==================== instr_mem_loader_flat
instr_mem_loader_flat, a small window of the routed layout:
Region (48, 48) to (88, 88) microns. Cells in grey, sequential cells in the stronger grey; small squares are vias.
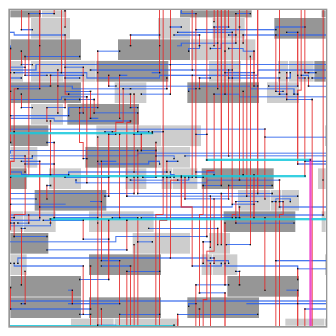
--- src/rtl/instr_mem_loader_if.sv ---
// Program-load and fetch bus between the PC/sequencer side (master)
// and the instruction store (slave).
interface instr_mem_loader_if #(
  parameter int IW = 8,
  parameter int AW = 4
);
  logic          state;
  logic          ld_valid;
  logic [IW-1:0] ld_data;
  logic          ld_ready;
  logic          load;
  logic [AW-1:0] pc;
  logic [IW-1:0] instr;
  logic          instr_valid;
  logic          prog_end;
  logic [AW:0]   word_cnt;
  logic          full;

  modport master (
    output state, ld_valid, ld_data, pc,
    input  ld_ready, load, instr, instr_valid, prog_end, word_cnt, full
  );

  modport slave (
    input  state, ld_valid, ld_data, pc,
    output ld_ready, load, instr, instr_valid, prog_end, word_cnt, full
  );
endinterface

--- src/rtl/instr_mem_loader.sv ---
// Instruction store for the 4-bit microcode processor: sequential program
// load over valid/ready, then registered fetch at the PC address.
module instr_mem_loader #(
  parameter int IW = 8,
  parameter int AW = 4
) (
  input logic               clk,
  input logic               rst,
  instr_mem_loader_if.slave bus
);
  localparam int unsigned DEPTH = 2 ** AW;

  typedef enum logic [1:0] {S_LOAD, S_FULL, S_EXEC} fsm_t;

  fsm_t          fsm, fsm_nxt;
  logic [IW-1:0] mem [DEPTH];
  logic [AW-1:0] wr_ptr;
  logic [AW:0]   word_cnt;
  logic [IW-1:0] instr;
  logic          instr_valid;
  logic          prog_end;
  logic          load;
  logic          rst_q;
  logic          ld_ready;
  logic          accept;
  logic          restart;
  logic          fetch;
  logic          in_prog;

  always_ff @(posedge clk or negedge rst) begin
    if (!rst) fsm <= S_LOAD;
    else      fsm <= fsm_nxt;
  end

  // rst_q keeps ld_ready low until the first edge after reset release,
  // so a word presented during release is never written.
  always_comb begin
    fsm_nxt  = fsm;
    ld_ready = 1'b0;
    accept   = 1'b0;
    restart  = 1'b0;
    fetch    = 1'b0;
    in_prog  = {1'b0, bus.pc} < word_cnt;
    case (fsm)
      S_LOAD: begin
        ld_ready = rst && rst_q && !word_cnt[AW];
        if (bus.state) begin
          fsm_nxt = S_EXEC;
        end else if (bus.ld_valid && ld_ready) begin
          accept = 1'b1;
          if (word_cnt == {1'b0, {AW{1'b1}}}) fsm_nxt = S_FULL;
        end
      end
      S_FULL: begin
        if (bus.state) fsm_nxt = S_EXEC;
      end
      S_EXEC: begin
        if (!bus.state) begin
          fsm_nxt = S_LOAD;
          restart = 1'b1;
        end else begin
          fetch = 1'b1;
        end
      end
      default: fsm_nxt = S_LOAD;
    endcase
  end

  always_ff @(posedge clk or negedge rst) begin
    if (!rst) begin
      for (int unsigned i = 0; i < DEPTH; i++) mem[i] <= '0;
      wr_ptr      <= '0;
      word_cnt    <= '0;
      instr       <= '0;
      instr_valid <= 1'b0;
      prog_end    <= 1'b0;
      load        <= 1'b0;
      rst_q       <= 1'b0;
    end else begin
      rst_q <= 1'b1;
      load  <= accept;
      if (accept) begin
        mem[wr_ptr] <= bus.ld_data;
        // Pointer parks at the last address; FULL blocks any further write.
        if (wr_ptr != '1) wr_ptr <= wr_ptr + AW'(1);
        word_cnt <= word_cnt + (AW+1)'(1);
      end
      if (restart) begin
        wr_ptr      <= '0;
        word_cnt    <= '0;
        instr       <= '0;
        instr_valid <= 1'b0;
        prog_end    <= 1'b0;
      end else if (fetch) begin
        instr       <= in_prog ? mem[bus.pc] : '0;
        instr_valid <= in_prog;
        prog_end    <= !in_prog;
      end
    end
  end

  assign bus.ld_ready    = ld_ready;
  assign bus.load        = load;
  assign bus.instr       = instr;
  assign bus.instr_valid = instr_valid;
  assign bus.prog_end    = prog_end;
  assign bus.word_cnt    = word_cnt;
  assign bus.full        = word_cnt[AW];
endmodule

--- src/flat_wrapper.sv ---
// flat-port wrapper written by rule: the top's interface ports become plain ports
module instr_mem_loader_flat 
#(
  parameter int IW = 8,
  parameter int AW = 4
)
  (clk, rst, bus_state, bus_ld_valid, bus_ld_data, bus_pc, bus_ld_ready, bus_load, bus_instr, bus_instr_valid, bus_prog_end, bus_word_cnt, bus_full);
  instr_mem_loader_if #(.IW(IW), .AW(AW)) bus_i ();
  input logic clk;
  input logic rst;
  input wire logic [$bits(bus_i.state)-1:0] bus_state;
  input wire logic [$bits(bus_i.ld_valid)-1:0] bus_ld_valid;
  input wire logic [$bits(bus_i.ld_data)-1:0] bus_ld_data;
  input wire logic [$bits(bus_i.pc)-1:0] bus_pc;
  output wire logic [$bits(bus_i.ld_ready)-1:0] bus_ld_ready;
  output wire logic [$bits(bus_i.load)-1:0] bus_load;
  output wire logic [$bits(bus_i.instr)-1:0] bus_instr;
  output wire logic [$bits(bus_i.instr_valid)-1:0] bus_instr_valid;
  output wire logic [$bits(bus_i.prog_end)-1:0] bus_prog_end;
  output wire logic [$bits(bus_i.word_cnt)-1:0] bus_word_cnt;
  output wire logic [$bits(bus_i.full)-1:0] bus_full;
  assign bus_i.state = bus_state;
  assign bus_i.ld_valid = bus_ld_valid;
  assign bus_i.ld_data = bus_ld_data;
  assign bus_i.pc = bus_pc;
  assign bus_ld_ready = bus_i.ld_ready;
  assign bus_load = bus_i.load;
  assign bus_instr = bus_i.instr;
  assign bus_instr_valid = bus_i.instr_valid;
  assign bus_prog_end = bus_i.prog_end;
  assign bus_word_cnt = bus_i.word_cnt;
  assign bus_full = bus_i.full;
  instr_mem_loader #(.IW(IW), .AW(AW)) u_core (.clk(clk), .rst(rst), .bus(bus_i));
endmodule
--- config.mk ---
export PLATFORM = sky130hd
export DESIGN_NAME = instr_mem_loader_flat
export DESIGN_NICKNAME = d
export VERILOG_FILES = /design/src/rtl/instr_mem_loader_if.sv /design/src/rtl/instr_mem_loader.sv /design/src/flat_wrapper.sv
export SDC_FILE = /design/constraint.sdc
export NUM_CORES = 1
export LEC_CHECK = 0
export CAP_MARGIN = 20
export CORE_MARGIN = 1.5
export CORE_UTILIZATION = 40
export CTS_BUF_LIST = sky130_fd_sc_hd__clkbuf_8
export CTS_CLUSTER_DIAMETER = 120
export CTS_CLUSTER_SIZE = 14
export DETAILED_ROUTE_END_ITERATION = 12
export PLACE_DENSITY_LB_ADDON = 0.1
export SYNTH_ARGS = -nofsm -noshare
export SYNTH_HDL_FRONTEND = slang
export SYNTH_SLANG_ARGS = --single-unit
--- constraint.sdc ---
create_clock -name clk -period 4.41 [get_ports clk]
set_input_delay 0.6615 -clock clk [delete_from_list [all_inputs] [get_ports clk]]
set_output_delay 0.6615 -clock clk [all_outputs]
set_load 0.005 [all_outputs]
==> out/qor.yml <==
logic_synthesis:
  topCellsByArea: "dfrtp_1 (53%), mux2_1 (15%), mux4_2 (10%)"
  seq_area_frac_synth_pct: 52.63
  yosysTopAreaCell: "dfrtp_1"
  postSynthAreaPerCell_sq_um: 15.54
  postSynthRegisterBits: 151
  syn_area_sq_mm: 0.007179
  ys_dominant_reg_cell: "dfrtp_1"
  netlist-cell-type-count: 46
  synth.cells.most_frequent: "dfrtp_1 (151), mux2_1 (96), mux2_4 (32), mux4_2 (32), nand2_1 (17)"
  yosys.area_share.adder_pct: 1.568
timing:
  unrepaired_setup_endpoints_after_global_routing: "no"
  worst_pin_slew_ps: 863.3
  setup_viol: 0
  max_freq_mhz: 384.0
  clock-skew-final_ps: 14.84
  finalClockPeriodUsage_pct: 59.06
  period_minus_slack_ps: 2604
power_and_ir_drop:
  clock_power_share_pct: 44.3
  p_seq_share_pct: 49.4
  p_comb_share_pct: 6.3
  vdd_drop_max_uv: 193.5
  power.static_leakage_nw: 3.955
  power_per_cell_area_mw_per_mm2: 354.5
clock_tree:
  cts.repair.resized: 0
  clockBufferDepth: 2
  cts.sink_count: 151
  clock_tree.root_cell: "clkbuf_8"
finish:
  mostFrequentLayoutCells: "dfrtp_1 (151), mux2_1 (96), mux2_4 (32), mux4_2 (32), clkdlybuf4s50_1 (31)"
  nNetsFinal: 519
  antennaDiodeCount: 0
  ratio_of_cells_with_drive_above_1_in_the_final_layout_pct: 24.46
detailed_routing:
  via_per_inst: 5.500
  routed.top_layer: "met4"
  totalWireLength_mm: 16.48
  drc_errors: 0
  met3RoutedLength_microns: 712
  first_pass_iters: 4
worst_setup_path:
  critical_path_arrival_ps: 2990
  crit_buf_inv: 1
global_routing:
  grt_util_met1_pct: 26.49
  antenna_found_initial: 0
  fraction_of_met3_tracks_used_by_global_routing_pct: 4.444
  grt.overflow.total: 0
flow_run:
  drv_cap: 0
die:
  core_sq_mm: 0.01742
  pin_count: 34
  die_width_microns: 137.0
run_status:
  outcome: "finished clean"
placement:
  placed_cells_incl_taps: 700
  place.detailed.hpwl_mm: 10.78
  port-buffer-count: 33
hold_path:
  worstHoldPathType: "in -> async"
## Picture notes: 'a small window of the routed layout' of instr_mem_loader_flat
- magenta: metal 4
- red: metal 2
- cyan: metal 3
- blue: metal 1
- netlist names of flops here include: u_core.mem (16), u_core.bus.instr (3)
- sequential cells in the window: 19
- most frequent: dfrtp_1 (19), mux2_1 (13), a22o_1 (5)
- cells with their middle in the window: 50

-- per-stage QoR --
stage	power (mW)	area, sq um	hold WS, ps
4_1_cts	2.944	8192	429.9
3_5_place_dp	1.650	7706	468.1
2_1_floorplan	1.558	7179	365.9
3_3_place_gp	1.647	7706	462.7
6_report	2.904	8192	365.5
5_1_grt	3.017	8192	458.8
-- how the worst max path moves through the flow --
stage                         start             endpoint  slack (ps)  cells after the start
after CTS                 bus_pc[1]  u_core.bus.instr[3]        1750                      6
after global routing      bus_pc[1]  u_core.bus.instr[3]        1680                      6
after detailed placement  bus_pc[1]  u_core.bus.instr[3]        1280                      6
after global placement    bus_pc[0]  u_core.bus.instr[5]        1310                      6
after floorplan           bus_pc[0]  u_core.bus.instr[3]        2430                      6
final                     bus_pc[1]  u_core.bus.instr[3]        1810                      6
-- final cells by class --
type / count / area (sq um) / area share (%)
flip-flops and latches: 151 / 3779 / 46.13
well taps: 225 / 281.5 / 3.437
clock buffers: 19 / 261.5 / 3.192
clock inverters: 13 / 224.0 / 2.734
inverters: 7 / 26.28 / 0.3208
multi-input cells: 280 / 3238 / 39.53
repair buffers: 37 / 381.6 / 4.659

==================== rv_rf_sb
rv_rf_sb, wire density map:
Scale bar: 100 microns. The die is cut into 22 by 22 equal tiles; white is low, dark blue is high, scaled to the fullest tile. Values are wire area over tile area, all layers added.
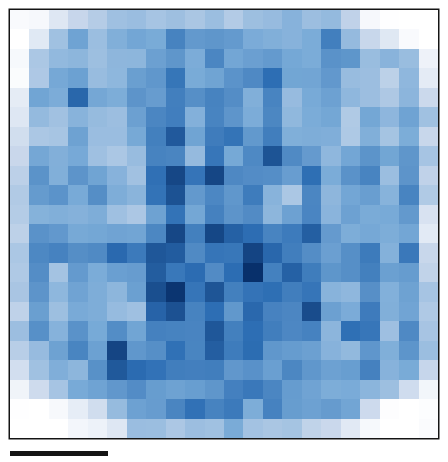
rv_rf_sb, M3 wires:
Cells faint in the background.
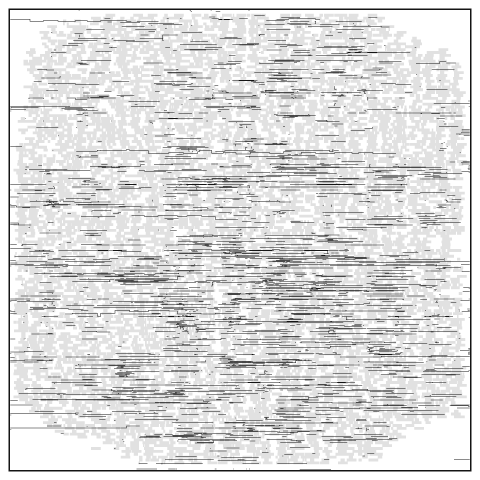
**src/rtl/rv_pkg.sv**
```systemverilog
// Shared rv core defaults so the register file, decoder and hazard unit agree
// on data width, register count and register address width.
package rv_pkg;
  localparam int RV_XLEN = 64;
  localparam int RV_NREG = 32;
  localparam int RV_AW   = $clog2(RV_NREG);
endpackage

```
**src/rtl/rv_sb.sv**
```systemverilog
// Scoreboard: one busy bit per architectural register plus a registered
// population count of the busy vector.
module rv_sb
  import rv_pkg::*;
#(
  parameter int NREG = RV_NREG,
  parameter int NWR  = 1,
  parameter int AW   = $clog2(NREG),
  parameter int CW   = $clog2(NREG + 1)
) (
  input  logic              clk,
  input  logic              rstn,
  input  logic [NWR-1:0]    wr_en_i,
  input  logic [NWR*AW-1:0] wr_addr_i,
  input  logic              iss_en_i,
  input  logic [AW-1:0]     iss_addr_i,
  input  logic              flush_i,
  output logic [NREG-1:0]   busy_o,
  output logic [CW-1:0]     pend_cnt_o
);

  logic [NREG-1:0] busy_q, busy_d;
  logic [CW-1:0]   cnt_q, cnt_d;

  // Priority: flush beats issue, issue beats writeback clear.
  always_comb begin
    busy_d = busy_q;
    if (flush_i) begin
      busy_d = '0;
    end else begin
      for (int p = 0; p < NWR; p++) begin
        if (wr_en_i[p]) busy_d[wr_addr_i[p*AW +: AW]] = 1'b0;
      end
      if (iss_en_i && iss_addr_i != '0) busy_d[iss_addr_i] = 1'b1;
    end
    busy_d[0] = 1'b0;
  end

  always_comb begin
    cnt_d = '0;
    for (int i = 0; i < NREG; i++) cnt_d = cnt_d + CW'(busy_d[i]);
  end

  always_ff @(posedge clk or negedge rstn) begin
    if (!rstn) begin
      busy_q <= '0;
      cnt_q  <= '0;
    end else begin
      busy_q <= busy_d;
      cnt_q  <= cnt_d;
    end
  end

  assign busy_o     = busy_q;
  assign pend_cnt_o = cnt_q;

endmodule

```
**src/rtl/rv_rf_sb.sv**
```systemverilog
// Multi-port integer register file with optional same-cycle write-to-read
// bypass and a pending-write scoreboard.
module rv_rf_sb
  import rv_pkg::*;
#(
  parameter int XLEN   = RV_XLEN,
  parameter int NREG   = RV_NREG,
  parameter int NRD    = 2,
  parameter int NWR    = 1,
  parameter int BYPASS = 1,
  localparam int AW    = $clog2(NREG),
  localparam int CW    = $clog2(NREG + 1)
) (
  input  logic                clk,
  input  logic                rstn,
  input  logic [NRD*AW-1:0]   rd_addr_i,
  output logic [NRD*XLEN-1:0] rd_data_o,
  output logic [NRD-1:0]      rd_busy_o,
  input  logic [NWR-1:0]      wr_en_i,
  input  logic [NWR*AW-1:0]   wr_addr_i,
  input  logic [NWR*XLEN-1:0] wr_data_i,
  input  logic                iss_en_i,
  input  logic [AW-1:0]       iss_addr_i,
  input  logic                flush_i,
  output logic [CW-1:0]       pend_cnt_o
);

  logic [XLEN-1:0] mem_q [NREG];
  logic [XLEN-1:0] mem_d [NREG];
  logic [NREG-1:0] busy;

  // Ports applied in ascending order so the highest-index port wins a collision.
  always_comb begin
    for (int i = 0; i < NREG; i++) mem_d[i] = mem_q[i];
    for (int p = 0; p < NWR; p++) begin
      if (wr_en_i[p] && wr_addr_i[p*AW +: AW] != '0)
        mem_d[wr_addr_i[p*AW +: AW]] = wr_data_i[p*XLEN +: XLEN];
    end
  end

  // Full reset of the array keeps x0 at zero without a read-side mask.
  always_ff @(posedge clk or negedge rstn) begin
    if (!rstn) begin
      for (int i = 0; i < NREG; i++) mem_q[i] <= '0;
    end else begin
      for (int i = 0; i < NREG; i++) mem_q[i] <= mem_d[i];
    end
  end

  rv_sb #(
    .NREG (NREG),
    .NWR  (NWR),
    .AW   (AW),
    .CW   (CW)
  ) u_sb (
    .clk        (clk),
    .rstn       (rstn),
    .wr_en_i    (wr_en_i),
    .wr_addr_i  (wr_addr_i),
    .iss_en_i   (iss_en_i),
    .iss_addr_i (iss_addr_i),
    .flush_i    (flush_i),
    .busy_o     (busy),
    .pend_cnt_o (pend_cnt_o)
  );

  for (genvar gi = 0; gi < NRD; gi++) begin : g_rd
    logic [AW-1:0]   addr;
    logic [XLEN-1:0] data;
    logic            hit;

    assign addr = rd_addr_i[gi*AW +: AW];

    always_comb begin
      data = mem_q[addr];
      hit  = 1'b0;
      if (BYPASS != 0 && addr != '0) begin
        for (int p = 0; p < NWR; p++) begin
          if (wr_en_i[p] && wr_addr_i[p*AW +: AW] == addr) begin
            data = wr_data_i[p*XLEN +: XLEN];
            hit  = 1'b1;
          end
        end
      end
    end

    assign rd_data_o[gi*XLEN +: XLEN] = data;
    assign rd_busy_o[gi]              = busy[addr] & ~hit;
  end

endmodule

```
**config.mk**
```make
export PLATFORM = sky130hd
export DESIGN_NAME = rv_rf_sb
export DESIGN_NICKNAME = d
export VERILOG_FILES = /design/src/rtl/rv_pkg.sv /design/src/rtl/rv_sb.sv /design/src/rtl/rv_rf_sb.sv
export SDC_FILE = /design/constraint.sdc
export NUM_CORES = 2
export LEC_CHECK = 0
export CAP_MARGIN = 10
export CORE_MARGIN = 3
export CORE_UTILIZATION = 60
export CTS_BUF_LIST = sky130_fd_sc_hd__clkbuf_8
export CTS_CLUSTER_DIAMETER = 80
export DETAILED_ROUTE_END_ITERATION = 8
export DONT_BUFFER_PORTS = 1
export HOLD_SLACK_MARGIN = 0.15
export PLACE_DENSITY_LB_ADDON = 0.1
export SYNTH_ARGS = -nofsm -noshare
export SYNTH_HDL_FRONTEND = slang
export SYNTH_SLANG_ARGS = --single-unit
```
**constraint.sdc**
```tcl
create_clock -name clk -period 12.9 [get_ports clk]
set_input_delay 3.225 -clock clk [delete_from_list [all_inputs] [get_ports clk]]
set_output_delay 3.225 -clock clk [all_outputs]
set_load 0.005 [all_outputs]
```
==> out/qor.yml <==
logic_synthesis:
  ys_async_sr_fraction_pct: 100.0
  yosys_stat_chip_area_sq_mm: 0.1110
timing:
  report.final.slew_viol_count: 891
  clock-skew-final_ps: 18.73
  fin_setup_tns_ps: 0
  max_freq_mhz: 85.05
run_status:
  failed_checks: "slew limit"
  outcome: "finished, violations left"
placement:
  place.detailed.hpwl_mm: 178.9
global_routing:
  vias_in_the_first_global_route: 74400
  maximum_number_of_pins_on_one_net_before_global_route_repair: 646
finish:
  syn2layout_area_growth_pct: 6.565
  mostFrequentLayoutCells: "dfrtp_1 (2,085), mux2_2 (1,951), mux4_2 (913)"
  clock_cell_area_share_pct: 5.976
worst_setup_path:
  r2r_start: "u_sb.busy_o[2]"
clock_tree:
  cts.sink_count: 2085
  cts_made_buffers: 365
detailed_routing:
  first_pass_iters: 6
  drt-initial-drc-count: 6978
power_and_ir_drop:
  power.static_leakage_nw: 51.79
Notes on 'wire density map' of rv_rf_sb above:
- tiles over half the peak: 55%
- mean over tiles: 0.30
- fullest tile: 0.60
- nearly empty tiles: 3.1%
routed vias: 71,090
Routed WL: 341.1 mm
Wirelength per Cell: 34.58 microns
total global-route track usage: 36.01%

Notes on 'M3 wires' of rv_rf_sb above:
- main direction: horizontal
- nets with wire on the layer: 556
- share of all routed wire: 8.4%
- longest straight run: 156 microns

per-layer routing:
| metal | GRT usage, % | vias to the layer above | routed length, microns |
|---|---|---|---|
| met5 | 0 | - | 22 |
| met4 | 18.13 | 4 | 18990 |
| met3 | 7.096 | 944 | 28680 |
| met2 | 56.02 | 3486 | 159400 |
| met1 | 48.88 | 38190 | 134000 |
| li1 | - | 28460 | - |
cells by family (layout without fill, tap and decap cells):
family,Yosys count,in the layout,share of synthesized area [%]
other,0,8,0
adders and majority gates,32,32,0.5164
muxes,3136,3136,40.83
buffers and inverters,932,766,3.925
DFF,2085,2085,47.02
and+or+nand+nor,502,502,2.348
AOI/OAI and AO/OA,857,857,5.269
xor gates and xnor gates,12,12,0.09471
sequential cells by signal, summed over array words and instances, names as in the netlist:
register	cells
mem_q	2048
u_sb.busy_o	31
u_sb.pend_cnt_o	6
report_power, final:
group | internal, mW | switching [mW] | total (mW)
logic | 2.17 | 1.15 | 3.32
registers | 7.77 | 0.861 | 8.63
clock network | 3.26 | 2.77 | 6.03
total | 13.2 | 4.78 | 18.0

==================== menu_controller
menu_controller, clock network drawn from the DEF:
Scale bar: 20 microns.
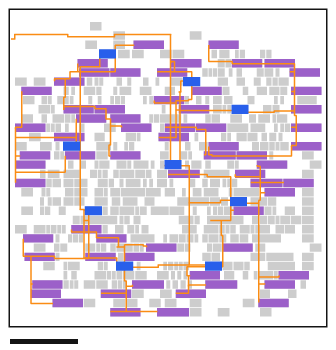
menu_controller, a small window of the routed layout:
Region (27, 27) to (67, 67) microns. Cells in grey, sequential cells in the stronger grey; small squares are vias.
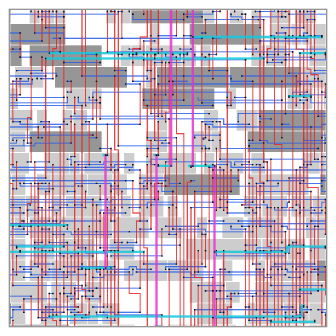
menu_controller, clock nets:
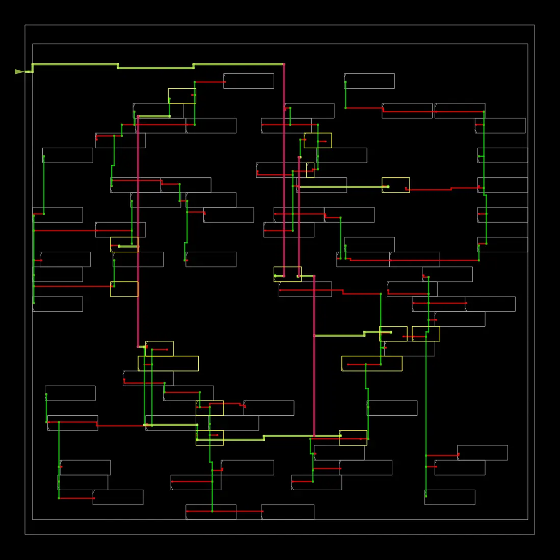
**src/rtl/menu_controller_pkg.sv**
```systemverilog
// menu_controller_pkg: shared state encodings, press codes and encoder home position.
package menu_controller_pkg;
  typedef enum logic {BROWSE, EDIT} state_t;
  localparam logic [1:0] PB_NONE   = 2'd0;
  localparam logic [1:0] PB_SHORT  = 2'd1;
  localparam logic [1:0] PB_NORMAL = 2'd2;
  localparam logic [1:0] PB_LONG   = 2'd3;
  localparam logic [3:0] ENC_HOME  = 4'd8;
endpackage

```
**src/rtl/menu_controller_enc_step_decode.sv**
```systemverilog
// enc_step_decode: turns encoder position changes into +1/-1 steps, masking press-related jumps.
module enc_step_decode
  import menu_controller_pkg::*;
(
  input  logic       clk,
  input  logic       rstn,
  input  logic [3:0] enc,
  input  logic       press,
  output logic       step_up,
  output logic       step_dn
);
  logic [3:0] enc_q, enc_d;
  logic       supp_q, supp_d;
  always_comb begin
    enc_d  = enc;
    supp_d = press;
  end
  always_ff @(posedge clk or negedge rstn) begin
    if (!rstn) begin
      enc_q  <= ENC_HOME;
      supp_q <= 1'b0;
    end else begin
      enc_q  <= enc_d;
      supp_q <= supp_d;
    end
  end
  // The encoder snaps back to home after a press report; ignore that jump.
  assign step_up = !press && !supp_q && (enc == enc_q + 4'd1);
  assign step_dn = !press && !supp_q && (enc == enc_q - 4'd1);
endmodule

```
**src/rtl/menu_controller.sv**
```systemverilog
// menu_controller: browse/edit menu FSM over a bank of committed parameter registers.
module menu_controller
  import menu_controller_pkg::*;
#(
  parameter int NPARAM  = 4,
  parameter int W       = 8,
  parameter int DEF_VAL = 128,
  parameter int TIMEOUT = 10000
) (
  input  logic                      clk,
  input  logic                      rstn,
  input  logic [3:0]                enc,
  input  logic [1:0]                pb_press_type,
  output logic [NPARAM*W-1:0]       params,
  output logic [$clog2(NPARAM)-1:0] sel,
  output logic [W-1:0]              edit_val,
  output logic                      editing,
  output logic                      cfg_wr,
  output logic [$clog2(NPARAM)-1:0] cfg_addr
);
  localparam int SW = $clog2(NPARAM);
  localparam int CW = $clog2(TIMEOUT + 1);
  localparam logic [SW-1:0] SEL_MAX = SW'(NPARAM - 1);
  localparam logic [CW-1:0] IDLE_MAX = CW'(TIMEOUT - 1);
  localparam logic [W-1:0] DEF = W'(DEF_VAL);
  state_t        state_q, state_d;
  logic [W-1:0]  params_q [NPARAM];
  logic [W-1:0]  params_d [NPARAM];
  logic [SW-1:0] sel_q, sel_d, cfg_addr_q, cfg_addr_d;
  logic [W-1:0]  edit_val_q, edit_val_d;
  logic [CW-1:0] idle_q, idle_d;
  logic          editing_q, editing_d, cfg_wr_q, cfg_wr_d;
  logic          step_up, step_dn;
  enc_step_decode u_dec (
    .clk    (clk),
    .rstn   (rstn),
    .enc    (enc),
    .press  (pb_press_type != PB_NONE),
    .step_up(step_up),
    .step_dn(step_dn)
  );
  always_comb begin
    state_d    = state_q;
    params_d   = params_q;
    sel_d      = sel_q;
    edit_val_d = edit_val_q;
    idle_d     = idle_q;
    cfg_wr_d   = 1'b0;
    cfg_addr_d = cfg_addr_q;
    if (pb_press_type == PB_LONG) begin
      for (int i = 0; i < NPARAM; i++) params_d[i] = DEF;
      sel_d      = '0;
      state_d    = BROWSE;
      cfg_wr_d   = 1'b1;
      cfg_addr_d = SEL_MAX;
    end else if (state_q == BROWSE) begin
      if (pb_press_type == PB_SHORT) state_d = EDIT;
      else if (step_up) sel_d = (sel_q == SEL_MAX) ? '0 : sel_q + 1'b1;
      else if (step_dn) sel_d = (sel_q == '0) ? SEL_MAX : sel_q - 1'b1;
    end else if (pb_press_type == PB_SHORT) begin
      params_d[sel_q] = edit_val_q;
      cfg_wr_d        = 1'b1;
      cfg_addr_d      = sel_q;
      state_d         = BROWSE;
    end else if (pb_press_type == PB_NORMAL) begin
      state_d = BROWSE;
    end else if (step_up) begin
      edit_val_d = (&edit_val_q) ? edit_val_q : edit_val_q + 1'b1;
      idle_d     = '0;
    end else if (step_dn) begin
      edit_val_d = (edit_val_q == '0) ? edit_val_q : edit_val_q - 1'b1;
      idle_d     = '0;
    end else if (idle_q == IDLE_MAX) begin
      state_d = BROWSE;
    end else begin
      idle_d = idle_q + 1'b1;
    end
    // Outside EDIT the working value mirrors the selected committed value.
    if (state_d == BROWSE) begin
      idle_d     = '0;
      edit_val_d = params_d[sel_d];
    end
    editing_d = (state_d == EDIT);
  end
  always_ff @(posedge clk or negedge rstn) begin
    if (!rstn) begin
      state_q <= BROWSE;
      for (int i = 0; i < NPARAM; i++) params_q[i] <= DEF;
      sel_q      <= '0;
      edit_val_q <= DEF;
      idle_q     <= '0;
      editing_q  <= 1'b0;
      cfg_wr_q   <= 1'b0;
      cfg_addr_q <= '0;
    end else begin
      state_q    <= state_d;
      params_q   <= params_d;
      sel_q      <= sel_d;
      edit_val_q <= edit_val_d;
      idle_q     <= idle_d;
      editing_q  <= editing_d;
      cfg_wr_q   <= cfg_wr_d;
      cfg_addr_q <= cfg_addr_d;
    end
  end
  for (genvar i = 0; i < NPARAM; i++) begin : g_p
    assign params[i*W +: W] = params_q[i];
  end
  assign sel      = sel_q;
  assign edit_val = edit_val_q;
  assign editing  = editing_q;
  assign cfg_wr   = cfg_wr_q;
  assign cfg_addr = cfg_addr_q;
endmodule

```
**config.mk**
```make
export PLATFORM = sky130hd
export DESIGN_NAME = menu_controller
export DESIGN_NICKNAME = d
export VERILOG_FILES = /design/src/rtl/menu_controller_pkg.sv /design/src/rtl/menu_controller_enc_step_decode.sv /design/src/rtl/menu_controller.sv
export SDC_FILE = /design/constraint.sdc
export NUM_CORES = 1
export LEC_CHECK = 0
export CAP_MARGIN = 20
export CORE_UTILIZATION = 46
export CTS_CLUSTER_SIZE = 12
export DETAILED_ROUTE_END_ITERATION = 10
export HOLD_SLACK_MARGIN = 0.05
export PLACE_DENSITY_LB_ADDON = 0.3
export SETUP_SLACK_MARGIN = 0.05
export SLEW_MARGIN = 20
export SYNTH_ARGS = -nofsm -noshare
export SYNTH_HDL_FRONTEND = slang
export SYNTH_SLANG_ARGS = --single-unit
```
**constraint.sdc**
```tcl
create_clock -name clk -period 4.8 [get_ports clk]
set_input_delay 0.72 -clock clk [delete_from_list [all_inputs] [get_ports clk]]
set_output_delay 0.72 -clock clk [all_outputs]
set_load 0.02 [all_outputs]
```
==> out/qor.yml <==
power_and_ir_drop:
  p_total_mw: 1.440
clock_tree:
  clock_tree.root_cell: "clkbuf_8"
  cts_made_buffers: 9
  clockBufferDepth: 2
  cts.clk_slew.worst_paths_ps: 70
die:
  tapcells: 102
  fp.dieH_microns: 93.22
timing:
  timing.final.hold_violations: 0
  worst_pin_slew_ps: 761.6
  setup_ws_ps: 1172
logic_synthesis:
  postSynthAreaPerCell_sq_um: 9.404
  syn_area_sq_mm: 0.003827
  enable_flop_cells: 0
  seq_area_frac_synth_pct: 42.69
  synth.cells.most_frequent: "nand2_1 (87), dfrtp_1 (59), a21oi_1 (35), nand3_1 (21)"
  ys_sh_simple_pct: 22.20
  synthCells: 407
  topCellsByArea: "dfrtp_1 (39%), nand2_1 (8.5%), a21oi_1 (4.6%)"
detailed_routing:
  num_vias: 3240
  route.layer.met1.wl_mm: 4.422
  routed.top_layer: "met4"
  drc_errors: 0
  totalWireLength_mm: 10.01
worst_setup_path:
  timing.critical_path.slowest_cell_delay_ps: 540
  cp-end-kind: "register"
  cp_top_family: "simple AND/OR/NAND/NOR gates"
placement:
  dpl-instance-area_sq_mm: 0.004407
  port-buffer-count: 53
finish:
  fin_cells: 561
  seq_area_share_pct: 35.25
  final.clkbuf_count: 13
  clock_cell_area_share_pct: 4.939
  fin_util_pct: 58.77
global_routing:
  antenna_found_initial: 0
run_status:
  outcome: "finished clean"
flow_run:
  openroad.warnings: 30
## Picture notes: 'clock network drawn from the DEF' of menu_controller
- blue: clock drivers (count 9)
- purple: flip-flops (count 65)
- orange: clock wires (length 922 microns)
- flops lie: spread over the die
clock latency reported for the late side of the worst-skew pair: 350 ps
Layout Skew: 5.331 ps
power of the clock network: 0.539 mW

## Picture notes: 'a small window of the routed layout' of menu_controller
- magenta: metal 4
- blue: metal 1
- red: metal 2
- cyan: metal 3
- netlist names of flops here include: edit_val (5), params (4), idle_q (3)
- most frequent: nand2_1 (22), nor2_1 (12)
- sequential cells in the window: 12
- cells with their middle in the window: 129

## Picture notes: 'clock nets' of menu_controller
Seq cells: 65
clock tree sinks: 65

cells in the final DEF (no fill, tap or decap), drive strengths merged, types with 3 or more instances in the layout:
master / instances
inv: 11
o21a: 5
nand2: 87
nor4: 4
a21oi: 36
o21ai: 15
clkbuf: 13
a21o: 3
dfstp: 6
and3: 14
xnor2: 9
and2: 4
mux2: 3
dfrtp: 59
clkdlybuf4s50: 52
nand3: 22
nor3: 6
nor2: 15
a211oi: 3
o32ai: 3
buf: 5
a21boi: 4
a22o: 3
xor2: 7
mux2i: 8
o31ai: 7
ha: 13
o22a: 4
o221ai: 3
nand4: 4
registers in the layout, summed over array words and instances, names as in the netlist:
signal / count
edit_val: 8
cfg_wr: 1
cfg_addr: 2
params: 32
sel: 2
idle_q: 14
editing: 1
u_dec.supp_q: 1
u_dec.enc_q: 4
power breakdown:
part / internal [mW] / leakage, nW / switching, mW
Sequential: 0.574 / 0.859 / 0.0449
Clock: 0.333 / 0.116 / 0.207
Combinational: 0.122 / 0.967 / 0.160
Total: 1.03 / 1.94 / 0.412
metal layers:
metal	track usage (%)	vias to the layer above
li1	-	1543
met3	4.472	17
met1	32.91	1575
met2	39.58	105
met4	12.69	0
met5	0	-

==================== calc_port_scoreboard
===== src/rtl/calc_pkg.sv =====
// Shared constants and types for the calc port scoreboard: resp/cmd codes,
// expectation packet layout and failure causes.
package calc_pkg;

  localparam logic [1:0] RESP_NONE = 2'd0;
  localparam logic [1:0] RESP_OK   = 2'd1;
  localparam logic [1:0] RESP_ERR  = 2'd2;

  localparam logic [3:0] ADD = 4'd1;
  localparam logic [3:0] SUB = 4'd2;
  localparam logic [3:0] SHL = 4'd5;
  localparam logic [3:0] SHR = 4'd6;

  localparam int EXP_W         = 37;
  localparam int EXP_TAG_HI    = 36;
  localparam int EXP_TAG_LO    = 35;
  localparam int EXP_RESP_HI   = 34;
  localparam int EXP_RESP_LO   = 33;
  localparam int EXP_RESULT_HI = 32;
  localparam int EXP_RESULT_LO = 1;
  localparam int EXP_FLAG      = 0;

  localparam int NUM_TAGS = 4;

  typedef struct packed {
    logic [1:0]  tag;
    logic [1:0]  resp;
    logic [31:0] result;
    logic        flag;
  } exp_pkt_t;

  typedef enum logic [2:0] {
    FC_NONE    = 3'd0,
    FC_RESP    = 3'd1,
    FC_DATA    = 3'd2,
    FC_UNEXP   = 3'd3,
    FC_DUP     = 3'd4,
    FC_TIMEOUT = 3'd5
  } fail_code_t;

endpackage


===== src/rtl/calc_sb_entry.sv =====
// One scoreboard slot: valid, expected resp/result and an age counter that
// flags expiry when it reaches TIMEOUT-1; set wins over clear, no backpressure.
module calc_sb_entry
  import calc_pkg::*;
#(
  parameter int TIMEOUT = 64
) (
  input  logic        c_clk,
  input  logic        reset_n,
  input  logic        set,
  input  logic        clr,
  input  logic [1:0]  set_resp,
  input  logic [31:0] set_result,
  output logic        valid,
  output logic [1:0]  exp_resp,
  output logic [31:0] exp_result,
  output logic        expire
);

  localparam int AGE_W = $clog2(TIMEOUT + 1);
  localparam logic [AGE_W-1:0] AGE_MAX = AGE_W'(TIMEOUT - 1);
  localparam logic [AGE_W-1:0] AGE_ONE = AGE_W'(1);

  logic [AGE_W-1:0] age;

  assign expire = valid && (age == AGE_MAX);

  // A same-cycle set replaces a retiring entry, so it takes priority over clr.
  always_ff @(posedge c_clk or negedge reset_n) begin
    if (!reset_n) begin
      valid      <= 1'b0;
      age        <= '0;
      exp_resp   <= RESP_NONE;
      exp_result <= '0;
    end else if (set) begin
      valid      <= 1'b1;
      age        <= '0;
      exp_resp   <= set_resp;
      exp_result <= set_result;
    end else if (clr) begin
      valid <= 1'b0;
      age   <= '0;
    end else if (valid) begin
      age <= age + AGE_ONE;
    end
  end

endmodule


===== src/rtl/calc_port_scoreboard.sv =====
// Tag-indexed scoreboard matching golden expectations against DUT port responses;
// pulses/fail_code registered with 1-cycle latency, never stalls either side.
module calc_port_scoreboard
  import calc_pkg::*;
#(
  parameter int TIMEOUT = 64,
  parameter int CNT_W   = 16
) (
  input  logic             c_clk,
  input  logic             reset_n,
  input  logic             exp_valid,
  input  logic [EXP_W-1:0] exp_packet,
  input  logic [1:0]       out_resp,
  input  logic [1:0]       out_tag,
  input  logic [31:0]      out_data,
  output logic             pass_pulse,
  output logic             fail_pulse,
  output logic [2:0]       fail_code,
  output logic [CNT_W-1:0] pass_cnt,
  output logic [CNT_W-1:0] fail_cnt,
  output logic [2:0]       outstanding,
  output logic             idle
);

  localparam logic [CNT_W-1:0] CNT_ONE = CNT_W'(1);

  logic [1:0]  exp_tag;
  logic [1:0]  exp_resp;
  logic [31:0] exp_result;
  logic        unused_flag;

  assign exp_tag     = exp_packet[EXP_TAG_HI:EXP_TAG_LO];
  assign exp_resp    = exp_packet[EXP_RESP_HI:EXP_RESP_LO];
  assign exp_result  = exp_packet[EXP_RESULT_HI:EXP_RESULT_LO];
  assign unused_flag = exp_packet[EXP_FLAG];

  logic [NUM_TAGS-1:0] ent_valid;
  logic [NUM_TAGS-1:0] ent_expire;
  logic [NUM_TAGS-1:0] ent_set;
  logic [NUM_TAGS-1:0] ent_clr;
  logic [NUM_TAGS-1:0] retire;
  logic [NUM_TAGS-1:0] timeout;
  logic [1:0]          ent_resp   [NUM_TAGS];
  logic [31:0]         ent_result [NUM_TAGS];

  for (genvar i = 0; i < NUM_TAGS; i++) begin : g_entry
    calc_sb_entry #(.TIMEOUT(TIMEOUT)) u_entry (
      .c_clk      (c_clk),
      .reset_n    (reset_n),
      .set        (ent_set[i]),
      .clr        (ent_clr[i]),
      .set_resp   (exp_resp),
      .set_result (exp_result),
      .valid      (ent_valid[i]),
      .exp_resp   (ent_resp[i]),
      .exp_result (ent_result[i]),
      .expire     (ent_expire[i])
    );
  end

  logic           resp_vld;
  logic           tag_hit;
  logic           unexpected;
  logic           resp_mis;
  logic           data_mis;
  logic           match;
  logic           exp_in;
  logic           slot_busy;
  logic           dup;
  logic [2:0]     n_fail;
  fail_code_t     code_nxt;
  fail_code_t     fail_code_q;
  logic [CNT_W:0] fail_sum;
  logic [2:0]     valid_cnt;

  always_comb begin
    resp_vld   = (out_resp != RESP_NONE);
    tag_hit    = ent_valid[out_tag];
    unexpected = resp_vld && !tag_hit;
    resp_mis   = resp_vld && tag_hit && (out_resp != ent_resp[out_tag]);
    data_mis   = resp_vld && tag_hit && !resp_mis && (ent_resp[out_tag] == RESP_OK) &&
                 (out_data != ent_result[out_tag]);
    match      = resp_vld && tag_hit && !resp_mis && !data_mis;
    exp_in     = exp_valid && (exp_resp != RESP_NONE);

    retire = '0;
    for (int i = 0; i < NUM_TAGS; i++) begin
      retire[i] = resp_vld && tag_hit && (out_tag == 2'(i));
    end
    // A response arriving on the expiry cycle still gets compared, not timed out.
    timeout = ent_expire & ~retire;
    ent_clr = retire | timeout;

    // The response is judged against the old entry, so a freed slot accepts the new one.
    slot_busy = ent_valid[exp_tag] && !ent_clr[exp_tag];
    dup       = exp_in && slot_busy;
    ent_set   = '0;
    for (int i = 0; i < NUM_TAGS; i++) begin
      ent_set[i] = exp_in && !slot_busy && (exp_tag == 2'(i));
    end

    n_fail = 3'(dup) + 3'(unexpected | resp_mis | data_mis);
    for (int i = 0; i < NUM_TAGS; i++) begin
      n_fail = n_fail + 3'(timeout[i]);
    end

    code_nxt = FC_NONE;
    if (timeout != '0)    code_nxt = FC_TIMEOUT;
    else if (dup)         code_nxt = FC_DUP;
    else if (unexpected)  code_nxt = FC_UNEXP;
    else if (data_mis)    code_nxt = FC_DATA;
    else if (resp_mis)    code_nxt = FC_RESP;

    fail_sum = {1'b0, fail_cnt} + (CNT_W+1)'(n_fail);

    valid_cnt = '0;
    for (int i = 0; i < NUM_TAGS; i++) begin
      valid_cnt = valid_cnt + 3'(ent_valid[i]);
    end
  end

  always_ff @(posedge c_clk or negedge reset_n) begin
    if (!reset_n) begin
      pass_pulse  <= 1'b0;
      fail_pulse  <= 1'b0;
      fail_code_q <= FC_NONE;
      pass_cnt    <= '0;
      fail_cnt    <= '0;
    end else begin
      pass_pulse <= match;
      fail_pulse <= (n_fail != 3'd0);
      if (n_fail != 3'd0) fail_code_q <= code_nxt;
      if (match && (pass_cnt != '1)) pass_cnt <= pass_cnt + CNT_ONE;
      fail_cnt <= fail_sum[CNT_W] ? '1 : fail_sum[CNT_W-1:0];
    end
  end

  assign fail_code   = fail_code_q;
  assign outstanding = valid_cnt;
  assign idle        = (valid_cnt == 3'd0);

endmodule


===== config.mk =====
export PLATFORM = sky130hd
export DESIGN_NAME = calc_port_scoreboard
export DESIGN_NICKNAME = d
export VERILOG_FILES = /design/src/rtl/calc_pkg.sv /design/src/rtl/calc_sb_entry.sv /design/src/rtl/calc_port_scoreboard.sv
export SDC_FILE = /design/constraint.sdc
export NUM_CORES = 1
export LEC_CHECK = 0
export CORE_ASPECT_RATIO = 1.4
export CORE_MARGIN = 5
export CORE_UTILIZATION = 35
export CTS_BUF_LIST = sky130_fd_sc_hd__clkbuf_8
export DETAILED_ROUTE_END_ITERATION = 10
export GPL_TIMING_DRIVEN = 0
export RECOVER_POWER = 25
export SKIP_LAST_GASP = 1
export SYNTH_ARGS = -nofsm -noshare
export SYNTH_HDL_FRONTEND = slang
export SYNTH_SLANG_ARGS = --single-unit

===== constraint.sdc =====
create_clock -name c_clk -period 4.91 [get_ports c_clk]
set_clock_uncertainty 0.2 [all_clocks]
set_input_delay 0.7365 -clock c_clk [delete_from_list [all_inputs] [get_ports c_clk]]
set_output_delay 0.7365 -clock c_clk [all_outputs]
set_load 0.01 [all_outputs]

==> out/qor.yml <==
power_and_ir_drop:
  p_comb_share_pct: 25.8
  vdd_drop_max_uv: 203.2
  net-switching-power_mw: 1.558
  p_total_mw: 5.122
  swShare_pct: 30.42
  top_power_group: "sequential cells"
finish:
  layout.area.comb_sq_mm: 0.004831
  combAreaFraction_pct: 38.38
  final.clkbuf_count: 42
  num-multi-input-gates: 738
  seq_area_share_pct: 40.76
  ff_latch_area_sq_mm: 0.005130
  nNetsFinal: 1248
  fill_cells: 2773
  fin_util_pct: 44.45
  non_clock_inverter_count: 11
detailed_routing:
  met2_routed_wirelength_mm: 13.81
logic_synthesis:
  synthMuxAreaShare_pct: 12.55
  postSynthRegisterBits: 205
  yosys.area_share.adder_pct: 2.423
  ys_sh_simple_pct: 22.61
  yosys_cells: 1002
  syn_area_sq_mm: 0.01002
timing:
  timing.final.hold_violations: 0
  report.final.slew_viol_count: 207
  slew_headroom_pct: -63.04
  worst_pin_slew_ps: 2446
worst_setup_path:
  timing.critical_path.slowest_cell_delay_ps: 510
  required_ps: 5160
  critPathLaunchType: "input pin"
  worstPathCellList: "clkbuf_4 -> clkbuf_16 -> mux4_2 -> xnor2_2 -> nand4_1 -> nor4_4 -> a21oi_4 -> or2_4 -> ha_4 -> ha_4 -> fa_1 -> inv_1 -> fa_2 -> inv_2 -> a21oi_2 -> nor2_1 -> nand2_1 -> or3_4 -> clkbuf_8 -> nand2_1"
  largest_fanout_on_the_critical_path: 10
clock_tree:
  cts.sink_count: 205
  clockBufferDepth: 3
  cts.repair.resized: 18
  setup_repair_bufs_after_cts: 2
  clock_tree.root_cell: "clkbuf_8"
global_routing:
  vias_in_the_first_global_route: 7940
  fraction_of_met3_tracks_used_by_global_routing_pct: 2.793
  grt_pass1_wl_mm: 43.49
run_status:
  failed_checks: "capacitance limit, slew limit"
  outcome: "finished, violations left"
placement:
  place_congestion: 0.7982
  port-buffer-count: 111
die:
  std_cell_rows: 73
flow_run:
  openroad.warnings: 32
  drv_cap: 2
cells in the mapped netlist, drive strengths merged, types with 6 or more instances:
library cell	instances	area, sq um
nand2	356	1336
ha	13	162.7
buf	13	68.81
mux2	37	416.7
o21ai	22	113.9
a21oi	23	118.9
nand3	20	100.1
nor3	23	135.1
nor3b	7	62.56
clkbuf	35	132.6
and3	12	75.07
xnor2	37	324.1
mux4	36	810.8
nor2b	6	37.54
nor2	49	183.9
nand4	16	100.1
or3	8	50.05
or2	6	37.54
xor2	22	192.7
inv	11	41.29
dfrtp	205	5130
worst max-delay path, delay by kind of cell:
family	cells	cell delay (ps)
simple gates	7	1630
fa+ha+maj	4	1240
buf+inv	5	700
xor+xnor	1	170
mux	1	330
compound gates	2	180
registers in the layout, summed over array words and instances (netlist names):
name and flops:
fail_cnt 16, fail_code 3, fail_pulse 1, g_entry.u_entry.age 28, g_entry.u_entry.exp_resp 8, g_entry.u_entry.exp_result 128, g_entry.u_entry.valid 4, pass_cnt 16
pass_pulse 1
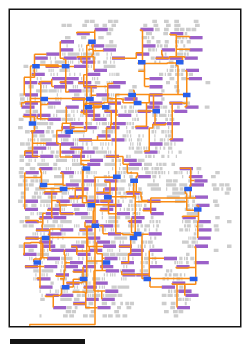
calc_port_scoreboard: clock network drawn from the DEF
Scale bar: 50 microns.
- purple: flip-flops (count 205)
- blue: clock drivers (count 34)
- orange: clock wires (length 2,980 microns)
- flops lie: spread over the die
- routed clock nets: 35
fraction of power consumed by the clock network: 28.4%
clock latency reported for the late side of the worst-skew pair: 530 ps
power of the clock network: 1.46 mW

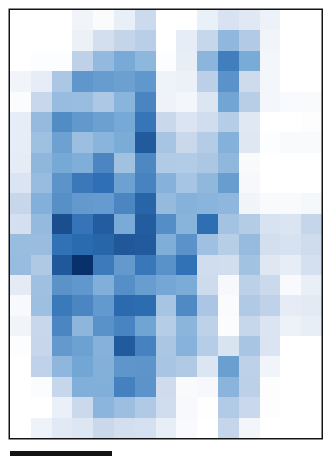
calc_port_scoreboard: wire density map
Scale bar: 50 microns. The die is cut into 15 by 21 equal tiles; white is low, dark blue is high, scaled to the fullest tile. Values are wire area over tile area, all layers added.
- tiles over half the peak: 23%
- mean over tiles: 0.13
- fullest tile: 0.44
- emptiest ninth of the die: lower right
- nearly empty tiles: 17%
Wirelength per Cell: 17.32 microns
Routed WL: 26.81 mm


==================== qdec_cnt_ctrl
qdec_cnt_ctrl, wire density map:
Scale bar: 20 microns. The die is cut into 21 by 21 equal tiles; white is low, dark blue is high, scaled to the fullest tile. Values are wire area over tile area, all layers added.
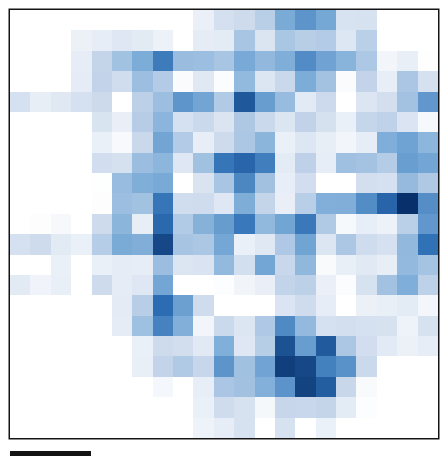
qdec_cnt_ctrl, clock network drawn from the DEF:
Scale bar: 20 microns.
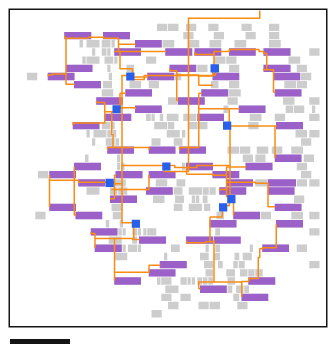
===== config.mk =====
export PLATFORM = sky130hd
export DESIGN_NAME = qdec_cnt_ctrl
export DESIGN_NICKNAME = d
export VERILOG_FILES = /design/src/rtl/qdec_cnt_ctrl.sv
export SDC_FILE = /design/constraint.sdc
export NUM_CORES = 1
export LEC_CHECK = 0
export CORE_MARGIN = 2
export CORE_UTILIZATION = 25
export CTS_BUF_LIST = sky130_fd_sc_hd__clkbuf_4
export DETAILED_ROUTE_END_ITERATION = 8
export GPL_ROUTABILITY_DRIVEN = 0
export HOLD_SLACK_MARGIN = 0.12
export PLACE_DENSITY = 0.45
export SYNTH_ARGS = -nofsm -noshare
export SYNTH_HDL_FRONTEND = slang
export SYNTH_SLANG_ARGS = --single-unit

===== constraint.sdc =====
create_clock -name i_sysclk -period 6.5 [get_ports i_sysclk]
set_clock_uncertainty 0.2 [all_clocks]
set_input_delay 0.975 -clock i_sysclk [delete_from_list [all_inputs] [get_ports i_sysclk]]
set_output_delay 0.975 -clock i_sysclk [all_outputs]
set_load 0.1 [all_outputs]

===== src/rtl/qdec_cnt_ctrl.sv =====
// Quadrature-encoder front end for a 16-bit up/down counter.
//
// Synchronises and glitch-filters encoder A/B/index, decodes Gray-code steps into
// single-cycle count pulses, turns index rising edges and software load requests
// into clear/load strobes, and counts illegal (both-bit) A/B transitions.
//
// Optional feature: define QDEC_X1_MODE_EN for x1 decode.
// In x1 decode, only 10->11 counts up and only 11->10 counts down.
// Without the macro, every legal A/B transition counts (x4 decode).
//
// Parameters:
//   FILT_LEN  consecutive differing cycles before a filtered input updates (1..15)
//   ERR_W     width of the saturating illegal-transition counter
//
// Ports:
//   i_sysclk, i_sysrst        clock, asynchronous active-high reset
//   i_a, i_b, i_idx           asynchronous encoder inputs
//   i_idx_clr_en              allow counter clear on index rising edge
//   i_ld_req, i_ld_val        single-cycle load request and its value
//   i_err_clr                 clear the error counter
//   o_ld, o_ld_data, o_clr    counter load/clear strobes and load data
//   o_cnt_en, o_dir           count pulse and direction (1=up)
//   o_err, o_err_cnt          illegal-transition pulse and saturating count
module qdec_cnt_ctrl #(
  parameter int unsigned FILT_LEN = 3,
  parameter int unsigned ERR_W    = 8
) (
  input  logic             i_sysclk,
  input  logic             i_sysrst,
  input  logic             i_a,
  input  logic             i_b,
  input  logic             i_idx,
  input  logic             i_idx_clr_en,
  input  logic             i_ld_req,
  input  logic [15:0]      i_ld_val,
  input  logic             i_err_clr,
  output logic             o_ld,
  output logic [15:0]      o_ld_data,
  output logic             o_clr,
  output logic             o_cnt_en,
  output logic             o_dir,
  output logic             o_err,
  output logic [ERR_W-1:0] o_err_cnt
);

  localparam int unsigned FCW = 4;
  localparam int unsigned ICW = 5;

  typedef enum logic [0:0] {StInit, StRun} state_e;

  // Channel order in the packed vectors: {a, b, idx}
  logic [2:0]     sync1_q, sync2_q, filt_q;
  logic [FCW-1:0] fcnt_q [3];

  logic [1:0] filt_ab;
  logic       filt_idx;
  assign filt_ab  = filt_q[2:1];
  assign filt_idx = filt_q[0];

  state_e         state_q, state_d;
  logic [ICW-1:0] init_cnt_q, init_cnt_d;
  logic [1:0]     prev_ab_q, prev_ab_d;
  logic           prev_idx_q, prev_idx_d;
  logic           step_d, up_d, err_d, idx_rise_d, fwd;
  logic           dec_step_q, dec_up_q, dec_err_q, dec_clr_q;

  always_ff @(posedge i_sysclk or posedge i_sysrst) begin
    if (i_sysrst) begin
      sync1_q <= '0;
      sync2_q <= '0;
      filt_q  <= '0;
      for (int i = 0; i < 3; i++) fcnt_q[i] <= '0;
    end else begin
      sync1_q <= {i_a, i_b, i_idx};
      sync2_q <= sync1_q;
      for (int i = 0; i < 3; i++) begin
        if (sync2_q[i] == filt_q[i]) begin
          fcnt_q[i] <= '0;
        end else if (fcnt_q[i] == FCW'(FILT_LEN - 1)) begin
          // This cycle is the FILT_LEN-th consecutive differing one
          filt_q[i] <= sync2_q[i];
          fcnt_q[i] <= '0;
        end else begin
          fcnt_q[i] <= fcnt_q[i] + 1'b1;
        end
      end
    end
  end

  always_comb begin
    state_d    = state_q;
    init_cnt_d = init_cnt_q;
    prev_ab_d  = prev_ab_q;
    prev_idx_d = prev_idx_q;
    step_d     = 1'b0;
    up_d       = 1'b0;
    err_d      = 1'b0;
    idx_rise_d = 1'b0;
    fwd        = 1'b0;
    unique case (state_q)
      StInit: begin
        // Wait until the filters have settled on the post-reset input level
        if (init_cnt_q == ICW'(FILT_LEN + 2)) begin
          state_d    = StRun;
          prev_ab_d  = filt_ab;
          prev_idx_d = filt_idx;
        end else begin
          init_cnt_d = init_cnt_q + 1'b1;
        end
      end
      StRun: begin
        prev_ab_d  = filt_ab;
        prev_idx_d = filt_idx;
        idx_rise_d = filt_idx & ~prev_idx_q & i_idx_clr_en;
        case ({prev_ab_q, filt_ab})
          4'b0010, 4'b1011, 4'b1101, 4'b0100: fwd = 1'b1;
          default:                            fwd = 1'b0;
        endcase
        if ((prev_ab_q ^ filt_ab) == 2'b11) begin
          err_d = 1'b1;
        end else if (prev_ab_q != filt_ab) begin
`ifdef QDEC_X1_MODE_EN
          step_d = ({prev_ab_q, filt_ab} == 4'b1011) || ({prev_ab_q, filt_ab} == 4'b1110);
          up_d   = (prev_ab_q == 2'b10);
`else
          step_d = 1'b1;
          up_d   = fwd;
`endif
        end
      end
      default: state_d = StInit;
    endcase
  end

  always_ff @(posedge i_sysclk or posedge i_sysrst) begin
    if (i_sysrst) begin
      state_q    <= StInit;
      init_cnt_q <= '0;
      prev_ab_q  <= '0;
      prev_idx_q <= 1'b0;
      dec_step_q <= 1'b0;
      dec_up_q   <= 1'b0;
      dec_err_q  <= 1'b0;
      dec_clr_q  <= 1'b0;
    end else begin
      state_q    <= state_d;
      init_cnt_q <= init_cnt_d;
      prev_ab_q  <= prev_ab_d;
      prev_idx_q <= prev_idx_d;
      dec_step_q <= step_d;
      dec_up_q   <= up_d;
      dec_err_q  <= err_d;
      dec_clr_q  <= idx_rise_d;
    end
  end

  always_ff @(posedge i_sysclk or posedge i_sysrst) begin
    if (i_sysrst) begin
      o_ld      <= 1'b0;
      o_ld_data <= '0;
      o_clr     <= 1'b0;
      o_cnt_en  <= 1'b0;
      o_dir     <= 1'b1;
      o_err     <= 1'b0;
      o_err_cnt <= '0;
    end else begin
      o_ld     <= i_ld_req;
      // A load landing on the same cycle makes the clear meaningless
      o_clr    <= dec_clr_q & ~i_ld_req;
      o_cnt_en <= dec_step_q;
      o_err    <= dec_err_q;
      if (i_ld_req) o_ld_data <= i_ld_val;
      if (dec_step_q) o_dir <= dec_up_q;
      if (i_err_clr) begin
        o_err_cnt <= '0;
      end else if (dec_err_q && !(&o_err_cnt)) begin
        o_err_cnt <= o_err_cnt + 1'b1;
      end
    end
  end

endmodule


==> out/qor.yml <==
run_status:
  outcome: "finished clean"
global_routing:
  grt_pass1_wl_mm: 7.369
finish:
  ratio_of_cells_with_drive_above_1_in_the_final_layout_pct: 17.69
  antennaDiodeCount: 0
  biggestRegsByFlops: "o_ld_data (16), fcnt_q (12), o_err_cnt (8)"
  largest_reg_flops: 16
  syn2layout_area_growth_pct: 30.77
logic_synthesis:
  xor_share_pct: 6.859
  seq_area_frac_synth_pct: 61.78
  post_synth_ao_oa_area_fraction_pct: 2.205
  yosys_stat_chip_area_sq_mm: 0.002554
  synthCells: 194
timing:
  finalClockPeriodUsage_pct: 49.52
  setup_ws_ps: 3281
  unrepaired_setup_endpoints_after_global_routing: "no"
  timing.final.hold_violations: 0
worst_setup_path:
  timing.critical_path.slowest_cell_delay_ps: 1120
  required_ps: 5320
  regToRegEndpoint: "prev_idx_q"
  critPathLaunchType: "register"
  worstSetupPathType: "reg -> out"
  r2r_start: "init_cnt_q[0]"
  largest_fanout_on_the_critical_path: 2
  critical_path_depth: 1
clock_tree:
  cts_made_buffers: 9
  clock_tree.root_cell: "clkbuf_4"
  tritoncts_clock_tree: "built"
  clock_insertion_delay_worst_skew_ps: 390
  post_cts_hold_buffer_count: 0
hold_path:
  worst_hold_path.num_cells: 0
die:
  fp.dieArea_sq_mm: 0.01104
placement:
  dpl-instance-area_sq_mm: 0.003228
flow_run:
  drv_cap: 0
detailed_routing:
  totalWireLength_mm: 4.276
  drt-initial-drc-count: 30
Notes on 'wire density map' of qdec_cnt_ctrl above:
- tiles over half the peak: 12%
- nearly empty tiles: 30%
- mean over tiles: 0.063
- emptiest ninth of the die: lower left
- fullest tile: 0.29
routed vias: 1,588
Wirelength per Cell: 10.88 microns
total global-route track usage: 8.540%

Notes on 'clock network drawn from the DEF' of qdec_cnt_ctrl above:
- purple: flip-flops (count 63)
- orange: clock wires (length 853 microns)
- blue: clock drivers (count 9)
- flops lie: spread over the die

-- power breakdown --
group / internal (mW) / switching, mW
sequential: 0.467 / 0.0569
combinational: 0.148 / 0.272
clock: 0.0939 / 0.130
total: 0.709 / 0.459
-- synth_stat cells (2+ instances only) --
library cell,count,area share (%)
a31oi_1,2,0.49
and3_1,2,0.49
nand2_1,8,1.2
mux2_2,23,10
nor3_1,3,0.59
and3_2,2,0.59
nand4_1,2,0.49
a21oi_1,3,0.59
dfrtp_1,62,61
nor2_1,21,3.1
inv_1,8,1.2
xor2_1,11,3.8
xnor2_1,9,3.1
ha_1,11,5.4
and2_1,2,0.49
buf_2,2,0.39
nand3_1,8,1.6
-- routing by layer --
metal / global-route usage, % / share of wire [%] / vias to the layer above
met4: 5.429 / 2.9 / 0
met1: 11.16 / 47 / 758
met3: 3.182 / 6.0 / 10
li1: - / - / 778
met2: 11.78 / 44 / 42
met5: 0 / 0 / -
-- cell type report --
cell class	count	area (sq um)
timing repair buffer	53	528.0
multi-input combinational	120	925.9
clock inverter	3	13.76
tap	133	166.4
clock buffer	13	97.59
fill	990	6525
sequential	63	1578
inverter	8	30.03

==================== bridge_cmd_rx
## config.mk

```make
export PLATFORM = sky130hd
export DESIGN_NAME = bridge_cmd_rx
export DESIGN_NICKNAME = d
export VERILOG_FILES = /design/src/rtl/bridge_cmd_rx.sv
export SDC_FILE = /design/constraint.sdc
export NUM_CORES = 1
export LEC_CHECK = 0
export CAP_MARGIN = 20
export CORE_MARGIN = 4
export CORE_UTILIZATION = 56
export CTS_CLUSTER_DIAMETER = 30
export CTS_CLUSTER_SIZE = 28
export DETAILED_ROUTE_END_ITERATION = 7
export PLACE_DENSITY = 0.85
export SYNTH_ARGS = -nofsm -noshare
export SYNTH_HDL_FRONTEND = slang
export SYNTH_SLANG_ARGS = --single-unit
```

## constraint.sdc

```tcl
create_clock -name clk -period 4.16 [get_ports clk]
set_input_delay 0.416 -clock clk [delete_from_list [all_inputs] [get_ports clk]]
set_output_delay 0.416 -clock clk [all_outputs]
set_load 0.01 [all_outputs]
```

## src/rtl/bridge_cmd_rx.sv

```systemverilog
// bridge_cmd_rx: decodes 8-byte command packets from a byte stream and forwards program payloads
module bridge_cmd_rx #(
  parameter logic [7:0] HEADER = 8'h5A,
  parameter int TIMEOUT_CYC = 4096
) (
  input  logic        clk,
  input  logic        rst_n,
  input  logic [7:0]  in_data,
  input  logic        in_valid,
  output logic        in_ready,
  output logic        cmd_valid,
  input  logic        cmd_ready,
  output logic [2:0]  cmd_bcmd,
  output logic [4:0]  cmd_lcode,
  output logic [8:0]  cmd_flen,
  output logic [7:0]  cmd_fcmd,
  output logic [31:0] cmd_arg,
  output logic [7:0]  pl_data,
  output logic        pl_valid,
  input  logic        pl_ready,
  output logic        pl_last,
  output logic        pl_abort,
  output logic        err_hdr,
  output logic        err_chk,
  output logic        err_bcmd,
  output logic        err_len,
  output logic        err_tmo,
  output logic        pl_chk_err
);
  localparam logic [2:0] IDLE = 3'd0, HDR = 3'd1, CHECK = 3'd2, CMD_OUT = 3'd3, PAYLOAD = 3'd4, PL_CHK = 3'd5;
  localparam int TW = $clog2(TIMEOUT_CYC + 1);
  logic [2:0]    state_q, state_d;
  logic [8:0]    cnt_q, cnt_d;
  logic [7:0]    x_q, x_d, b1_q, b1_d, fcmd_q, fcmd_d;
  logic [31:0]   arg_q, arg_d;
  logic [TW-1:0] tmo_q, tmo_d;
  logic [5:0]    err_q, err_d;
  logic          abort_q, abort_d, run_q;
  logic          acc, tmo_st, bcmd_bad, lcode_bad;

  // run_q keeps in_ready low until the first edge after reset release
  assign in_ready = run_q & ((state_q == IDLE) | (state_q == HDR) | (state_q == PL_CHK) |
                             ((state_q == PAYLOAD) & pl_ready));
  assign acc = in_valid & in_ready;
  assign cmd_bcmd = b1_q[2:0];
  assign cmd_lcode = b1_q[7:3];
  assign cmd_flen = (cmd_lcode == 5'd6) ? 9'd21 : (cmd_lcode == 5'd31) ? 9'd256 : {4'd0, cmd_lcode};
  assign cmd_fcmd = fcmd_q;
  assign cmd_arg = arg_q;
  assign cmd_valid = state_q == CMD_OUT;
  assign pl_data = in_data;
  assign pl_valid = (state_q == PAYLOAD) & in_valid;
  assign pl_last = (state_q == PAYLOAD) & (cnt_q == cmd_flen - 9'd1);
  assign pl_abort = abort_q;
  assign {err_hdr, err_chk, err_bcmd, err_len, err_tmo, pl_chk_err} = err_q;
  assign bcmd_bad = (cmd_bcmd == 3'd0) | (cmd_bcmd >= 3'd6);
  assign lcode_bad = !(((cmd_lcode >= 5'd1) && (cmd_lcode <= 5'd6)) || (cmd_lcode == 5'd31));
  assign tmo_st = (state_q == HDR) | (state_q == PAYLOAD) | (state_q == PL_CHK);

  // packet FSM; x_q holds the header XOR (must end at zero) and later the payload XOR
  always_comb begin
    state_d = state_q;
    cnt_d = cnt_q;
    x_d = x_q;
    b1_d = b1_q;
    fcmd_d = fcmd_q;
    arg_d = arg_q;
    tmo_d = tmo_q;
    err_d = '0;
    abort_d = 1'b0;
    case (state_q)
      IDLE: if (acc) begin
        if (in_data == HEADER) begin
          state_d = HDR;
          cnt_d = '0;
          x_d = '0;
        end else err_d[5] = 1'b1;
      end
      HDR: if (acc) begin
        x_d = x_q ^ in_data;
        cnt_d = cnt_q + 9'd1;
        if (cnt_q[2:0] == 3'd0) b1_d = in_data;
        if (cnt_q[2:0] == 3'd1) fcmd_d = in_data;
        if (cnt_q[2:0] >= 3'd2 && cnt_q[2:0] <= 3'd5) arg_d = {arg_q[23:0], in_data};
        if (cnt_q[2:0] == 3'd6) state_d = CHECK;
      end
      CHECK: begin
        state_d = IDLE;
        if (x_q != 8'd0) err_d[4] = 1'b1;
        else if (bcmd_bad) err_d[3] = 1'b1;
        else if (lcode_bad) err_d[2] = 1'b1;
        else state_d = CMD_OUT;
      end
      CMD_OUT: if (cmd_ready) begin
        state_d = (cmd_bcmd == 3'd3) ? PAYLOAD : IDLE;
        cnt_d = '0;
        x_d = '0;
      end
      PAYLOAD: if (acc) begin
        x_d = x_q ^ in_data;
        cnt_d = cnt_q + 9'd1;
        if (pl_last) state_d = PL_CHK;
      end
      PL_CHK: if (acc) begin
        err_d[0] = in_data != x_q;
        state_d = IDLE;
      end
      default: state_d = IDLE;
    endcase
    if (tmo_st) begin
      if (acc) tmo_d = '0;
      else if (tmo_q == TW'(TIMEOUT_CYC - 1)) begin
        tmo_d = '0;
        err_d[1] = 1'b1;
        abort_d = state_q != HDR;
        state_d = IDLE;
      end else tmo_d = tmo_q + TW'(1);
    end
  end

  // state and datapath registers
  always_ff @(posedge clk or negedge rst_n) begin
    if (!rst_n) begin
      state_q <= IDLE;
      cnt_q <= '0;
      x_q <= '0;
      b1_q <= '0;
      fcmd_q <= '0;
      arg_q <= '0;
      tmo_q <= '0;
      err_q <= '0;
      abort_q <= 1'b0;
      run_q <= 1'b0;
    end else begin
      state_q <= state_d;
      cnt_q <= cnt_d;
      x_q <= x_d;
      b1_q <= b1_d;
      fcmd_q <= fcmd_d;
      arg_q <= arg_d;
      tmo_q <= tmo_d;
      err_q <= err_d;
      abort_q <= abort_d;
      run_q <= 1'b1;
    end
  end
endmodule

```

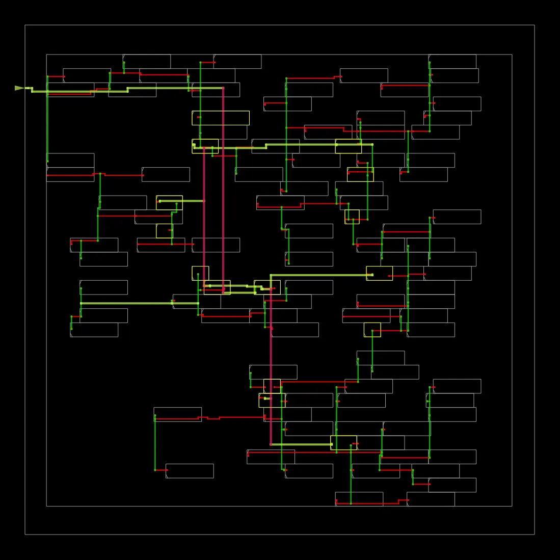
bridge_cmd_rx: clock nets
power of the clock network: 0.600 mW
number of buffers created by CTS: 9
Layout Skew: 10.99 ps
count of clock buffers in the final design: 9

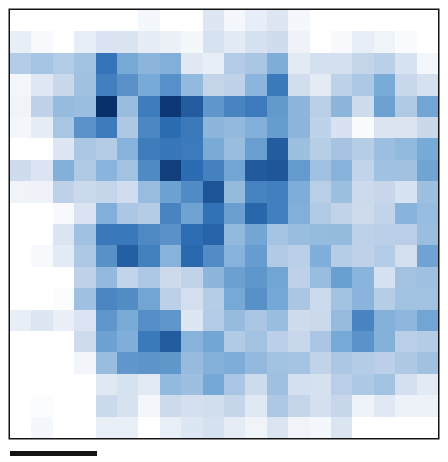
bridge_cmd_rx: wire density map
Scale bar: 20 microns. The die is cut into 20 by 20 equal tiles; white is low, dark blue is high, scaled to the fullest tile. Values are wire area over tile area, all layers added.
- tiles over half the peak: 22%
- fullest tile: 0.53
- nearly empty tiles: 13%
- mean over tiles: 0.17
- emptiest ninth of the die: lower left

final timing paths:
path	depth (start not counted)	slack, ps	from	endpoint
max in group asynchronous	3	3030	rst_n	cmd_arg[14]
max reg2reg	10	1490	b1_q[6]	state_q[0]
min in group clk	1	490	cmd_arg[31]	cmd_arg[31]
min reg2reg	1	490	cmd_arg[31]	cmd_arg[31]
min	2	490	rst_n	cmd_arg[13]
max	10	280	b1_q[6]	pl_last
sequential cells by signal, indices dropped and copies added (netlist names):
name / count
cmd_arg: 32
cmd_fcmd: 8
tmo_q: 13
err_q: 6
x_q: 8
cnt_q: 9
pl_abort: 1
b1_q: 8
run_q: 1
state_q: 3
worst max-delay path: cells and delay by family (launching register included):
family,cells,cell delay [ps]
simple gates,2,410
compound gates,4,820
buf+inv,1,590
xor+xnor,1,120
fa+ha+maj,2,570
flops,1,600
per-layer routing:
layer  track usage, %  share of wire [%]  wire (microns)
met1            28.22                 44            4575
met2            34.92                 49            5033
met3            5.000                5.5             561
met4            5.987                1.1             117
met5                0                  0               0
cells by family after synthesis:
family | count (synthesis)
and+or+nand+nor | 123
DFF | 89
AOI/OAI and AO/OA | 85
muxes | 50
buffers and inverters | 50
xor gates and xnor gates | 21
adders and majority gates | 7
other | 2
==> out/qor.yml <==
run_status:
  outcome: "finished clean"
global_routing:
  grt.overflow.total: 0
power_and_ir_drop:
  power.static_leakage_nw: 2.496
finish:
  antennaDiodeCount: 0
  clock_cell_area_share_pct: 3.505
timing:
  max_freq_mhz: 257.6
  period_minus_slack_ps: 3881
worst_setup_path:
  worstPathCellList: "a21boi_0 -> a211oi_2 -> ha_1 -> o21a_1 -> ha_1 -> xnor2_1 -> nor2_1 -> o2111ai_1 -> nor4_1 -> clkdlybuf4s50_1"
  cp_common_cell: "ha_1"
  critical_path_arrival_ps: 3470
clock_tree:
  cts_max_level: 3
  post_cts_hold_buffer_count: 0
logic_synthesis:
  yosysTopAreaCell: "dfrtp_1"
  yosys.area_share.adder_pct: 1.924
  netlist-cell-type-count: 59
  ys_dominant_reg_cell: "dfrtp_1"
detailed_routing:
  drc_errors: 0
die:
  fp-utilization_pct: 58.32

==================== if_id_stage
if_id_stage, wire density map:
Scale bar: 50 microns. The die is cut into 30 by 30 equal tiles; white is low, dark blue is high, scaled to the fullest tile. Values are wire area over tile area, all layers added.
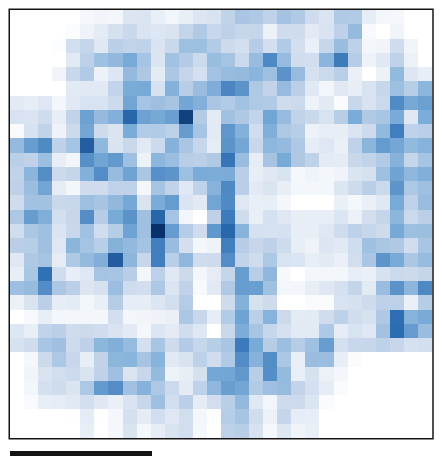
if_id_stage, a small window of the routed layout:
Region (54, 56) to (94, 96) microns. Cells in grey, sequential cells in the stronger grey; small squares are vias.
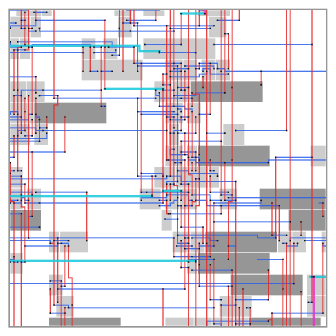
if_id_stage, clock nets:
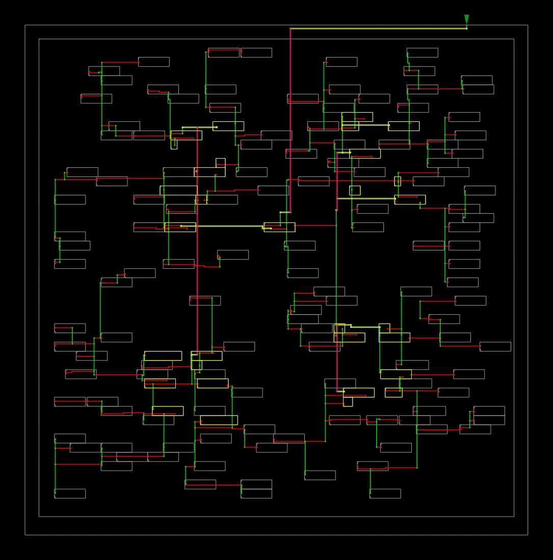
===== config.mk =====
export PLATFORM = sky130hd
export DESIGN_NAME = if_id_stage
export DESIGN_NICKNAME = d
export VERILOG_FILES = /design/src/rtl/if_id_stage.sv
export SDC_FILE = /design/constraint.sdc
export NUM_CORES = 1
export LEC_CHECK = 0
export ABC_CLOCK_PERIOD_IN_PS = 5950
export CAP_MARGIN = 25
export CELL_PAD_IN_SITES_DETAIL_PLACEMENT = 0
export CELL_PAD_IN_SITES_GLOBAL_PLACEMENT = 2
export CORE_AREA = 4 4 145 147
export DETAILED_ROUTE_END_ITERATION = 8
export DIE_AREA = 0 0 149 151
export HOLD_SLACK_MARGIN = 0.03
export PLACE_DENSITY_LB_ADDON = 0.3
export SLEW_MARGIN = 20
export SYNTH_ARGS = -nofsm -noshare
export SYNTH_HDL_FRONTEND = slang
export SYNTH_SLANG_ARGS = --single-unit
export TNS_END_PERCENT = 10

===== constraint.sdc =====
create_clock -name clk_i -period 5.95 [get_ports clk_i]
set_clock_uncertainty 0.15 [all_clocks]
set_input_delay 0.595 -clock clk_i [delete_from_list [all_inputs] [get_ports clk_i]]
set_output_delay 0.595 -clock clk_i [all_outputs]
set_load 0.05 [all_outputs]

===== src/rtl/if_id_stage.sv =====
// Fetch stage and IF/ID pipeline register: owns the PC, latches fetched instruction for decode,
// honours hazard-unit stall/PCWrite and branch flush, and keeps saturating debug counters.
module if_id_stage #(
  parameter logic [31:0] RESET_PC  = 32'h0000_0000,
  parameter logic [31:0] NOP_INSTR = 32'h0000_0013,
  parameter int unsigned CNT_W     = 16
) (
  input  logic             clk_i,
  input  logic             rst_i,
  input  logic             start_i,
  input  logic             PCWrite_i,
  input  logic             stall_i,
  input  logic             flush_i,
  input  logic [31:0]      branch_target_i,
  input  logic [31:0]      instr_i,
  output logic [31:0]      pc_o,
  output logic [31:0]      IFID_pc_o,
  output logic [31:0]      IFID_instr_o,
  output logic             IFID_valid_o,
  output logic [CNT_W-1:0] stall_cnt_o,
  output logic [CNT_W-1:0] flush_cnt_o
);

  localparam logic [CNT_W-1:0] CntOne = {{(CNT_W-1){1'b0}}, 1'b1};

  logic [31:0]      pc_q, pc_d;
  logic [31:0]      ifid_pc_q, ifid_pc_d;
  logic [31:0]      ifid_instr_q, ifid_instr_d;
  logic             ifid_valid_q, ifid_valid_d;
  logic [CNT_W-1:0] stall_cnt_q, stall_cnt_d;
  logic [CNT_W-1:0] flush_cnt_q, flush_cnt_d;
  logic             stall_eff;

  assign stall_eff = stall_i | ~PCWrite_i;

  always_comb begin
    pc_d         = pc_q;
    ifid_pc_d    = ifid_pc_q;
    ifid_instr_d = ifid_instr_q;
    ifid_valid_d = ifid_valid_q;
    stall_cnt_d  = stall_cnt_q;
    flush_cnt_d  = flush_cnt_q;
    if (start_i) begin
      if (stall_eff) begin
        // Stall beats flush: the branch compare in ID used a stale operand.
        if (!stall_i) begin
          ifid_pc_d    = pc_q;
          ifid_instr_d = instr_i;
          ifid_valid_d = 1'b1;
        end
        if (stall_cnt_q != '1) stall_cnt_d = stall_cnt_q + CntOne;
      end else if (flush_i) begin
        pc_d         = branch_target_i;
        ifid_pc_d    = 32'h0;
        ifid_instr_d = NOP_INSTR;
        ifid_valid_d = 1'b0;
        if (flush_cnt_q != '1) flush_cnt_d = flush_cnt_q + CntOne;
      end else begin
        pc_d         = pc_q + 32'd4;
        ifid_pc_d    = pc_q;
        ifid_instr_d = instr_i;
        ifid_valid_d = 1'b1;
      end
    end
  end

  always_ff @(posedge clk_i or negedge rst_i) begin
    if (!rst_i) begin
      pc_q         <= RESET_PC;
      ifid_pc_q    <= 32'h0;
      ifid_instr_q <= NOP_INSTR;
      ifid_valid_q <= 1'b0;
      stall_cnt_q  <= '0;
      flush_cnt_q  <= '0;
    end else begin
      pc_q         <= pc_d;
      ifid_pc_q    <= ifid_pc_d;
      ifid_instr_q <= ifid_instr_d;
      ifid_valid_q <= ifid_valid_d;
      stall_cnt_q  <= stall_cnt_d;
      flush_cnt_q  <= flush_cnt_d;
    end
  end

  assign pc_o         = pc_q;
  assign IFID_pc_o    = ifid_pc_q;
  assign IFID_instr_o = ifid_instr_q;
  assign IFID_valid_o = ifid_valid_q;
  assign stall_cnt_o  = stall_cnt_q;
  assign flush_cnt_o  = flush_cnt_q;

endmodule


==> out/qor.yml <==
run_status:
  outcome: "finished clean"
logic_synthesis:
  synth.top_cell.area_share_pct: 54.07
  yosys_stat_chip_area_sq_mm: 0.005832
die:
  core_sq_mm: 0.01991
  fp.dieArea_sq_mm: 0.02250
  std_cell_rows: 52
placement:
  place_congestion: 0.7525
  place.detailed.hpwl_mm: 12.86
flow_run:
  openroad.warnings: 26
clock_tree:
  setup_repair_bufs_after_cts: 0
  cts_max_level: 4
  cts.repair.resized: 0
finish:
  final_layout_top_logic_cell: "clkdlybuf4s50_1"
  fill_cells: 1908
power_and_ir_drop:
  comb-power_mw: 0.920
  swShare_pct: 35.60
timing:
  report.final.slew_viol_count: 0
## Picture notes: 'wire density map' of if_id_stage
- fullest tile: 0.52
- mean over tiles: 0.13
- nearly empty tiles: 11%
- emptiest ninth of the die: lower right

## Picture notes: 'a small window of the routed layout' of if_id_stage
- magenta: metal 4
- blue: metal 1
- cyan: metal 3
- red: metal 2
- most frequent: dfrtp_1 (8), nor3_1 (5)
- netlist names of flops here include: pc_o (4), IFID_pc_o (2), flush_cnt_o (2)
- cells with their middle in the window: 59
- sequential cells in the window: 8

## Picture notes: 'clock nets' of if_id_stage
number of buffers created by CTS: 17
Seq cells: 129
power of the clock network: 1.08 mW
count of clock buffers in the final design: 19

## cells by family after synthesis
logic type | after synthesis | share of synthesized area, %
AND-OR/OR-AND | 152 | 19.24
buffers and inverters | 42 | 3.518
XOR/XNOR | 26 | 3.905
adder cells (fa/ha/maj) | 3 | 0.6437
AND/OR/NAND/NOR | 160 | 15.13
multiplexers | 12 | 2.145
flip-flops | 129 | 55.42
## through the flow
| stage | area (sq um) | hold WS (ps) | power (mW) | setup slack, ps |
|---|---|---|---|---|
| 6_report | 8637 | 69.29 | 3.120 | 2539 |
| 5_1_grt | 8637 | 135.6 | 3.250 | 2315 |
| 4_1_cts | 8630 | 92.88 | 3.160 | 2508 |
| 3_5_place_dp | 8018 | 331.3 | 2.065 | 2084 |
| 3_3_place_gp | 8018 | 324.0 | 2.053 | 2184 |
| 2_1_floorplan | 5832 | 149.4 | 1.689 | 3601 |
## critical path, stage by stage
cell and delay [ps]:
clkdlybuf4s50_1 450, nand2b_2 190, buf_4 350, nor2_2 150, buf_4 370, nand2_1 590, a21oi_1 490, mux2_1 360

==================== phase_sequencer
phase_sequencer, wire density map:
Scale bar: 20 microns. The die is cut into 14 by 14 equal tiles; white is low, dark blue is high, scaled to the fullest tile. Values are wire area over tile area, all layers added.
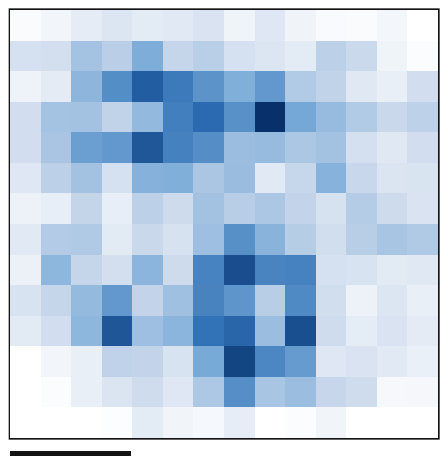
phase_sequencer, clock network drawn from the DEF:
Scale bar: 20 microns.
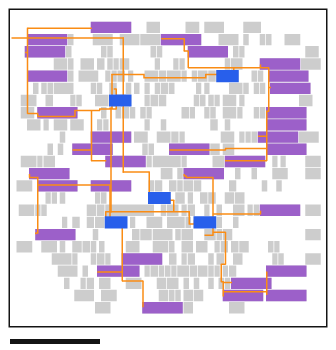
===== src/rtl/phase_sequencer.sv =====
// Run/stall/halt controller for the multicycle CPU's one-hot phase sequence.
// Drives phase enables to the datapath and counts retired instructions.
module phase_sequencer #(
    parameter int NPHASE    = 6,
    parameter int MEM_PHASE = 3,
    parameter int CNT_W     = 16
) (
    input  logic              clk,
    input  logic              reset,
    input  logic              start,
    input  logic              stall,
    input  logic              skip_mem,
    input  logic              halt_req,
    input  logic              step_mode,
    input  logic              step,
    output logic [NPHASE-1:0] phase,
    output logic              running,
    output logic              halted,
    output logic              instr_done,
    output logic [CNT_W-1:0]  instr_count
);

    typedef enum logic [1:0] {IDLE, RUN, PAUSE, HALT} state_t;

    localparam logic [NPHASE-1:0] P1          = NPHASE'(1);
    localparam logic [NPHASE-1:0] P_AFTER_MEM = NPHASE'(1) << (MEM_PHASE + 1);

    state_t            state;
    logic [NPHASE-1:0] ptr;
    logic              ptr_ok;

    assign ptr_ok = (ptr != '0) && ((ptr & (ptr - P1)) == '0);

    // Retirement pulse must coincide with the advancing last-phase cycle, so
    // it is decoded from registered state plus the live stall input.
    assign instr_done = (state == RUN) && ptr_ok && ptr[NPHASE-1] && !stall;

    always_ff @(posedge clk or posedge reset) begin
        if (reset) begin
            state       <= IDLE;
            ptr         <= P1;
            phase       <= '0;
            running     <= 1'b0;
            halted      <= 1'b0;
            instr_count <= '0;
        end else begin
            case (state)
                IDLE: begin
                    ptr <= P1;
                    if (start) begin
                        state   <= RUN;
                        phase   <= P1;
                        running <= 1'b1;
                    end
                end
                RUN: begin
                    if (!ptr_ok) begin
                        ptr   <= P1;
                        phase <= P1;
                    end else if (stall) begin
                        ptr   <= ptr;
                    end else if (ptr[NPHASE-1]) begin
                        instr_count <= instr_count + CNT_W'(1);
                        ptr         <= P1;
                        if (halt_req) begin
                            state   <= HALT;
                            phase   <= '0;
                            running <= 1'b0;
                            halted  <= 1'b1;
                        end else if (step_mode) begin
                            state   <= PAUSE;
                            phase   <= '0;
                            running <= 1'b0;
                        end else begin
                            phase   <= P1;
                        end
                    end else if (ptr[MEM_PHASE-1] && skip_mem) begin
                        ptr   <= P_AFTER_MEM;
                        phase <= P_AFTER_MEM;
                    end else begin
                        ptr   <= ptr << 1;
                        phase <= ptr << 1;
                    end
                end
                PAUSE: begin
                    ptr <= P1;
                    if (step || !step_mode) begin
                        state   <= RUN;
                        phase   <= P1;
                        running <= 1'b1;
                    end
                end
                HALT: begin
                    ptr <= P1;
                    if (start) begin
                        state   <= RUN;
                        phase   <= P1;
                        running <= 1'b1;
                        halted  <= 1'b0;
                    end
                end
                default: begin
                    state   <= IDLE;
                    ptr     <= P1;
                    phase   <= '0;
                    running <= 1'b0;
                    halted  <= 1'b0;
                end
            endcase
        end
    end

endmodule


===== config.mk =====
export PLATFORM = sky130hd
export DESIGN_NAME = phase_sequencer
export DESIGN_NICKNAME = d
export VERILOG_FILES = /design/src/rtl/phase_sequencer.sv
export SDC_FILE = /design/constraint.sdc
export NUM_CORES = 1
export LEC_CHECK = 0
export ABC_AREA = 1
export CORE_UTILIZATION = 40
export DETAILED_ROUTE_END_ITERATION = 8
export GPL_ROUTABILITY_DRIVEN = 0
export PLACE_DENSITY_LB_ADDON = 0.08
export REMOVE_ABC_BUFFERS = 1
export SYNTH_ARGS = -nofsm -noshare
export SYNTH_HDL_FRONTEND = slang
export SYNTH_SLANG_ARGS = --single-unit

===== constraint.sdc =====
create_clock -name clk -period 1.8 [get_ports clk]
set_input_delay 0.36 -clock clk [delete_from_list [all_inputs] [get_ports clk]]
set_output_delay 0.36 -clock clk [all_outputs]
set_load 0.03 [all_outputs]

==> out/qor.yml <==
die:
  core_sq_mm: 0.004444
  pin_count: 33
  fp.dieArea_sq_mm: 0.004973
  fp.dieH_microns: 70.52
finish:
  layout.area.comb_sq_um: 972.2
  antennaDiodeCount: 0
  clock_cell_area_share_pct: 4.515
  nNetsFinal: 313
  non_clock_inverter_count: 23
  fin_util_pct: 55.49
  mostFrequentLayoutCells: "nand2_1 (96), dfrtp_1 (31), nor2_1 (23)"
  area_dominant_class: "logic gates"
  combAreaFraction_pct: 39.42
  fin_cells: 354
detailed_routing:
  drt-initial-drc-count: 103
  drc_errors: 4
worst_setup_path:
  cp_common_cell: "nand2_2"
  worstPathCellList: "inv_4 -> nand2_2 -> nand2_2 -> nand2_2 -> nor2_4 -> nand3_4 -> inv_4 -> buf_6"
  worstSetupPathType: "reg -> out"
clock_tree:
  cts.sink_count: 32
  post_cts_hold_buffer_count: 0
  cts_max_level: 2
  setup_repair_bufs_after_cts: 5
  cts.clk_slew.worst_paths_ps: 70
  clock_tree.root_cell: "clkbuf_8"
placement:
  place.detailed.hpwl_mm: 3.072
logic_synthesis:
  yosys_stat_chip_area_sq_mm: 0.001878
  yosys_cells: 254
  synthesis_warning_total: 0
  netlist.top_cell.by_instances: "nand2_1"
  syn_area_sq_mm: 0.001878
  ys_dominant_reg_cell: "dfrtp_1"
timing:
  fin_setup_tns_ps: -80.49
  setup_ws_ps: -80.49
  period_minus_slack_ps: 1880
  setup_viol: 1
run_status:
  outcome: "finished, violations left"
  failed_checks: "DRC, setup timing"
global_routing:
  maximum_number_of_pins_on_one_net_before_global_route_repair: 33
  vias_in_the_first_global_route: 1654
flow_run:
  drv_cap: 0
Notes on 'wire density map' of phase_sequencer above:
- mean over tiles: 0.14
- nearly empty tiles: 7.1%
- fullest tile: 0.48
total global-route track usage: 19.27%
Wirelength per Cell: 12.20 microns
routed vias: 1,775
Routed WL: 4.320 mm

Notes on 'clock network drawn from the DEF' of phase_sequencer above:
- orange: clock wires (length 461 microns)
- purple: flip-flops (count 32)
- blue: clock drivers (count 5)
- flops lie: spread over the die
- routed clock nets: 6
clock latency reported for the late side of the worst-skew pair: 290 ps
power of the clock network: 0.688 mW

## final timing paths
path,cells past startpoint,start,slack (ps),end
hold reg to reg,2,phase[4],470,phase[4]
setup reg to reg,10,ptr[5],130,state[0]
min in group clk,2,phase[4],470,phase[4]
setup / recovery,8,ptr[5],-80,instr_done
hold / removal,3,reset,450,instr_count[9]
max in group asynchronous,3,reset,1030,ptr[0]
## per-layer routing
| layer | global-route usage, % | wire, microns |
|---|---|---|
| met2 | 30.10 | 1940 |
| met5 | 0 | 0 |
| met1 | 25.84 | 2083 |
| met3 | 4.329 | 244 |
| met4 | 7.937 | 53 |
## cells by family (layout without fill, tap and decap cells)
kind of cell | after synthesis | after routing | share of synthesized area (%)
XOR/XNOR | 13 | 13 | 6.063
AND/OR/NAND/NOR | 165 | 165 | 38.84
buffers and inverters | 27 | 75 | 6.063
adder cells (fa/ha/maj) | 4 | 4 | 2.665
flip-flops | 32 | 32 | 42.70
AND-OR/OR-AND | 13 | 13 | 3.664
## power breakdown
part	switching [mW]	internal (mW)
logic	0.705	0.442
clock network	0.279	0.409
registers	0.0834	0.830

==================== irq_priority_ctrl
irq_priority_ctrl, clock nets:
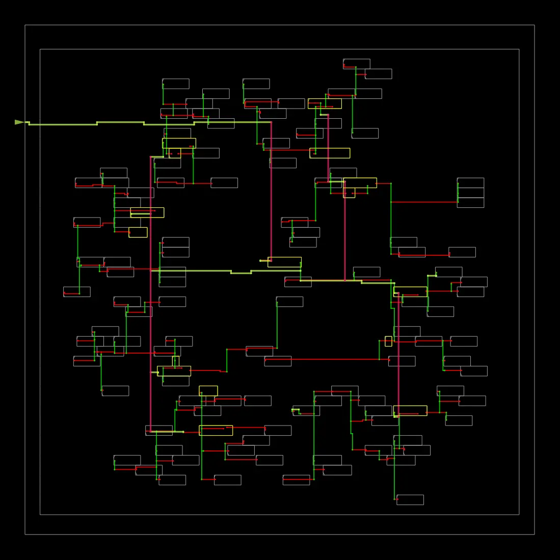
irq_priority_ctrl, clock network drawn from the DEF:
Scale bar: 50 microns.
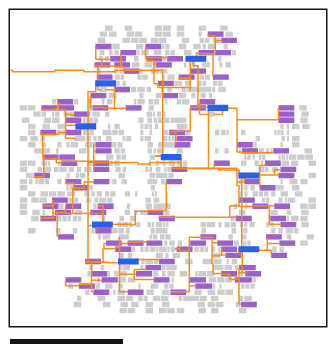
File: src/rtl/irq_priority_ctrl.sv
// 32-source interrupt controller: request capture into a pending register, software mask,
// priority offer through a valid/ack handshake, and non-nested service until end-of-interrupt.
module irq_priority_ctrl #(
  parameter int EDGE_MODE = 1,
  parameter int NUM_SRC   = 32,
  parameter int ID_W      = 5
) (
  input  logic               clk,
  input  logic               rst,
  input  logic [NUM_SRC-1:0] req,
  input  logic               mask_wr,
  input  logic [NUM_SRC-1:0] mask_wdata,
  output logic [NUM_SRC-1:0] mask,
  output logic [NUM_SRC-1:0] pending,
  output logic               irq_valid,
  output logic [ID_W-1:0]    irq_id,
  input  logic               irq_ack,
  input  logic               eoi,
  output logic               busy,
  output logic [ID_W-1:0]    in_service_id
);

  typedef enum logic [1:0] {IDLE, OFFER, SERVICE} state_t;

  state_t             state_reg, state_next;
  logic [NUM_SRC-1:0] req_q_reg, pending_reg, pending_next, mask_reg;
  logic [NUM_SRC-1:0] set_vec, clr_vec, elig;
  logic               irq_valid_reg, irq_valid_next, busy_reg, busy_next;
  logic [ID_W-1:0]    irq_id_reg, irq_id_next, in_service_id_reg, in_service_id_next;
  logic [ID_W-1:0]    winner;
  logic               ack_take;

  generate
    if (EDGE_MODE != 0) begin : g_edge
      assign set_vec = req & ~req_q_reg;
    end else begin : g_level
      assign set_vec = req;
    end
  endgenerate

  // The ack always refers to the registered irq_id currently presented.
  assign ack_take = (state_reg == OFFER) && irq_ack;

  generate
    for (genvar gi = 0; gi < NUM_SRC; gi++) begin : g_clr
      assign clr_vec[gi] = ack_take && (irq_id_reg == ID_W'(gi));
    end
  endgenerate

  // Set is OR-ed after the clear so a coincident new event survives the ack.
  assign pending_next = (pending_reg & ~clr_vec) | set_vec;
  assign elig         = pending_reg & ~mask_reg;

  always_comb begin
    winner = '0;
    for (int i = 0; i < NUM_SRC; i++) begin
      if (elig[i]) winner = ID_W'(i);
    end
  end

  always_comb begin
    state_next         = state_reg;
    irq_valid_next     = irq_valid_reg;
    irq_id_next        = irq_id_reg;
    busy_next          = busy_reg;
    in_service_id_next = in_service_id_reg;
    case (state_reg)
      IDLE: begin
        if (elig != '0) begin
          state_next     = OFFER;
          irq_valid_next = 1'b1;
          irq_id_next    = winner;
        end
      end
      OFFER: begin
        if (irq_ack) begin
          state_next         = SERVICE;
          irq_valid_next     = 1'b0;
          busy_next          = 1'b1;
          in_service_id_next = irq_id_reg;
        end else if (elig == '0) begin
          state_next     = IDLE;
          irq_valid_next = 1'b0;
        end else begin
          irq_id_next = winner;
        end
      end
      SERVICE: begin
        if (eoi) begin
          state_next = IDLE;
          busy_next  = 1'b0;
        end
      end
      default: begin
        state_next     = IDLE;
        irq_valid_next = 1'b0;
        busy_next      = 1'b0;
      end
    endcase
  end

  always_ff @(posedge clk) begin
    if (rst) begin
      state_reg         <= IDLE;
      req_q_reg         <= '0;
      pending_reg       <= '0;
      mask_reg          <= '1;
      irq_valid_reg     <= 1'b0;
      irq_id_reg        <= '0;
      busy_reg          <= 1'b0;
      in_service_id_reg <= '0;
    end else begin
      state_reg         <= state_next;
      req_q_reg         <= req;
      pending_reg       <= pending_next;
      if (mask_wr) mask_reg <= mask_wdata;
      irq_valid_reg     <= irq_valid_next;
      irq_id_reg        <= irq_id_next;
      busy_reg          <= busy_next;
      in_service_id_reg <= in_service_id_next;
    end
  end

  assign mask          = mask_reg;
  assign pending       = pending_reg;
  assign irq_valid     = irq_valid_reg;
  assign irq_id        = irq_id_reg;
  assign busy          = busy_reg;
  assign in_service_id = in_service_id_reg;

endmodule
File: config.mk
export PLATFORM = sky130hd
export DESIGN_NAME = irq_priority_ctrl
export DESIGN_NICKNAME = d
export VERILOG_FILES = /design/src/rtl/irq_priority_ctrl.sv
export SDC_FILE = /design/constraint.sdc
export NUM_CORES = 1
export LEC_CHECK = 0
export ABC_CLOCK_PERIOD_IN_PS = 2100
export CORE_MARGIN = 4
export CORE_UTILIZATION = 25
export DETAILED_ROUTE_END_ITERATION = 8
export SETUP_SLACK_MARGIN = 0.2
export SLEW_MARGIN = 20
export SYNTH_ARGS = -nofsm -noshare
export SYNTH_HDL_FRONTEND = slang
export SYNTH_SLANG_ARGS = --single-unit
File: constraint.sdc
create_clock -name clk -period 2.1 [get_ports clk]
set_input_delay 0.21 -clock clk [delete_from_list [all_inputs] [get_ports clk]]
set_output_delay 0.21 -clock clk [all_outputs]
set_load 0.01 [all_outputs]
==> out/qor.yml <==
run_status:
  outcome: "finished clean"
die:
  core_sq_mm: 0.01682
  fp.dieH_microns: 139.9
global_routing:
  grt_util_all_layers_pct: 14.54
clock_tree:
  setup_repair_bufs_after_cts: 0
  clockBufferDepth: 2
placement:
  dpl-instance-area_sq_mm: 0.006415
  placed_cells_incl_taps: 875
logic_synthesis:
  ys_dominant_reg_cell: "dfxtp_1"
  ys_async_sr_fraction_pct: 0
hold_path:
  holdCritStartpoint: "rst"
power_and_ir_drop:
  power.static_leakage_nw: 2.735
  p_total_mw: 5.277
finish:
  fin_cells: 893
  area_dominant_class: "flip-flops and latches"
worst_setup_path:
  worstSetupEndpoint: "irq_id[0]"
  number_of_cells_on_the_worst_reg_to_reg_path: 7
  r2r_start: "pending[7]"
  critical_path_depth: 7
detailed_routing:
  postRouteAntennaNets: 0
  route.layer.met1.wl_mm: 6.538
  routed_wire_length_per_instance_microns: 16.13
About 'clock nets' of irq_priority_ctrl:
Layout Skew: 8.564 ps
clock latency reported for the late side of the worst-skew pair: 360 ps
clock tree sinks: 110

About 'clock network drawn from the DEF' of irq_priority_ctrl:
- orange: clock wires (length 1,420 microns)
- blue: clock drivers (count 9)
- purple: flip-flops (count 110)
- routed clock nets: 10
- flops lie: spread over the die
power of the clock network: 1.78 mW
fraction of power consumed by the clock network: 33.7%

## layer usage
metal	global-route usage, %	vias to the layer above
met3	4.158	19
met4	5.507	0
met5	0	-
met1	18.61	1903
met2	23.32	108
li1	-	2004
## worst min-delay path, stage by stage
cell and delay (ps):
buf_2 80, inv_1 40, buf_4 250, nand2_1 90
## power by group
group / internal, mW / leakage (nW) / total [mW] / switching (mW)
sequential: 2.24 / 0.914 / 2.37 / 0.126
clock: 0.991 / 0.155 / 1.78 / 0.787
combinational: 0.615 / 1.67 / 1.13 / 0.516
total: 3.85 / 2.73 / 5.28 / 1.43
## cells in the mapped netlist (2+ instances only)
master     number
nand2b_1       61
a21oi_1        45
inv_1           6
o2111ai_1       3
and2_1          3
o211ai_1        7
dfxtp_1       110
buf_1           2
a31oi_1         3
a211oi_1        4
nand4_1         5
o21ai_0        39
nor2_1         11
clkbuf_1       15
nor2b_1        47
mux2i_1        30
or2_2           4
nand2_1        55
nand3_1         6
## kinds of logic (layout without fill, tap and decap cells)
group	count (synthesis)	after routing	share of synthesized area (%)
AND-OR/OR-AND	109	110	14.38
buffers and inverters	24	223	2.243
flip-flops	110	110	50.62
multiplexers	30	30	6.903
AND/OR/NAND/NOR	200	200	25.86

==================== dmni_br_receiver_flat
### src/rtl/dmni_br_receiver_if.sv
// BrLite receive port and DMNI MMR access bundle for dmni_br_receiver.
// slave modport is the receiver side, master modport the driver side.
interface dmni_br_receiver_if;
    logic        br_req_i;
    logic        br_ack_o;
    logic [35:0] br_payload_i;
    logic        cfg_en_i;
    logic        cfg_we_i;
    logic [7:0]  cfg_addr_i;
    logic [31:0] cfg_data_i;
    logic [31:0] cfg_data_o;
    logic        cfg_hit_o;

    modport slave (
        input  br_req_i,
        input  br_payload_i,
        input  cfg_en_i,
        input  cfg_we_i,
        input  cfg_addr_i,
        input  cfg_data_i,
        output br_ack_o,
        output cfg_data_o,
        output cfg_hit_o
    );

    modport master (
        output br_req_i,
        output br_payload_i,
        output cfg_en_i,
        output cfg_we_i,
        output cfg_addr_i,
        output cfg_data_i,
        input  br_ack_o,
        input  cfg_data_o,
        input  cfg_hit_o
    );
endinterface

### src/rtl/dmni_br_receiver.sv
// BrLite broadcast receive FIFO with DMNI peek/pop registers and IRQ.
// Optional macro DMNI_BR_DROP_EN: drop records when full, sticky overflow.
module dmni_br_receiver #(
    parameter int BUFFER_SIZE = 8
) (
    input  logic                clk_i,
    input  logic                rst_ni,
    dmni_br_receiver_if.slave   bus,
    output logic                irq_o,
    output logic                overflow_o
);
    localparam int            PW          = $clog2(BUFFER_SIZE);
    localparam logic [PW:0]   DEPTH       = (PW+1)'(BUFFER_SIZE);
    localparam logic [7:0]    ADDR_KSVC   = 8'h40;
    localparam logic [7:0]    ADDR_PAYLOAD = 8'h44;

    typedef struct packed {
        logic [15:0] payload;
        logic [15:0] seq_source;
        logic [3:0]  ksvc;
    } br_payload_t;

    br_payload_t   mem [BUFFER_SIZE];
    br_payload_t   head;
    logic [PW-1:0] wptr;
    logic [PW-1:0] rptr;
    logic [PW:0]   count;
    logic [PW:0]   count_nxt;
    logic          full;
    logic          empty;
    logic          rd;
    logic          peek;
    logic          pop_req;
    logic          pop;
    logic          push;
    logic          clr;
    logic          unused_wdata;

    assign full    = (count == DEPTH);
    assign empty   = (count == '0);
    assign head    = mem[rptr];

    assign rd      = bus.cfg_en_i && !bus.cfg_we_i;
    assign peek    = rd && (bus.cfg_addr_i == ADDR_KSVC);
    assign pop_req = rd && (bus.cfg_addr_i == ADDR_PAYLOAD);
    assign pop     = pop_req && !empty;

    // Writes only ever act as a strobe; the data itself is meaningless here.
    assign unused_wdata = ^bus.cfg_data_i;

`ifdef DMNI_BR_DROP_EN
    logic drop;

    assign bus.br_ack_o = 1'b1;
    assign push = bus.br_req_i && !full;
    assign drop = bus.br_req_i && full;
    assign clr  = bus.cfg_en_i && bus.cfg_we_i
                  && (bus.cfg_addr_i == ADDR_KSVC);

    // Sticky drop flag; a drop in the clearing cycle keeps it set.
    always_ff @(posedge clk_i or negedge rst_ni) begin
        if (!rst_ni) begin
            overflow_o <= 1'b0;
        end else if (drop) begin
            overflow_o <= 1'b1;
        end else if (clr) begin
            overflow_o <= 1'b0;
        end
    end
`else
    assign bus.br_ack_o = !full;
    assign push = bus.br_req_i && !full;
    assign clr  = 1'b0;
    assign overflow_o = 1'b0;
`endif

    // Record storage; contents need no reset since count gates visibility.
    always_ff @(posedge clk_i) begin
        if (push) begin
            mem[wptr] <= bus.br_payload_i;
        end
    end

    // Occupancy after this edge from the push/pop pair.
    always_comb begin
        count_nxt = count;
        unique case ({push, pop})
            2'b10:   count_nxt = count + 1'b1;
            2'b01:   count_nxt = count - 1'b1;
            default: count_nxt = count;
        endcase
    end

    // Pointers, count and the non-empty interrupt.
    always_ff @(posedge clk_i or negedge rst_ni) begin
        if (!rst_ni) begin
            wptr  <= '0;
            rptr  <= '0;
            count <= '0;
            irq_o <= 1'b0;
        end else begin
            if (push) begin
                wptr <= wptr + 1'b1;
            end
            if (pop) begin
                rptr <= rptr + 1'b1;
            end
            count <= count_nxt;
            irq_o <= (count_nxt != '0);
        end
    end

    // Registered MMR read data and decode hit.
    always_ff @(posedge clk_i or negedge rst_ni) begin
        if (!rst_ni) begin
            bus.cfg_data_o <= '0;
            bus.cfg_hit_o  <= 1'b0;
        end else begin
            bus.cfg_hit_o <= peek || pop_req || clr;
            if (peek) begin
                bus.cfg_data_o <= empty ? '0 : {28'b0, head.ksvc};
            end else if (pop_req) begin
                bus.cfg_data_o <= empty ? '0
                                  : {head.seq_source, head.payload};
            end
        end
    end
endmodule

### src/flat_wrapper.sv
// flat-port wrapper written by rule: the top's interface ports become plain ports
module dmni_br_receiver_flat 
#(
    parameter int BUFFER_SIZE = 8
)
  (clk_i, rst_ni, irq_o, overflow_o, bus_br_req_i, bus_br_payload_i, bus_cfg_en_i, bus_cfg_we_i, bus_cfg_addr_i, bus_cfg_data_i, bus_br_ack_o, bus_cfg_data_o, bus_cfg_hit_o);
  dmni_br_receiver_if bus_i ();
  input  logic clk_i;
  input  logic rst_ni;
  output logic irq_o;
  output logic overflow_o;
  input wire logic [$bits(bus_i.br_req_i)-1:0] bus_br_req_i;
  input wire logic [$bits(bus_i.br_payload_i)-1:0] bus_br_payload_i;
  input wire logic [$bits(bus_i.cfg_en_i)-1:0] bus_cfg_en_i;
  input wire logic [$bits(bus_i.cfg_we_i)-1:0] bus_cfg_we_i;
  input wire logic [$bits(bus_i.cfg_addr_i)-1:0] bus_cfg_addr_i;
  input wire logic [$bits(bus_i.cfg_data_i)-1:0] bus_cfg_data_i;
  output wire logic [$bits(bus_i.br_ack_o)-1:0] bus_br_ack_o;
  output wire logic [$bits(bus_i.cfg_data_o)-1:0] bus_cfg_data_o;
  output wire logic [$bits(bus_i.cfg_hit_o)-1:0] bus_cfg_hit_o;
  assign bus_i.br_req_i = bus_br_req_i;
  assign bus_i.br_payload_i = bus_br_payload_i;
  assign bus_i.cfg_en_i = bus_cfg_en_i;
  assign bus_i.cfg_we_i = bus_cfg_we_i;
  assign bus_i.cfg_addr_i = bus_cfg_addr_i;
  assign bus_i.cfg_data_i = bus_cfg_data_i;
  assign bus_br_ack_o = bus_i.br_ack_o;
  assign bus_cfg_data_o = bus_i.cfg_data_o;
  assign bus_cfg_hit_o = bus_i.cfg_hit_o;
  dmni_br_receiver #(.BUFFER_SIZE(BUFFER_SIZE)) u_core (.clk_i(clk_i), .rst_ni(rst_ni), .bus(bus_i), .irq_o(irq_o), .overflow_o(overflow_o));
endmodule
### config.mk
export PLATFORM = sky130hd
export DESIGN_NAME = dmni_br_receiver_flat
export DESIGN_NICKNAME = d
export VERILOG_FILES = /design/src/rtl/dmni_br_receiver_if.sv /design/src/rtl/dmni_br_receiver.sv /design/src/flat_wrapper.sv
export SDC_FILE = /design/constraint.sdc
export NUM_CORES = 1
export LEC_CHECK = 0
export ABC_AREA = 1
export ABC_CLOCK_PERIOD_IN_PS = 4500
export CORE_MARGIN = 4
export CORE_UTILIZATION = 30
export CTS_BUF_LIST = sky130_fd_sc_hd__clkbuf_16
export CTS_CLUSTER_DIAMETER = 100
export CTS_CLUSTER_SIZE = 20
export DETAILED_ROUTE_END_ITERATION = 7
export GPL_TIMING_DRIVEN = 0
export PLACE_DENSITY = 0.58
export SETUP_SLACK_MARGIN = 0.5
export SLEW_MARGIN = 5
export SYNTH_ARGS = -nofsm -noshare
export SYNTH_HDL_FRONTEND = slang
export SYNTH_SLANG_ARGS = --single-unit
### constraint.sdc
create_clock -name clk_i -period 4.5 [get_ports clk_i]
set_input_delay 0.9 -clock clk_i [delete_from_list [all_inputs] [get_ports clk_i]]
set_output_delay 0.9 -clock clk_i [all_outputs]
set_load 0.02 [all_outputs]
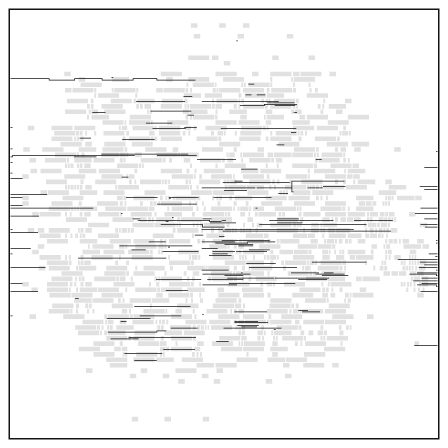
dmni_br_receiver_flat: M3 wires
Cells faint in the background.
- share of all routed wire: 6.9%
- wire length on this layer: 2,420 microns

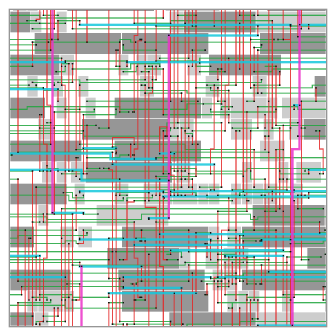
dmni_br_receiver_flat: a small window of the routed layout
Region (88, 88) to (128, 128) microns. Cells in grey, sequential cells in the stronger grey; small squares are vias.
- green: metal 1
- cyan: metal 3
- red: metal 2
- magenta: metal 4
- sequential cells in the window: 21
- most frequent: clkbuf_1 (17), edfxtp_1 (17), nor2_1 (12)
- cells with their middle in the window: 88
- netlist names of flops here include: u_core.mem (17), u_core.bus.cfg_data_o (2), u_core.rptr (2)

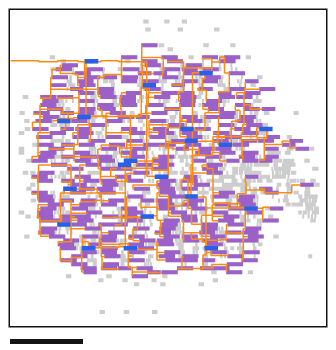
dmni_br_receiver_flat: clock network drawn from the DEF
Scale bar: 50 microns.
- blue: clock drivers (count 20)
- purple: flip-flops (count 332)
- orange: clock wires (length 3,670 microns)
- routed clock nets: 21

==> out/qor.yml <==
global_routing:
  grt_util_met1_pct: 20.98
  grt_util_all_layers_pct: 14.56
  fraction_of_met3_tracks_used_by_global_routing_pct: 2.532
finish:
  nNetsFinal: 1167
  layout.area.comb_sq_mm: 0.002922
  fill_cells: 4048
logic_synthesis:
  ys_dominant_reg_cell: "edfxtp_1"
  ys_sh_simple_pct: 9.882
  synthMuxAreaShare_pct: 0
  yosysTopAreaCell: "edfxtp_1"
  netlist_logic_family_top: "AND-OR/OR-AND gates"
timing:
  setup_ws_ps: 1388
  unrepaired_setup_endpoints_after_global_routing: "no"
  report.final.slew_viol_count: 0
  timing.final.hold_violations: 0
  fin_hold_ws_ps: 447.8
  setup_viol: 0
  period_minus_slack_ps: 3112
worst_setup_path:
  r2r_start: "u_core.count[2]"
  worstSetupEndpoint: "u_core.irq_o"
  regToRegSetupSlack_ps: 1890
  regToRegEndpoint: "u_core.irq_o"
power_and_ir_drop:
  clock_power_share_pct: 26.9
  vdd_drop_max_uv: 278.2
run_status:
  outcome: "finished clean"
flow_run:
  openroad.warnings: 58
  drv_cap: 0
hold_path:
  worstHoldPathType: "in -> async"
placement:
  port-buffer-count: 83
detailed_routing:
  num_vias: 8296
  met2_routed_wirelength_mm: 16.37
  route.layer.met1.wl_mm: 15.71
die:
  std_cell_rows: 75
[metrics by stage]
stage,cells,setup TNS [ps],util (%)
6_report,1674,0,36.27
5_1_grt,1673,0,36.27
4_1_cts,1673,0,36.27
3_5_place_dp,1637,0,34.90
3_3_place_gp,1628,-227300,34.30
2_1_floorplan,968,0,-
[sequential cells by signal (all words and copies together) (netlist names)]
register,cells
u_core.rptr,3
u_core.count,4
u_core.irq_o,1
u_core.mem,288
u_core.wptr,3
u_core.bus.cfg_data_o,32
u_core.bus.cfg_hit_o,1
[area by class of cell]
cell class | instances | share of cell area, %
Antenna cell | 1 | 0.01630
Buffer | 62 | 1.793
Clock buffer | 20 | 3.260
Clock inverter | 16 | 0.5053
Inverter | 21 | 0.5135
Multi-Input combinational cell | 553 | 19.03
Sequential cell | 332 | 63.51
Tap cell | 577 | 4.703
Timing Repair Buffer | 92 | 6.667
[worst max-delay path, cell delays in order]
cell	delay (ps)
clkdlybuf4s50_1	480
inv_1	40
nor2_1	110
nand3_1	120
nor2_4	180
nand2_1	170
inv_2	160
buf_2	300
ha_1	330
inv_1	130
o21ai_0	110
or2_2	290
nor2_1	100
nand3_1	80

==================== seven_seg_scan_driver_flat
[src/rtl/seven_seg_scan_driver_pkg.sv]
// Shared constants and types for the seven-segment scan driver and its decoder.
// Digit codes 14/15 are the decoder's blank and minus glyphs.
package seven_seg_scan_driver_pkg;

  localparam logic [3:0] DIGIT_BLANK = 4'd14;
  localparam logic [3:0] DIGIT_MINUS = 4'd15;
  localparam int         BIN_W       = 8;
  localparam int         BCD_W       = 12;

  typedef enum logic [1:0] {
    IDLE   = 2'd0,
    SHIFT  = 2'd1,
    COMMIT = 2'd2
  } conv_state_t;

  // Double-dabble correction applied to each BCD nibble before the shift.
  function automatic logic [3:0] dabble_adj(input logic [3:0] d);
    return (d >= 4'd5) ? d + 4'd3 : d;
  endfunction

endpackage

[src/rtl/seven_seg_scan_driver_if.sv]
// Load/status/display bundle between the datapath, the scan driver and the segment decoder.
// Handshake: value is sampled on any clk edge where load=1 and busy=0; done pulses once per committed value.
interface seven_seg_scan_driver_if;
  import seven_seg_scan_driver_pkg::*;

  logic [7:0]  value;
  logic        load;
  logic        busy;
  logic        done;
  logic [1:0]  en;
  logic [3:0]  num;
  conv_state_t state;

  modport master (output value, load, input busy, done, en, num, state);
  modport slave  (input value, load, output busy, done, en, num, state);

endinterface

[src/rtl/seven_seg_scan_driver_bin2bcd_seq.sv]
// Sequential 8-bit binary to 3-digit BCD converter (double dabble), one bit per clock.
// start is accepted only while idle; done pulses the cycle after the eighth shift.
module bin2bcd_seq
  import seven_seg_scan_driver_pkg::*;
(
  input  logic             clk,
  input  logic             rst,
  input  logic             start,
  input  logic [BIN_W-1:0] bin,
  output logic             busy,
  output logic             done,
  output logic [BCD_W-1:0] bcd
);

  logic [BIN_W-1:0] mag;
  logic [BCD_W-1:0] bcd_q;
  logic [BCD_W-1:0] adj;
  logic [2:0]       iter;
  logic             running;
  logic             done_q;

  always_comb begin
    adj = {dabble_adj(bcd_q[11:8]), dabble_adj(bcd_q[7:4]), dabble_adj(bcd_q[3:0])};
  end

  always_ff @(posedge clk) begin
    if (rst) begin
      mag     <= '0;
      bcd_q   <= '0;
      iter    <= '0;
      running <= 1'b0;
      done_q  <= 1'b0;
    end else begin
      done_q <= 1'b0;
      if (running) begin
        {bcd_q, mag} <= {adj, mag} << 1;
        iter         <= iter + 3'd1;
        if (iter == 3'd7) begin
          running <= 1'b0;
          done_q  <= 1'b1;
        end
      end else if (start) begin
        mag     <= bin;
        bcd_q   <= '0;
        iter    <= '0;
        running <= 1'b1;
      end
    end
  end

  assign busy = running;
  assign done = done_q;
  assign bcd  = bcd_q;

endmodule

[src/rtl/seven_seg_scan_driver.sv]
// Converts a signed 8-bit value to sign + 3 BCD digits and time-multiplexes
// the four digit codes onto en/num for the per-digit segment decoder.
module seven_seg_scan_driver
  import seven_seg_scan_driver_pkg::*;
#(
  parameter int REFRESH_DIV = 100000,
  parameter bit BLANK_LZ    = 1'b1
) (
  input  logic                  clk,
  input  logic                  rst,
  seven_seg_scan_driver_if.slave bus
);

  localparam int              CW       = $clog2(REFRESH_DIV);
  localparam logic [CW-1:0]   CNT_LAST = CW'(REFRESH_DIV - 1);
  localparam logic [3:0]      RST_HT   = BLANK_LZ ? DIGIT_BLANK : 4'd0;

  conv_state_t      state, state_next;
  logic             conv_start, conv_busy, conv_done, commit;
  logic [BCD_W-1:0] conv_bcd;
  logic [7:0]       mag_in;
  logic             neg_q;
  logic [3:0]       code      [4];
  logic [3:0]       disp      [4];
  logic [3:0]       disp_next [4];
  logic [CW-1:0]    cnt;
  logic [1:0]       en_q, en_adv;
  logic [3:0]       num_q;

  assign mag_in = bus.value[7] ? (~bus.value + 8'd1) : bus.value;

  bin2bcd_seq u_bin2bcd (
    .clk   (clk),
    .rst   (rst),
    .start (conv_start),
    .bin   (mag_in),
    .busy  (conv_busy),
    .done  (conv_done),
    .bcd   (conv_bcd)
  );

  always_ff @(posedge clk) begin
    if (rst) begin
      state <= IDLE;
      neg_q <= 1'b0;
    end else begin
      state <= state_next;
      if (conv_start) neg_q <= bus.value[7];
    end
  end

  always_comb begin
    state_next = state;
    conv_start = 1'b0;
    case (state)
      IDLE: begin
        if (bus.load && !conv_busy) begin
          conv_start = 1'b1;
          state_next = SHIFT;
        end
      end
      SHIFT:   if (conv_done) state_next = COMMIT;
      COMMIT:  state_next = IDLE;
      default: state_next = IDLE;
    endcase
  end

  // Digits are written on the edge that enters COMMIT, so done and the new
  // display contents become visible together.
  assign commit = (state == SHIFT) && conv_done;

  always_comb begin
    code[3] = neg_q ? DIGIT_MINUS : DIGIT_BLANK;
    code[2] = conv_bcd[11:8];
    code[1] = conv_bcd[7:4];
    code[0] = conv_bcd[3:0];
    if (BLANK_LZ) begin
      if (conv_bcd[11:8] == 4'd0) code[2] = DIGIT_BLANK;
      if (conv_bcd[11:4] == 8'd0) code[1] = DIGIT_BLANK;
    end
  end

  always_comb begin
    for (int i = 0; i < 4; i++) begin
      disp_next[i] = commit ? code[i] : disp[i];
    end
  end

  always_ff @(posedge clk) begin
    if (rst) begin
      disp[3] <= DIGIT_BLANK;
      disp[2] <= RST_HT;
      disp[1] <= RST_HT;
      disp[0] <= 4'd0;
    end else begin
      for (int i = 0; i < 4; i++) begin
        disp[i] <= disp_next[i];
      end
    end
  end

  // Scanner reads disp_next so a commit landing on a wrap shows the new digit at once.
  assign en_adv = en_q + 2'd1;

  always_ff @(posedge clk) begin
    if (rst) begin
      cnt   <= '0;
      en_q  <= 2'd0;
      num_q <= 4'd0;
    end else if (cnt == CNT_LAST) begin
      cnt   <= '0;
      en_q  <= en_adv;
      num_q <= disp_next[en_adv];
    end else begin
      cnt <= cnt + 1'b1;
    end
  end

  assign bus.busy  = (state != IDLE);
  assign bus.done  = (state == COMMIT);
  assign bus.en    = en_q;
  assign bus.num   = num_q;
  assign bus.state = state;

endmodule

[src/flat_wrapper.sv]
// flat-port wrapper written by rule: the top's interface ports become plain ports
module seven_seg_scan_driver_flat import seven_seg_scan_driver_pkg::*;
#(
  parameter int REFRESH_DIV = 100000,
  parameter bit BLANK_LZ    = 1'b1
)
  (clk, rst, bus_value, bus_load, bus_busy, bus_done, bus_en, bus_num, bus_state);
  seven_seg_scan_driver_if bus_i ();
  input  logic clk;
  input  logic rst;
  input wire logic [$bits(bus_i.value)-1:0] bus_value;
  input wire logic [$bits(bus_i.load)-1:0] bus_load;
  output wire logic [$bits(bus_i.busy)-1:0] bus_busy;
  output wire logic [$bits(bus_i.done)-1:0] bus_done;
  output wire logic [$bits(bus_i.en)-1:0] bus_en;
  output wire logic [$bits(bus_i.num)-1:0] bus_num;
  output wire logic [$bits(bus_i.state)-1:0] bus_state;
  assign bus_i.value = bus_value;
  assign bus_i.load = bus_load;
  assign bus_busy = bus_i.busy;
  assign bus_done = bus_i.done;
  assign bus_en = bus_i.en;
  assign bus_num = bus_i.num;
  assign bus_state = bus_i.state;
  seven_seg_scan_driver #(.REFRESH_DIV(REFRESH_DIV), .BLANK_LZ(BLANK_LZ)) u_core (.clk(clk), .rst(rst), .bus(bus_i));
endmodule
[config.mk]
export PLATFORM = sky130hd
export DESIGN_NAME = seven_seg_scan_driver_flat
export DESIGN_NICKNAME = d
export VERILOG_FILES = /design/src/rtl/seven_seg_scan_driver_pkg.sv /design/src/rtl/seven_seg_scan_driver_if.sv /design/src/rtl/seven_seg_scan_driver_bin2bcd_seq.sv /design/src/rtl/seven_seg_scan_driver.sv /design/src/flat_wrapper.sv
export SDC_FILE = /design/constraint.sdc
export NUM_CORES = 1
export LEC_CHECK = 0
export CAP_MARGIN = 20
export CORE_ASPECT_RATIO = 1.1
export CORE_UTILIZATION = 55
export DETAILED_ROUTE_END_ITERATION = 8
export PLACE_DENSITY_LB_ADDON = 0.05
export SLEW_MARGIN = 20
export SYNTH_ARGS = -nofsm -noshare
export SYNTH_HDL_FRONTEND = slang
export SYNTH_SLANG_ARGS = --single-unit
[constraint.sdc]
create_clock -name clk -period 2.63 [get_ports clk]
set_clock_uncertainty 0.1 [all_clocks]
set_input_delay 0.3945 -clock clk [delete_from_list [all_inputs] [get_ports clk]]
set_output_delay 0.3945 -clock clk [all_outputs]
set_load 0.02 [all_outputs]
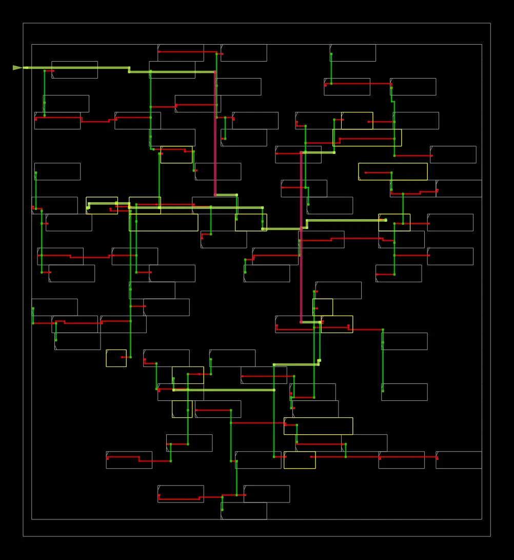
seven_seg_scan_driver_flat: clock nets
clock tree sinks: 67
Seq cells: 67
clock latency reported for the late side of the worst-skew pair: 340 ps

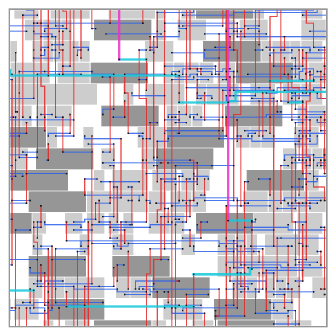
seven_seg_scan_driver_flat: a small window of the routed layout
Region (17, 21) to (57, 61) microns. Cells in grey, sequential cells in the stronger grey; small squares are vias.
- magenta: metal 4
- cyan: metal 3
- red: metal 2
- blue: metal 1
- cells with their middle in the window: 129
- netlist names of flops here include: u_core.u_bin2bcd.bcd (7), u_core.disp (6), u_core.cnt (3)
- sequential cells in the window: 19
- most frequent: nor2_1 (19), dfxtp_1 (19)

-- report_power, final --
group / internal (mW) / switching [mW] / total [mW]
clock network: 0.734 / 0.408 / 1.14
logic: 0.0649 / 0.0927 / 0.158
registers: 1.04 / 0.0169 / 1.05
total: 1.84 / 0.517 / 2.35
-- worst max-delay path by stage --
stage,from,to,slack [ps],cells after the start
3_3_place_gp,bus_value[1],u_core.u_bin2bcd.mag[5],540,6
6_report,u_core.u_bin2bcd.bcd[8],u_core.bus.num[0],520,7
2_1_floorplan,u_core.cnt[0],u_core.cnt[11],790,8
5_1_grt,u_core.u_bin2bcd.bcd[8],u_core.bus.num[0],390,7
3_5_place_dp,bus_value[1],u_core.u_bin2bcd.mag[5],470,6
4_1_cts,u_core.u_bin2bcd.bcd[8],u_core.bus.num[0],520,7
-- area by class of cell --
cell class / count / area (sq um) / share of cell area (%)
timing repair buffer: 26 / 245.2 / 6.579
multi-input combinational: 284 / 1717 / 46.06
tap: 75 / 93.84 / 2.518
clock buffer: 9 / 123.9 / 3.323
inverter: 16 / 60.06 / 1.611
sequential: 67 / 1341 / 35.99
clock inverter: 7 / 146.4 / 3.927
==> out/qor.yml <==
run_status:
  outcome: "finished clean"
timing:
  max_freq_mhz: 474.3
  setup_ws_ps: 521.5
  period_minus_slack_ps: 2109
  worst_pin_slew_ps: 568.5
  fin_hold_ws_ps: 352.1
logic_synthesis:
  synthMuxAreaShare_pct: 2.523
  postSynthRegisterBits: 67
  xor_share_pct: 7.065
  net_count_after_synthesis: 408
  netlist.top_cell.by_instances: "dfxtp_1"
  postSynthAreaPerCell_sq_um: 8.328
  seq_area_frac_synth_pct: 41.61
  enable_flop_cells: 0
detailed_routing:
  drt-initial-drc-count: 133
  via_per_inst: 5.341
  postRouteAntennaNets: 0
power_and_ir_drop:
  vdd_drop_max_uv: 511.5
  power.static_leakage_nw: 1.439
  power_per_cell_area_mw_per_mm2: 631.1
finish:
  nNetsFinal: 425
  mostFrequentLayoutCells: "dfxtp_1 (67), nor2_1 (60), nand2_1 (34)"
  regMostFlops: "u_core.cnt"
worst_setup_path:
  regToRegEndpoint: "u_core.bus.num[0]"
  required_ps: 2750
  critical-path-slowest-cell: "dfxtp_1"
  timing.critical_path.slowest_cell_delay_ps: 350
  regToRegSetupSlack_ps: 520
global_routing:
  antenna_found_initial: 0
  use_met2_pct: 37.12
  top_usage_layer: "met2"
  grt_util_all_layers_pct: 21.92
placement:
  place.detailed.hpwl_mm: 4.109
  dpl-instance-area_sq_mm: 0.003457
  placed_cells_incl_taps: 468
  port-buffer-count: 20
die:
  std_cell_rows: 28
  fp.dieH_microns: 82.29
clock_tree:
  post_cts_hold_buffer_count: 0
  cts.repair.resized: 0


## Gallery

A small window of the routed layout.
(a)
Region (198, 198) to (238, 238) microns. Cells in grey, sequential cells in the stronger grey; small squares are vias.
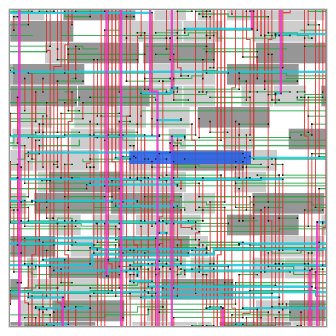
(b)
Region (15, 15) to (55, 55) microns. Cells in grey, sequential cells in the stronger grey; small squares are vias.
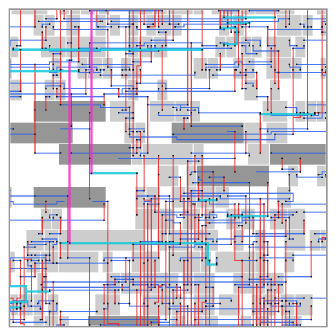
(c)
Region (33, 33) to (73, 73) microns. Cells in grey, sequential cells in the stronger grey; small squares are vias.
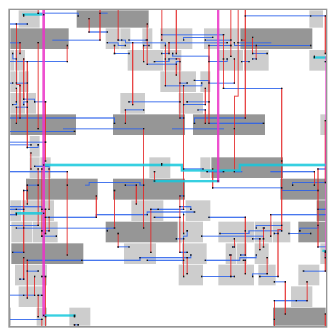
(d)
Region (29, 29) to (69, 69) microns. Cells in grey, sequential cells in the stronger grey; small squares are vias.
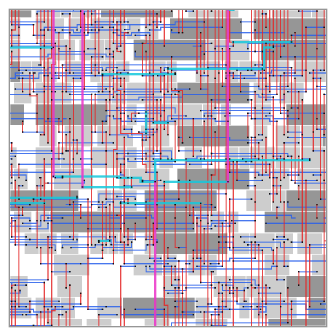
(e)
Region (50, 50) to (90, 90) microns. Cells in grey, sequential cells in the stronger grey; small squares are vias.
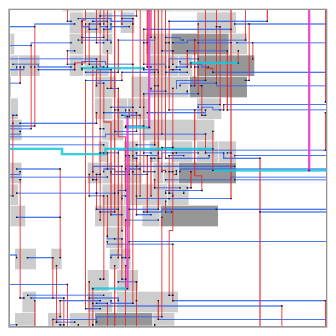
(f)
Region (56, 85) to (96, 125) microns. Cells in grey, sequential cells in the stronger grey; small squares are vias.
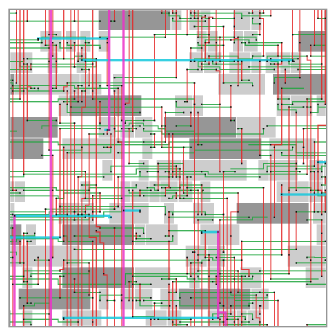
- (a) = rv_rf_sb
- (e) = irq_priority_ctrl
- (c) = qdec_cnt_ctrl
- (b) = phase_sequencer
- (f) = calc_port_scoreboard
- (d) = bridge_cmd_rx


==> layout pictures side by side <==
Wire density map.
Plate I
Scale bar: 20 microns. The die is cut into 15 by 16 equal tiles; white is low, dark blue is high, scaled to the fullest tile. Values are wire area over tile area, all layers added.
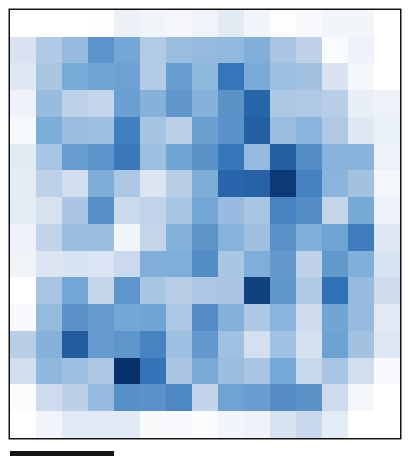
Plate II
Scale bar: 50 microns. The die is cut into 27 by 27 equal tiles; white is low, dark blue is high, scaled to the fullest tile. Values are wire area over tile area, all layers added.
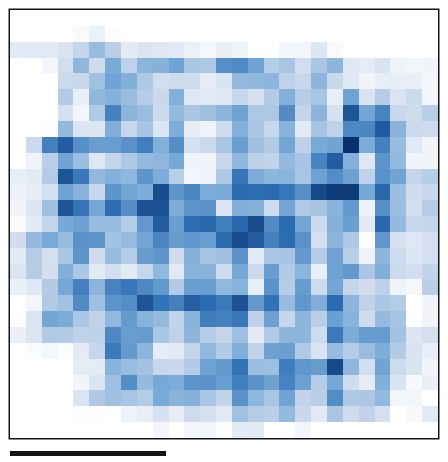
Plate III
Scale bar: 50 microns. The die is cut into 22 by 22 equal tiles; white is low, dark blue is high, scaled to the fullest tile. Values are wire area over tile area, all layers added.
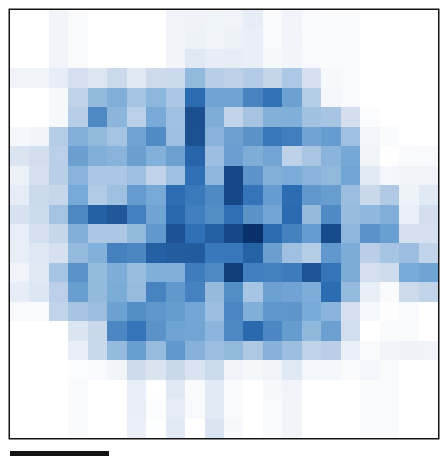
Plate IV
Scale bar: 20 microns. The die is cut into 19 by 19 equal tiles; white is low, dark blue is high, scaled to the fullest tile. Values are wire area over tile area, all layers added.
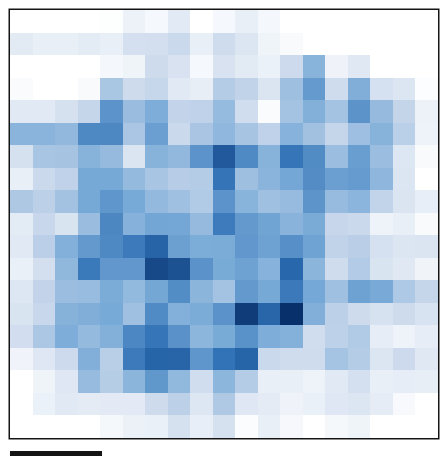
Plate V
Scale bar: 50 microns. The die is cut into 28 by 28 equal tiles; white is low, dark blue is high, scaled to the fullest tile. Values are wire area over tile area, all layers added.
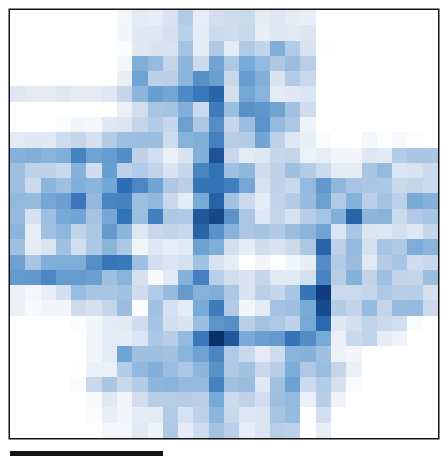
- menu_controller = Plate IV
- irq_priority_ctrl = Plate V
- instr_mem_loader_flat = Plate II
- dmni_br_receiver_flat = Plate III
- seven_seg_scan_driver_flat = Plate I

Power figures rest on the tool's default switching activity, not on a simulated workload.
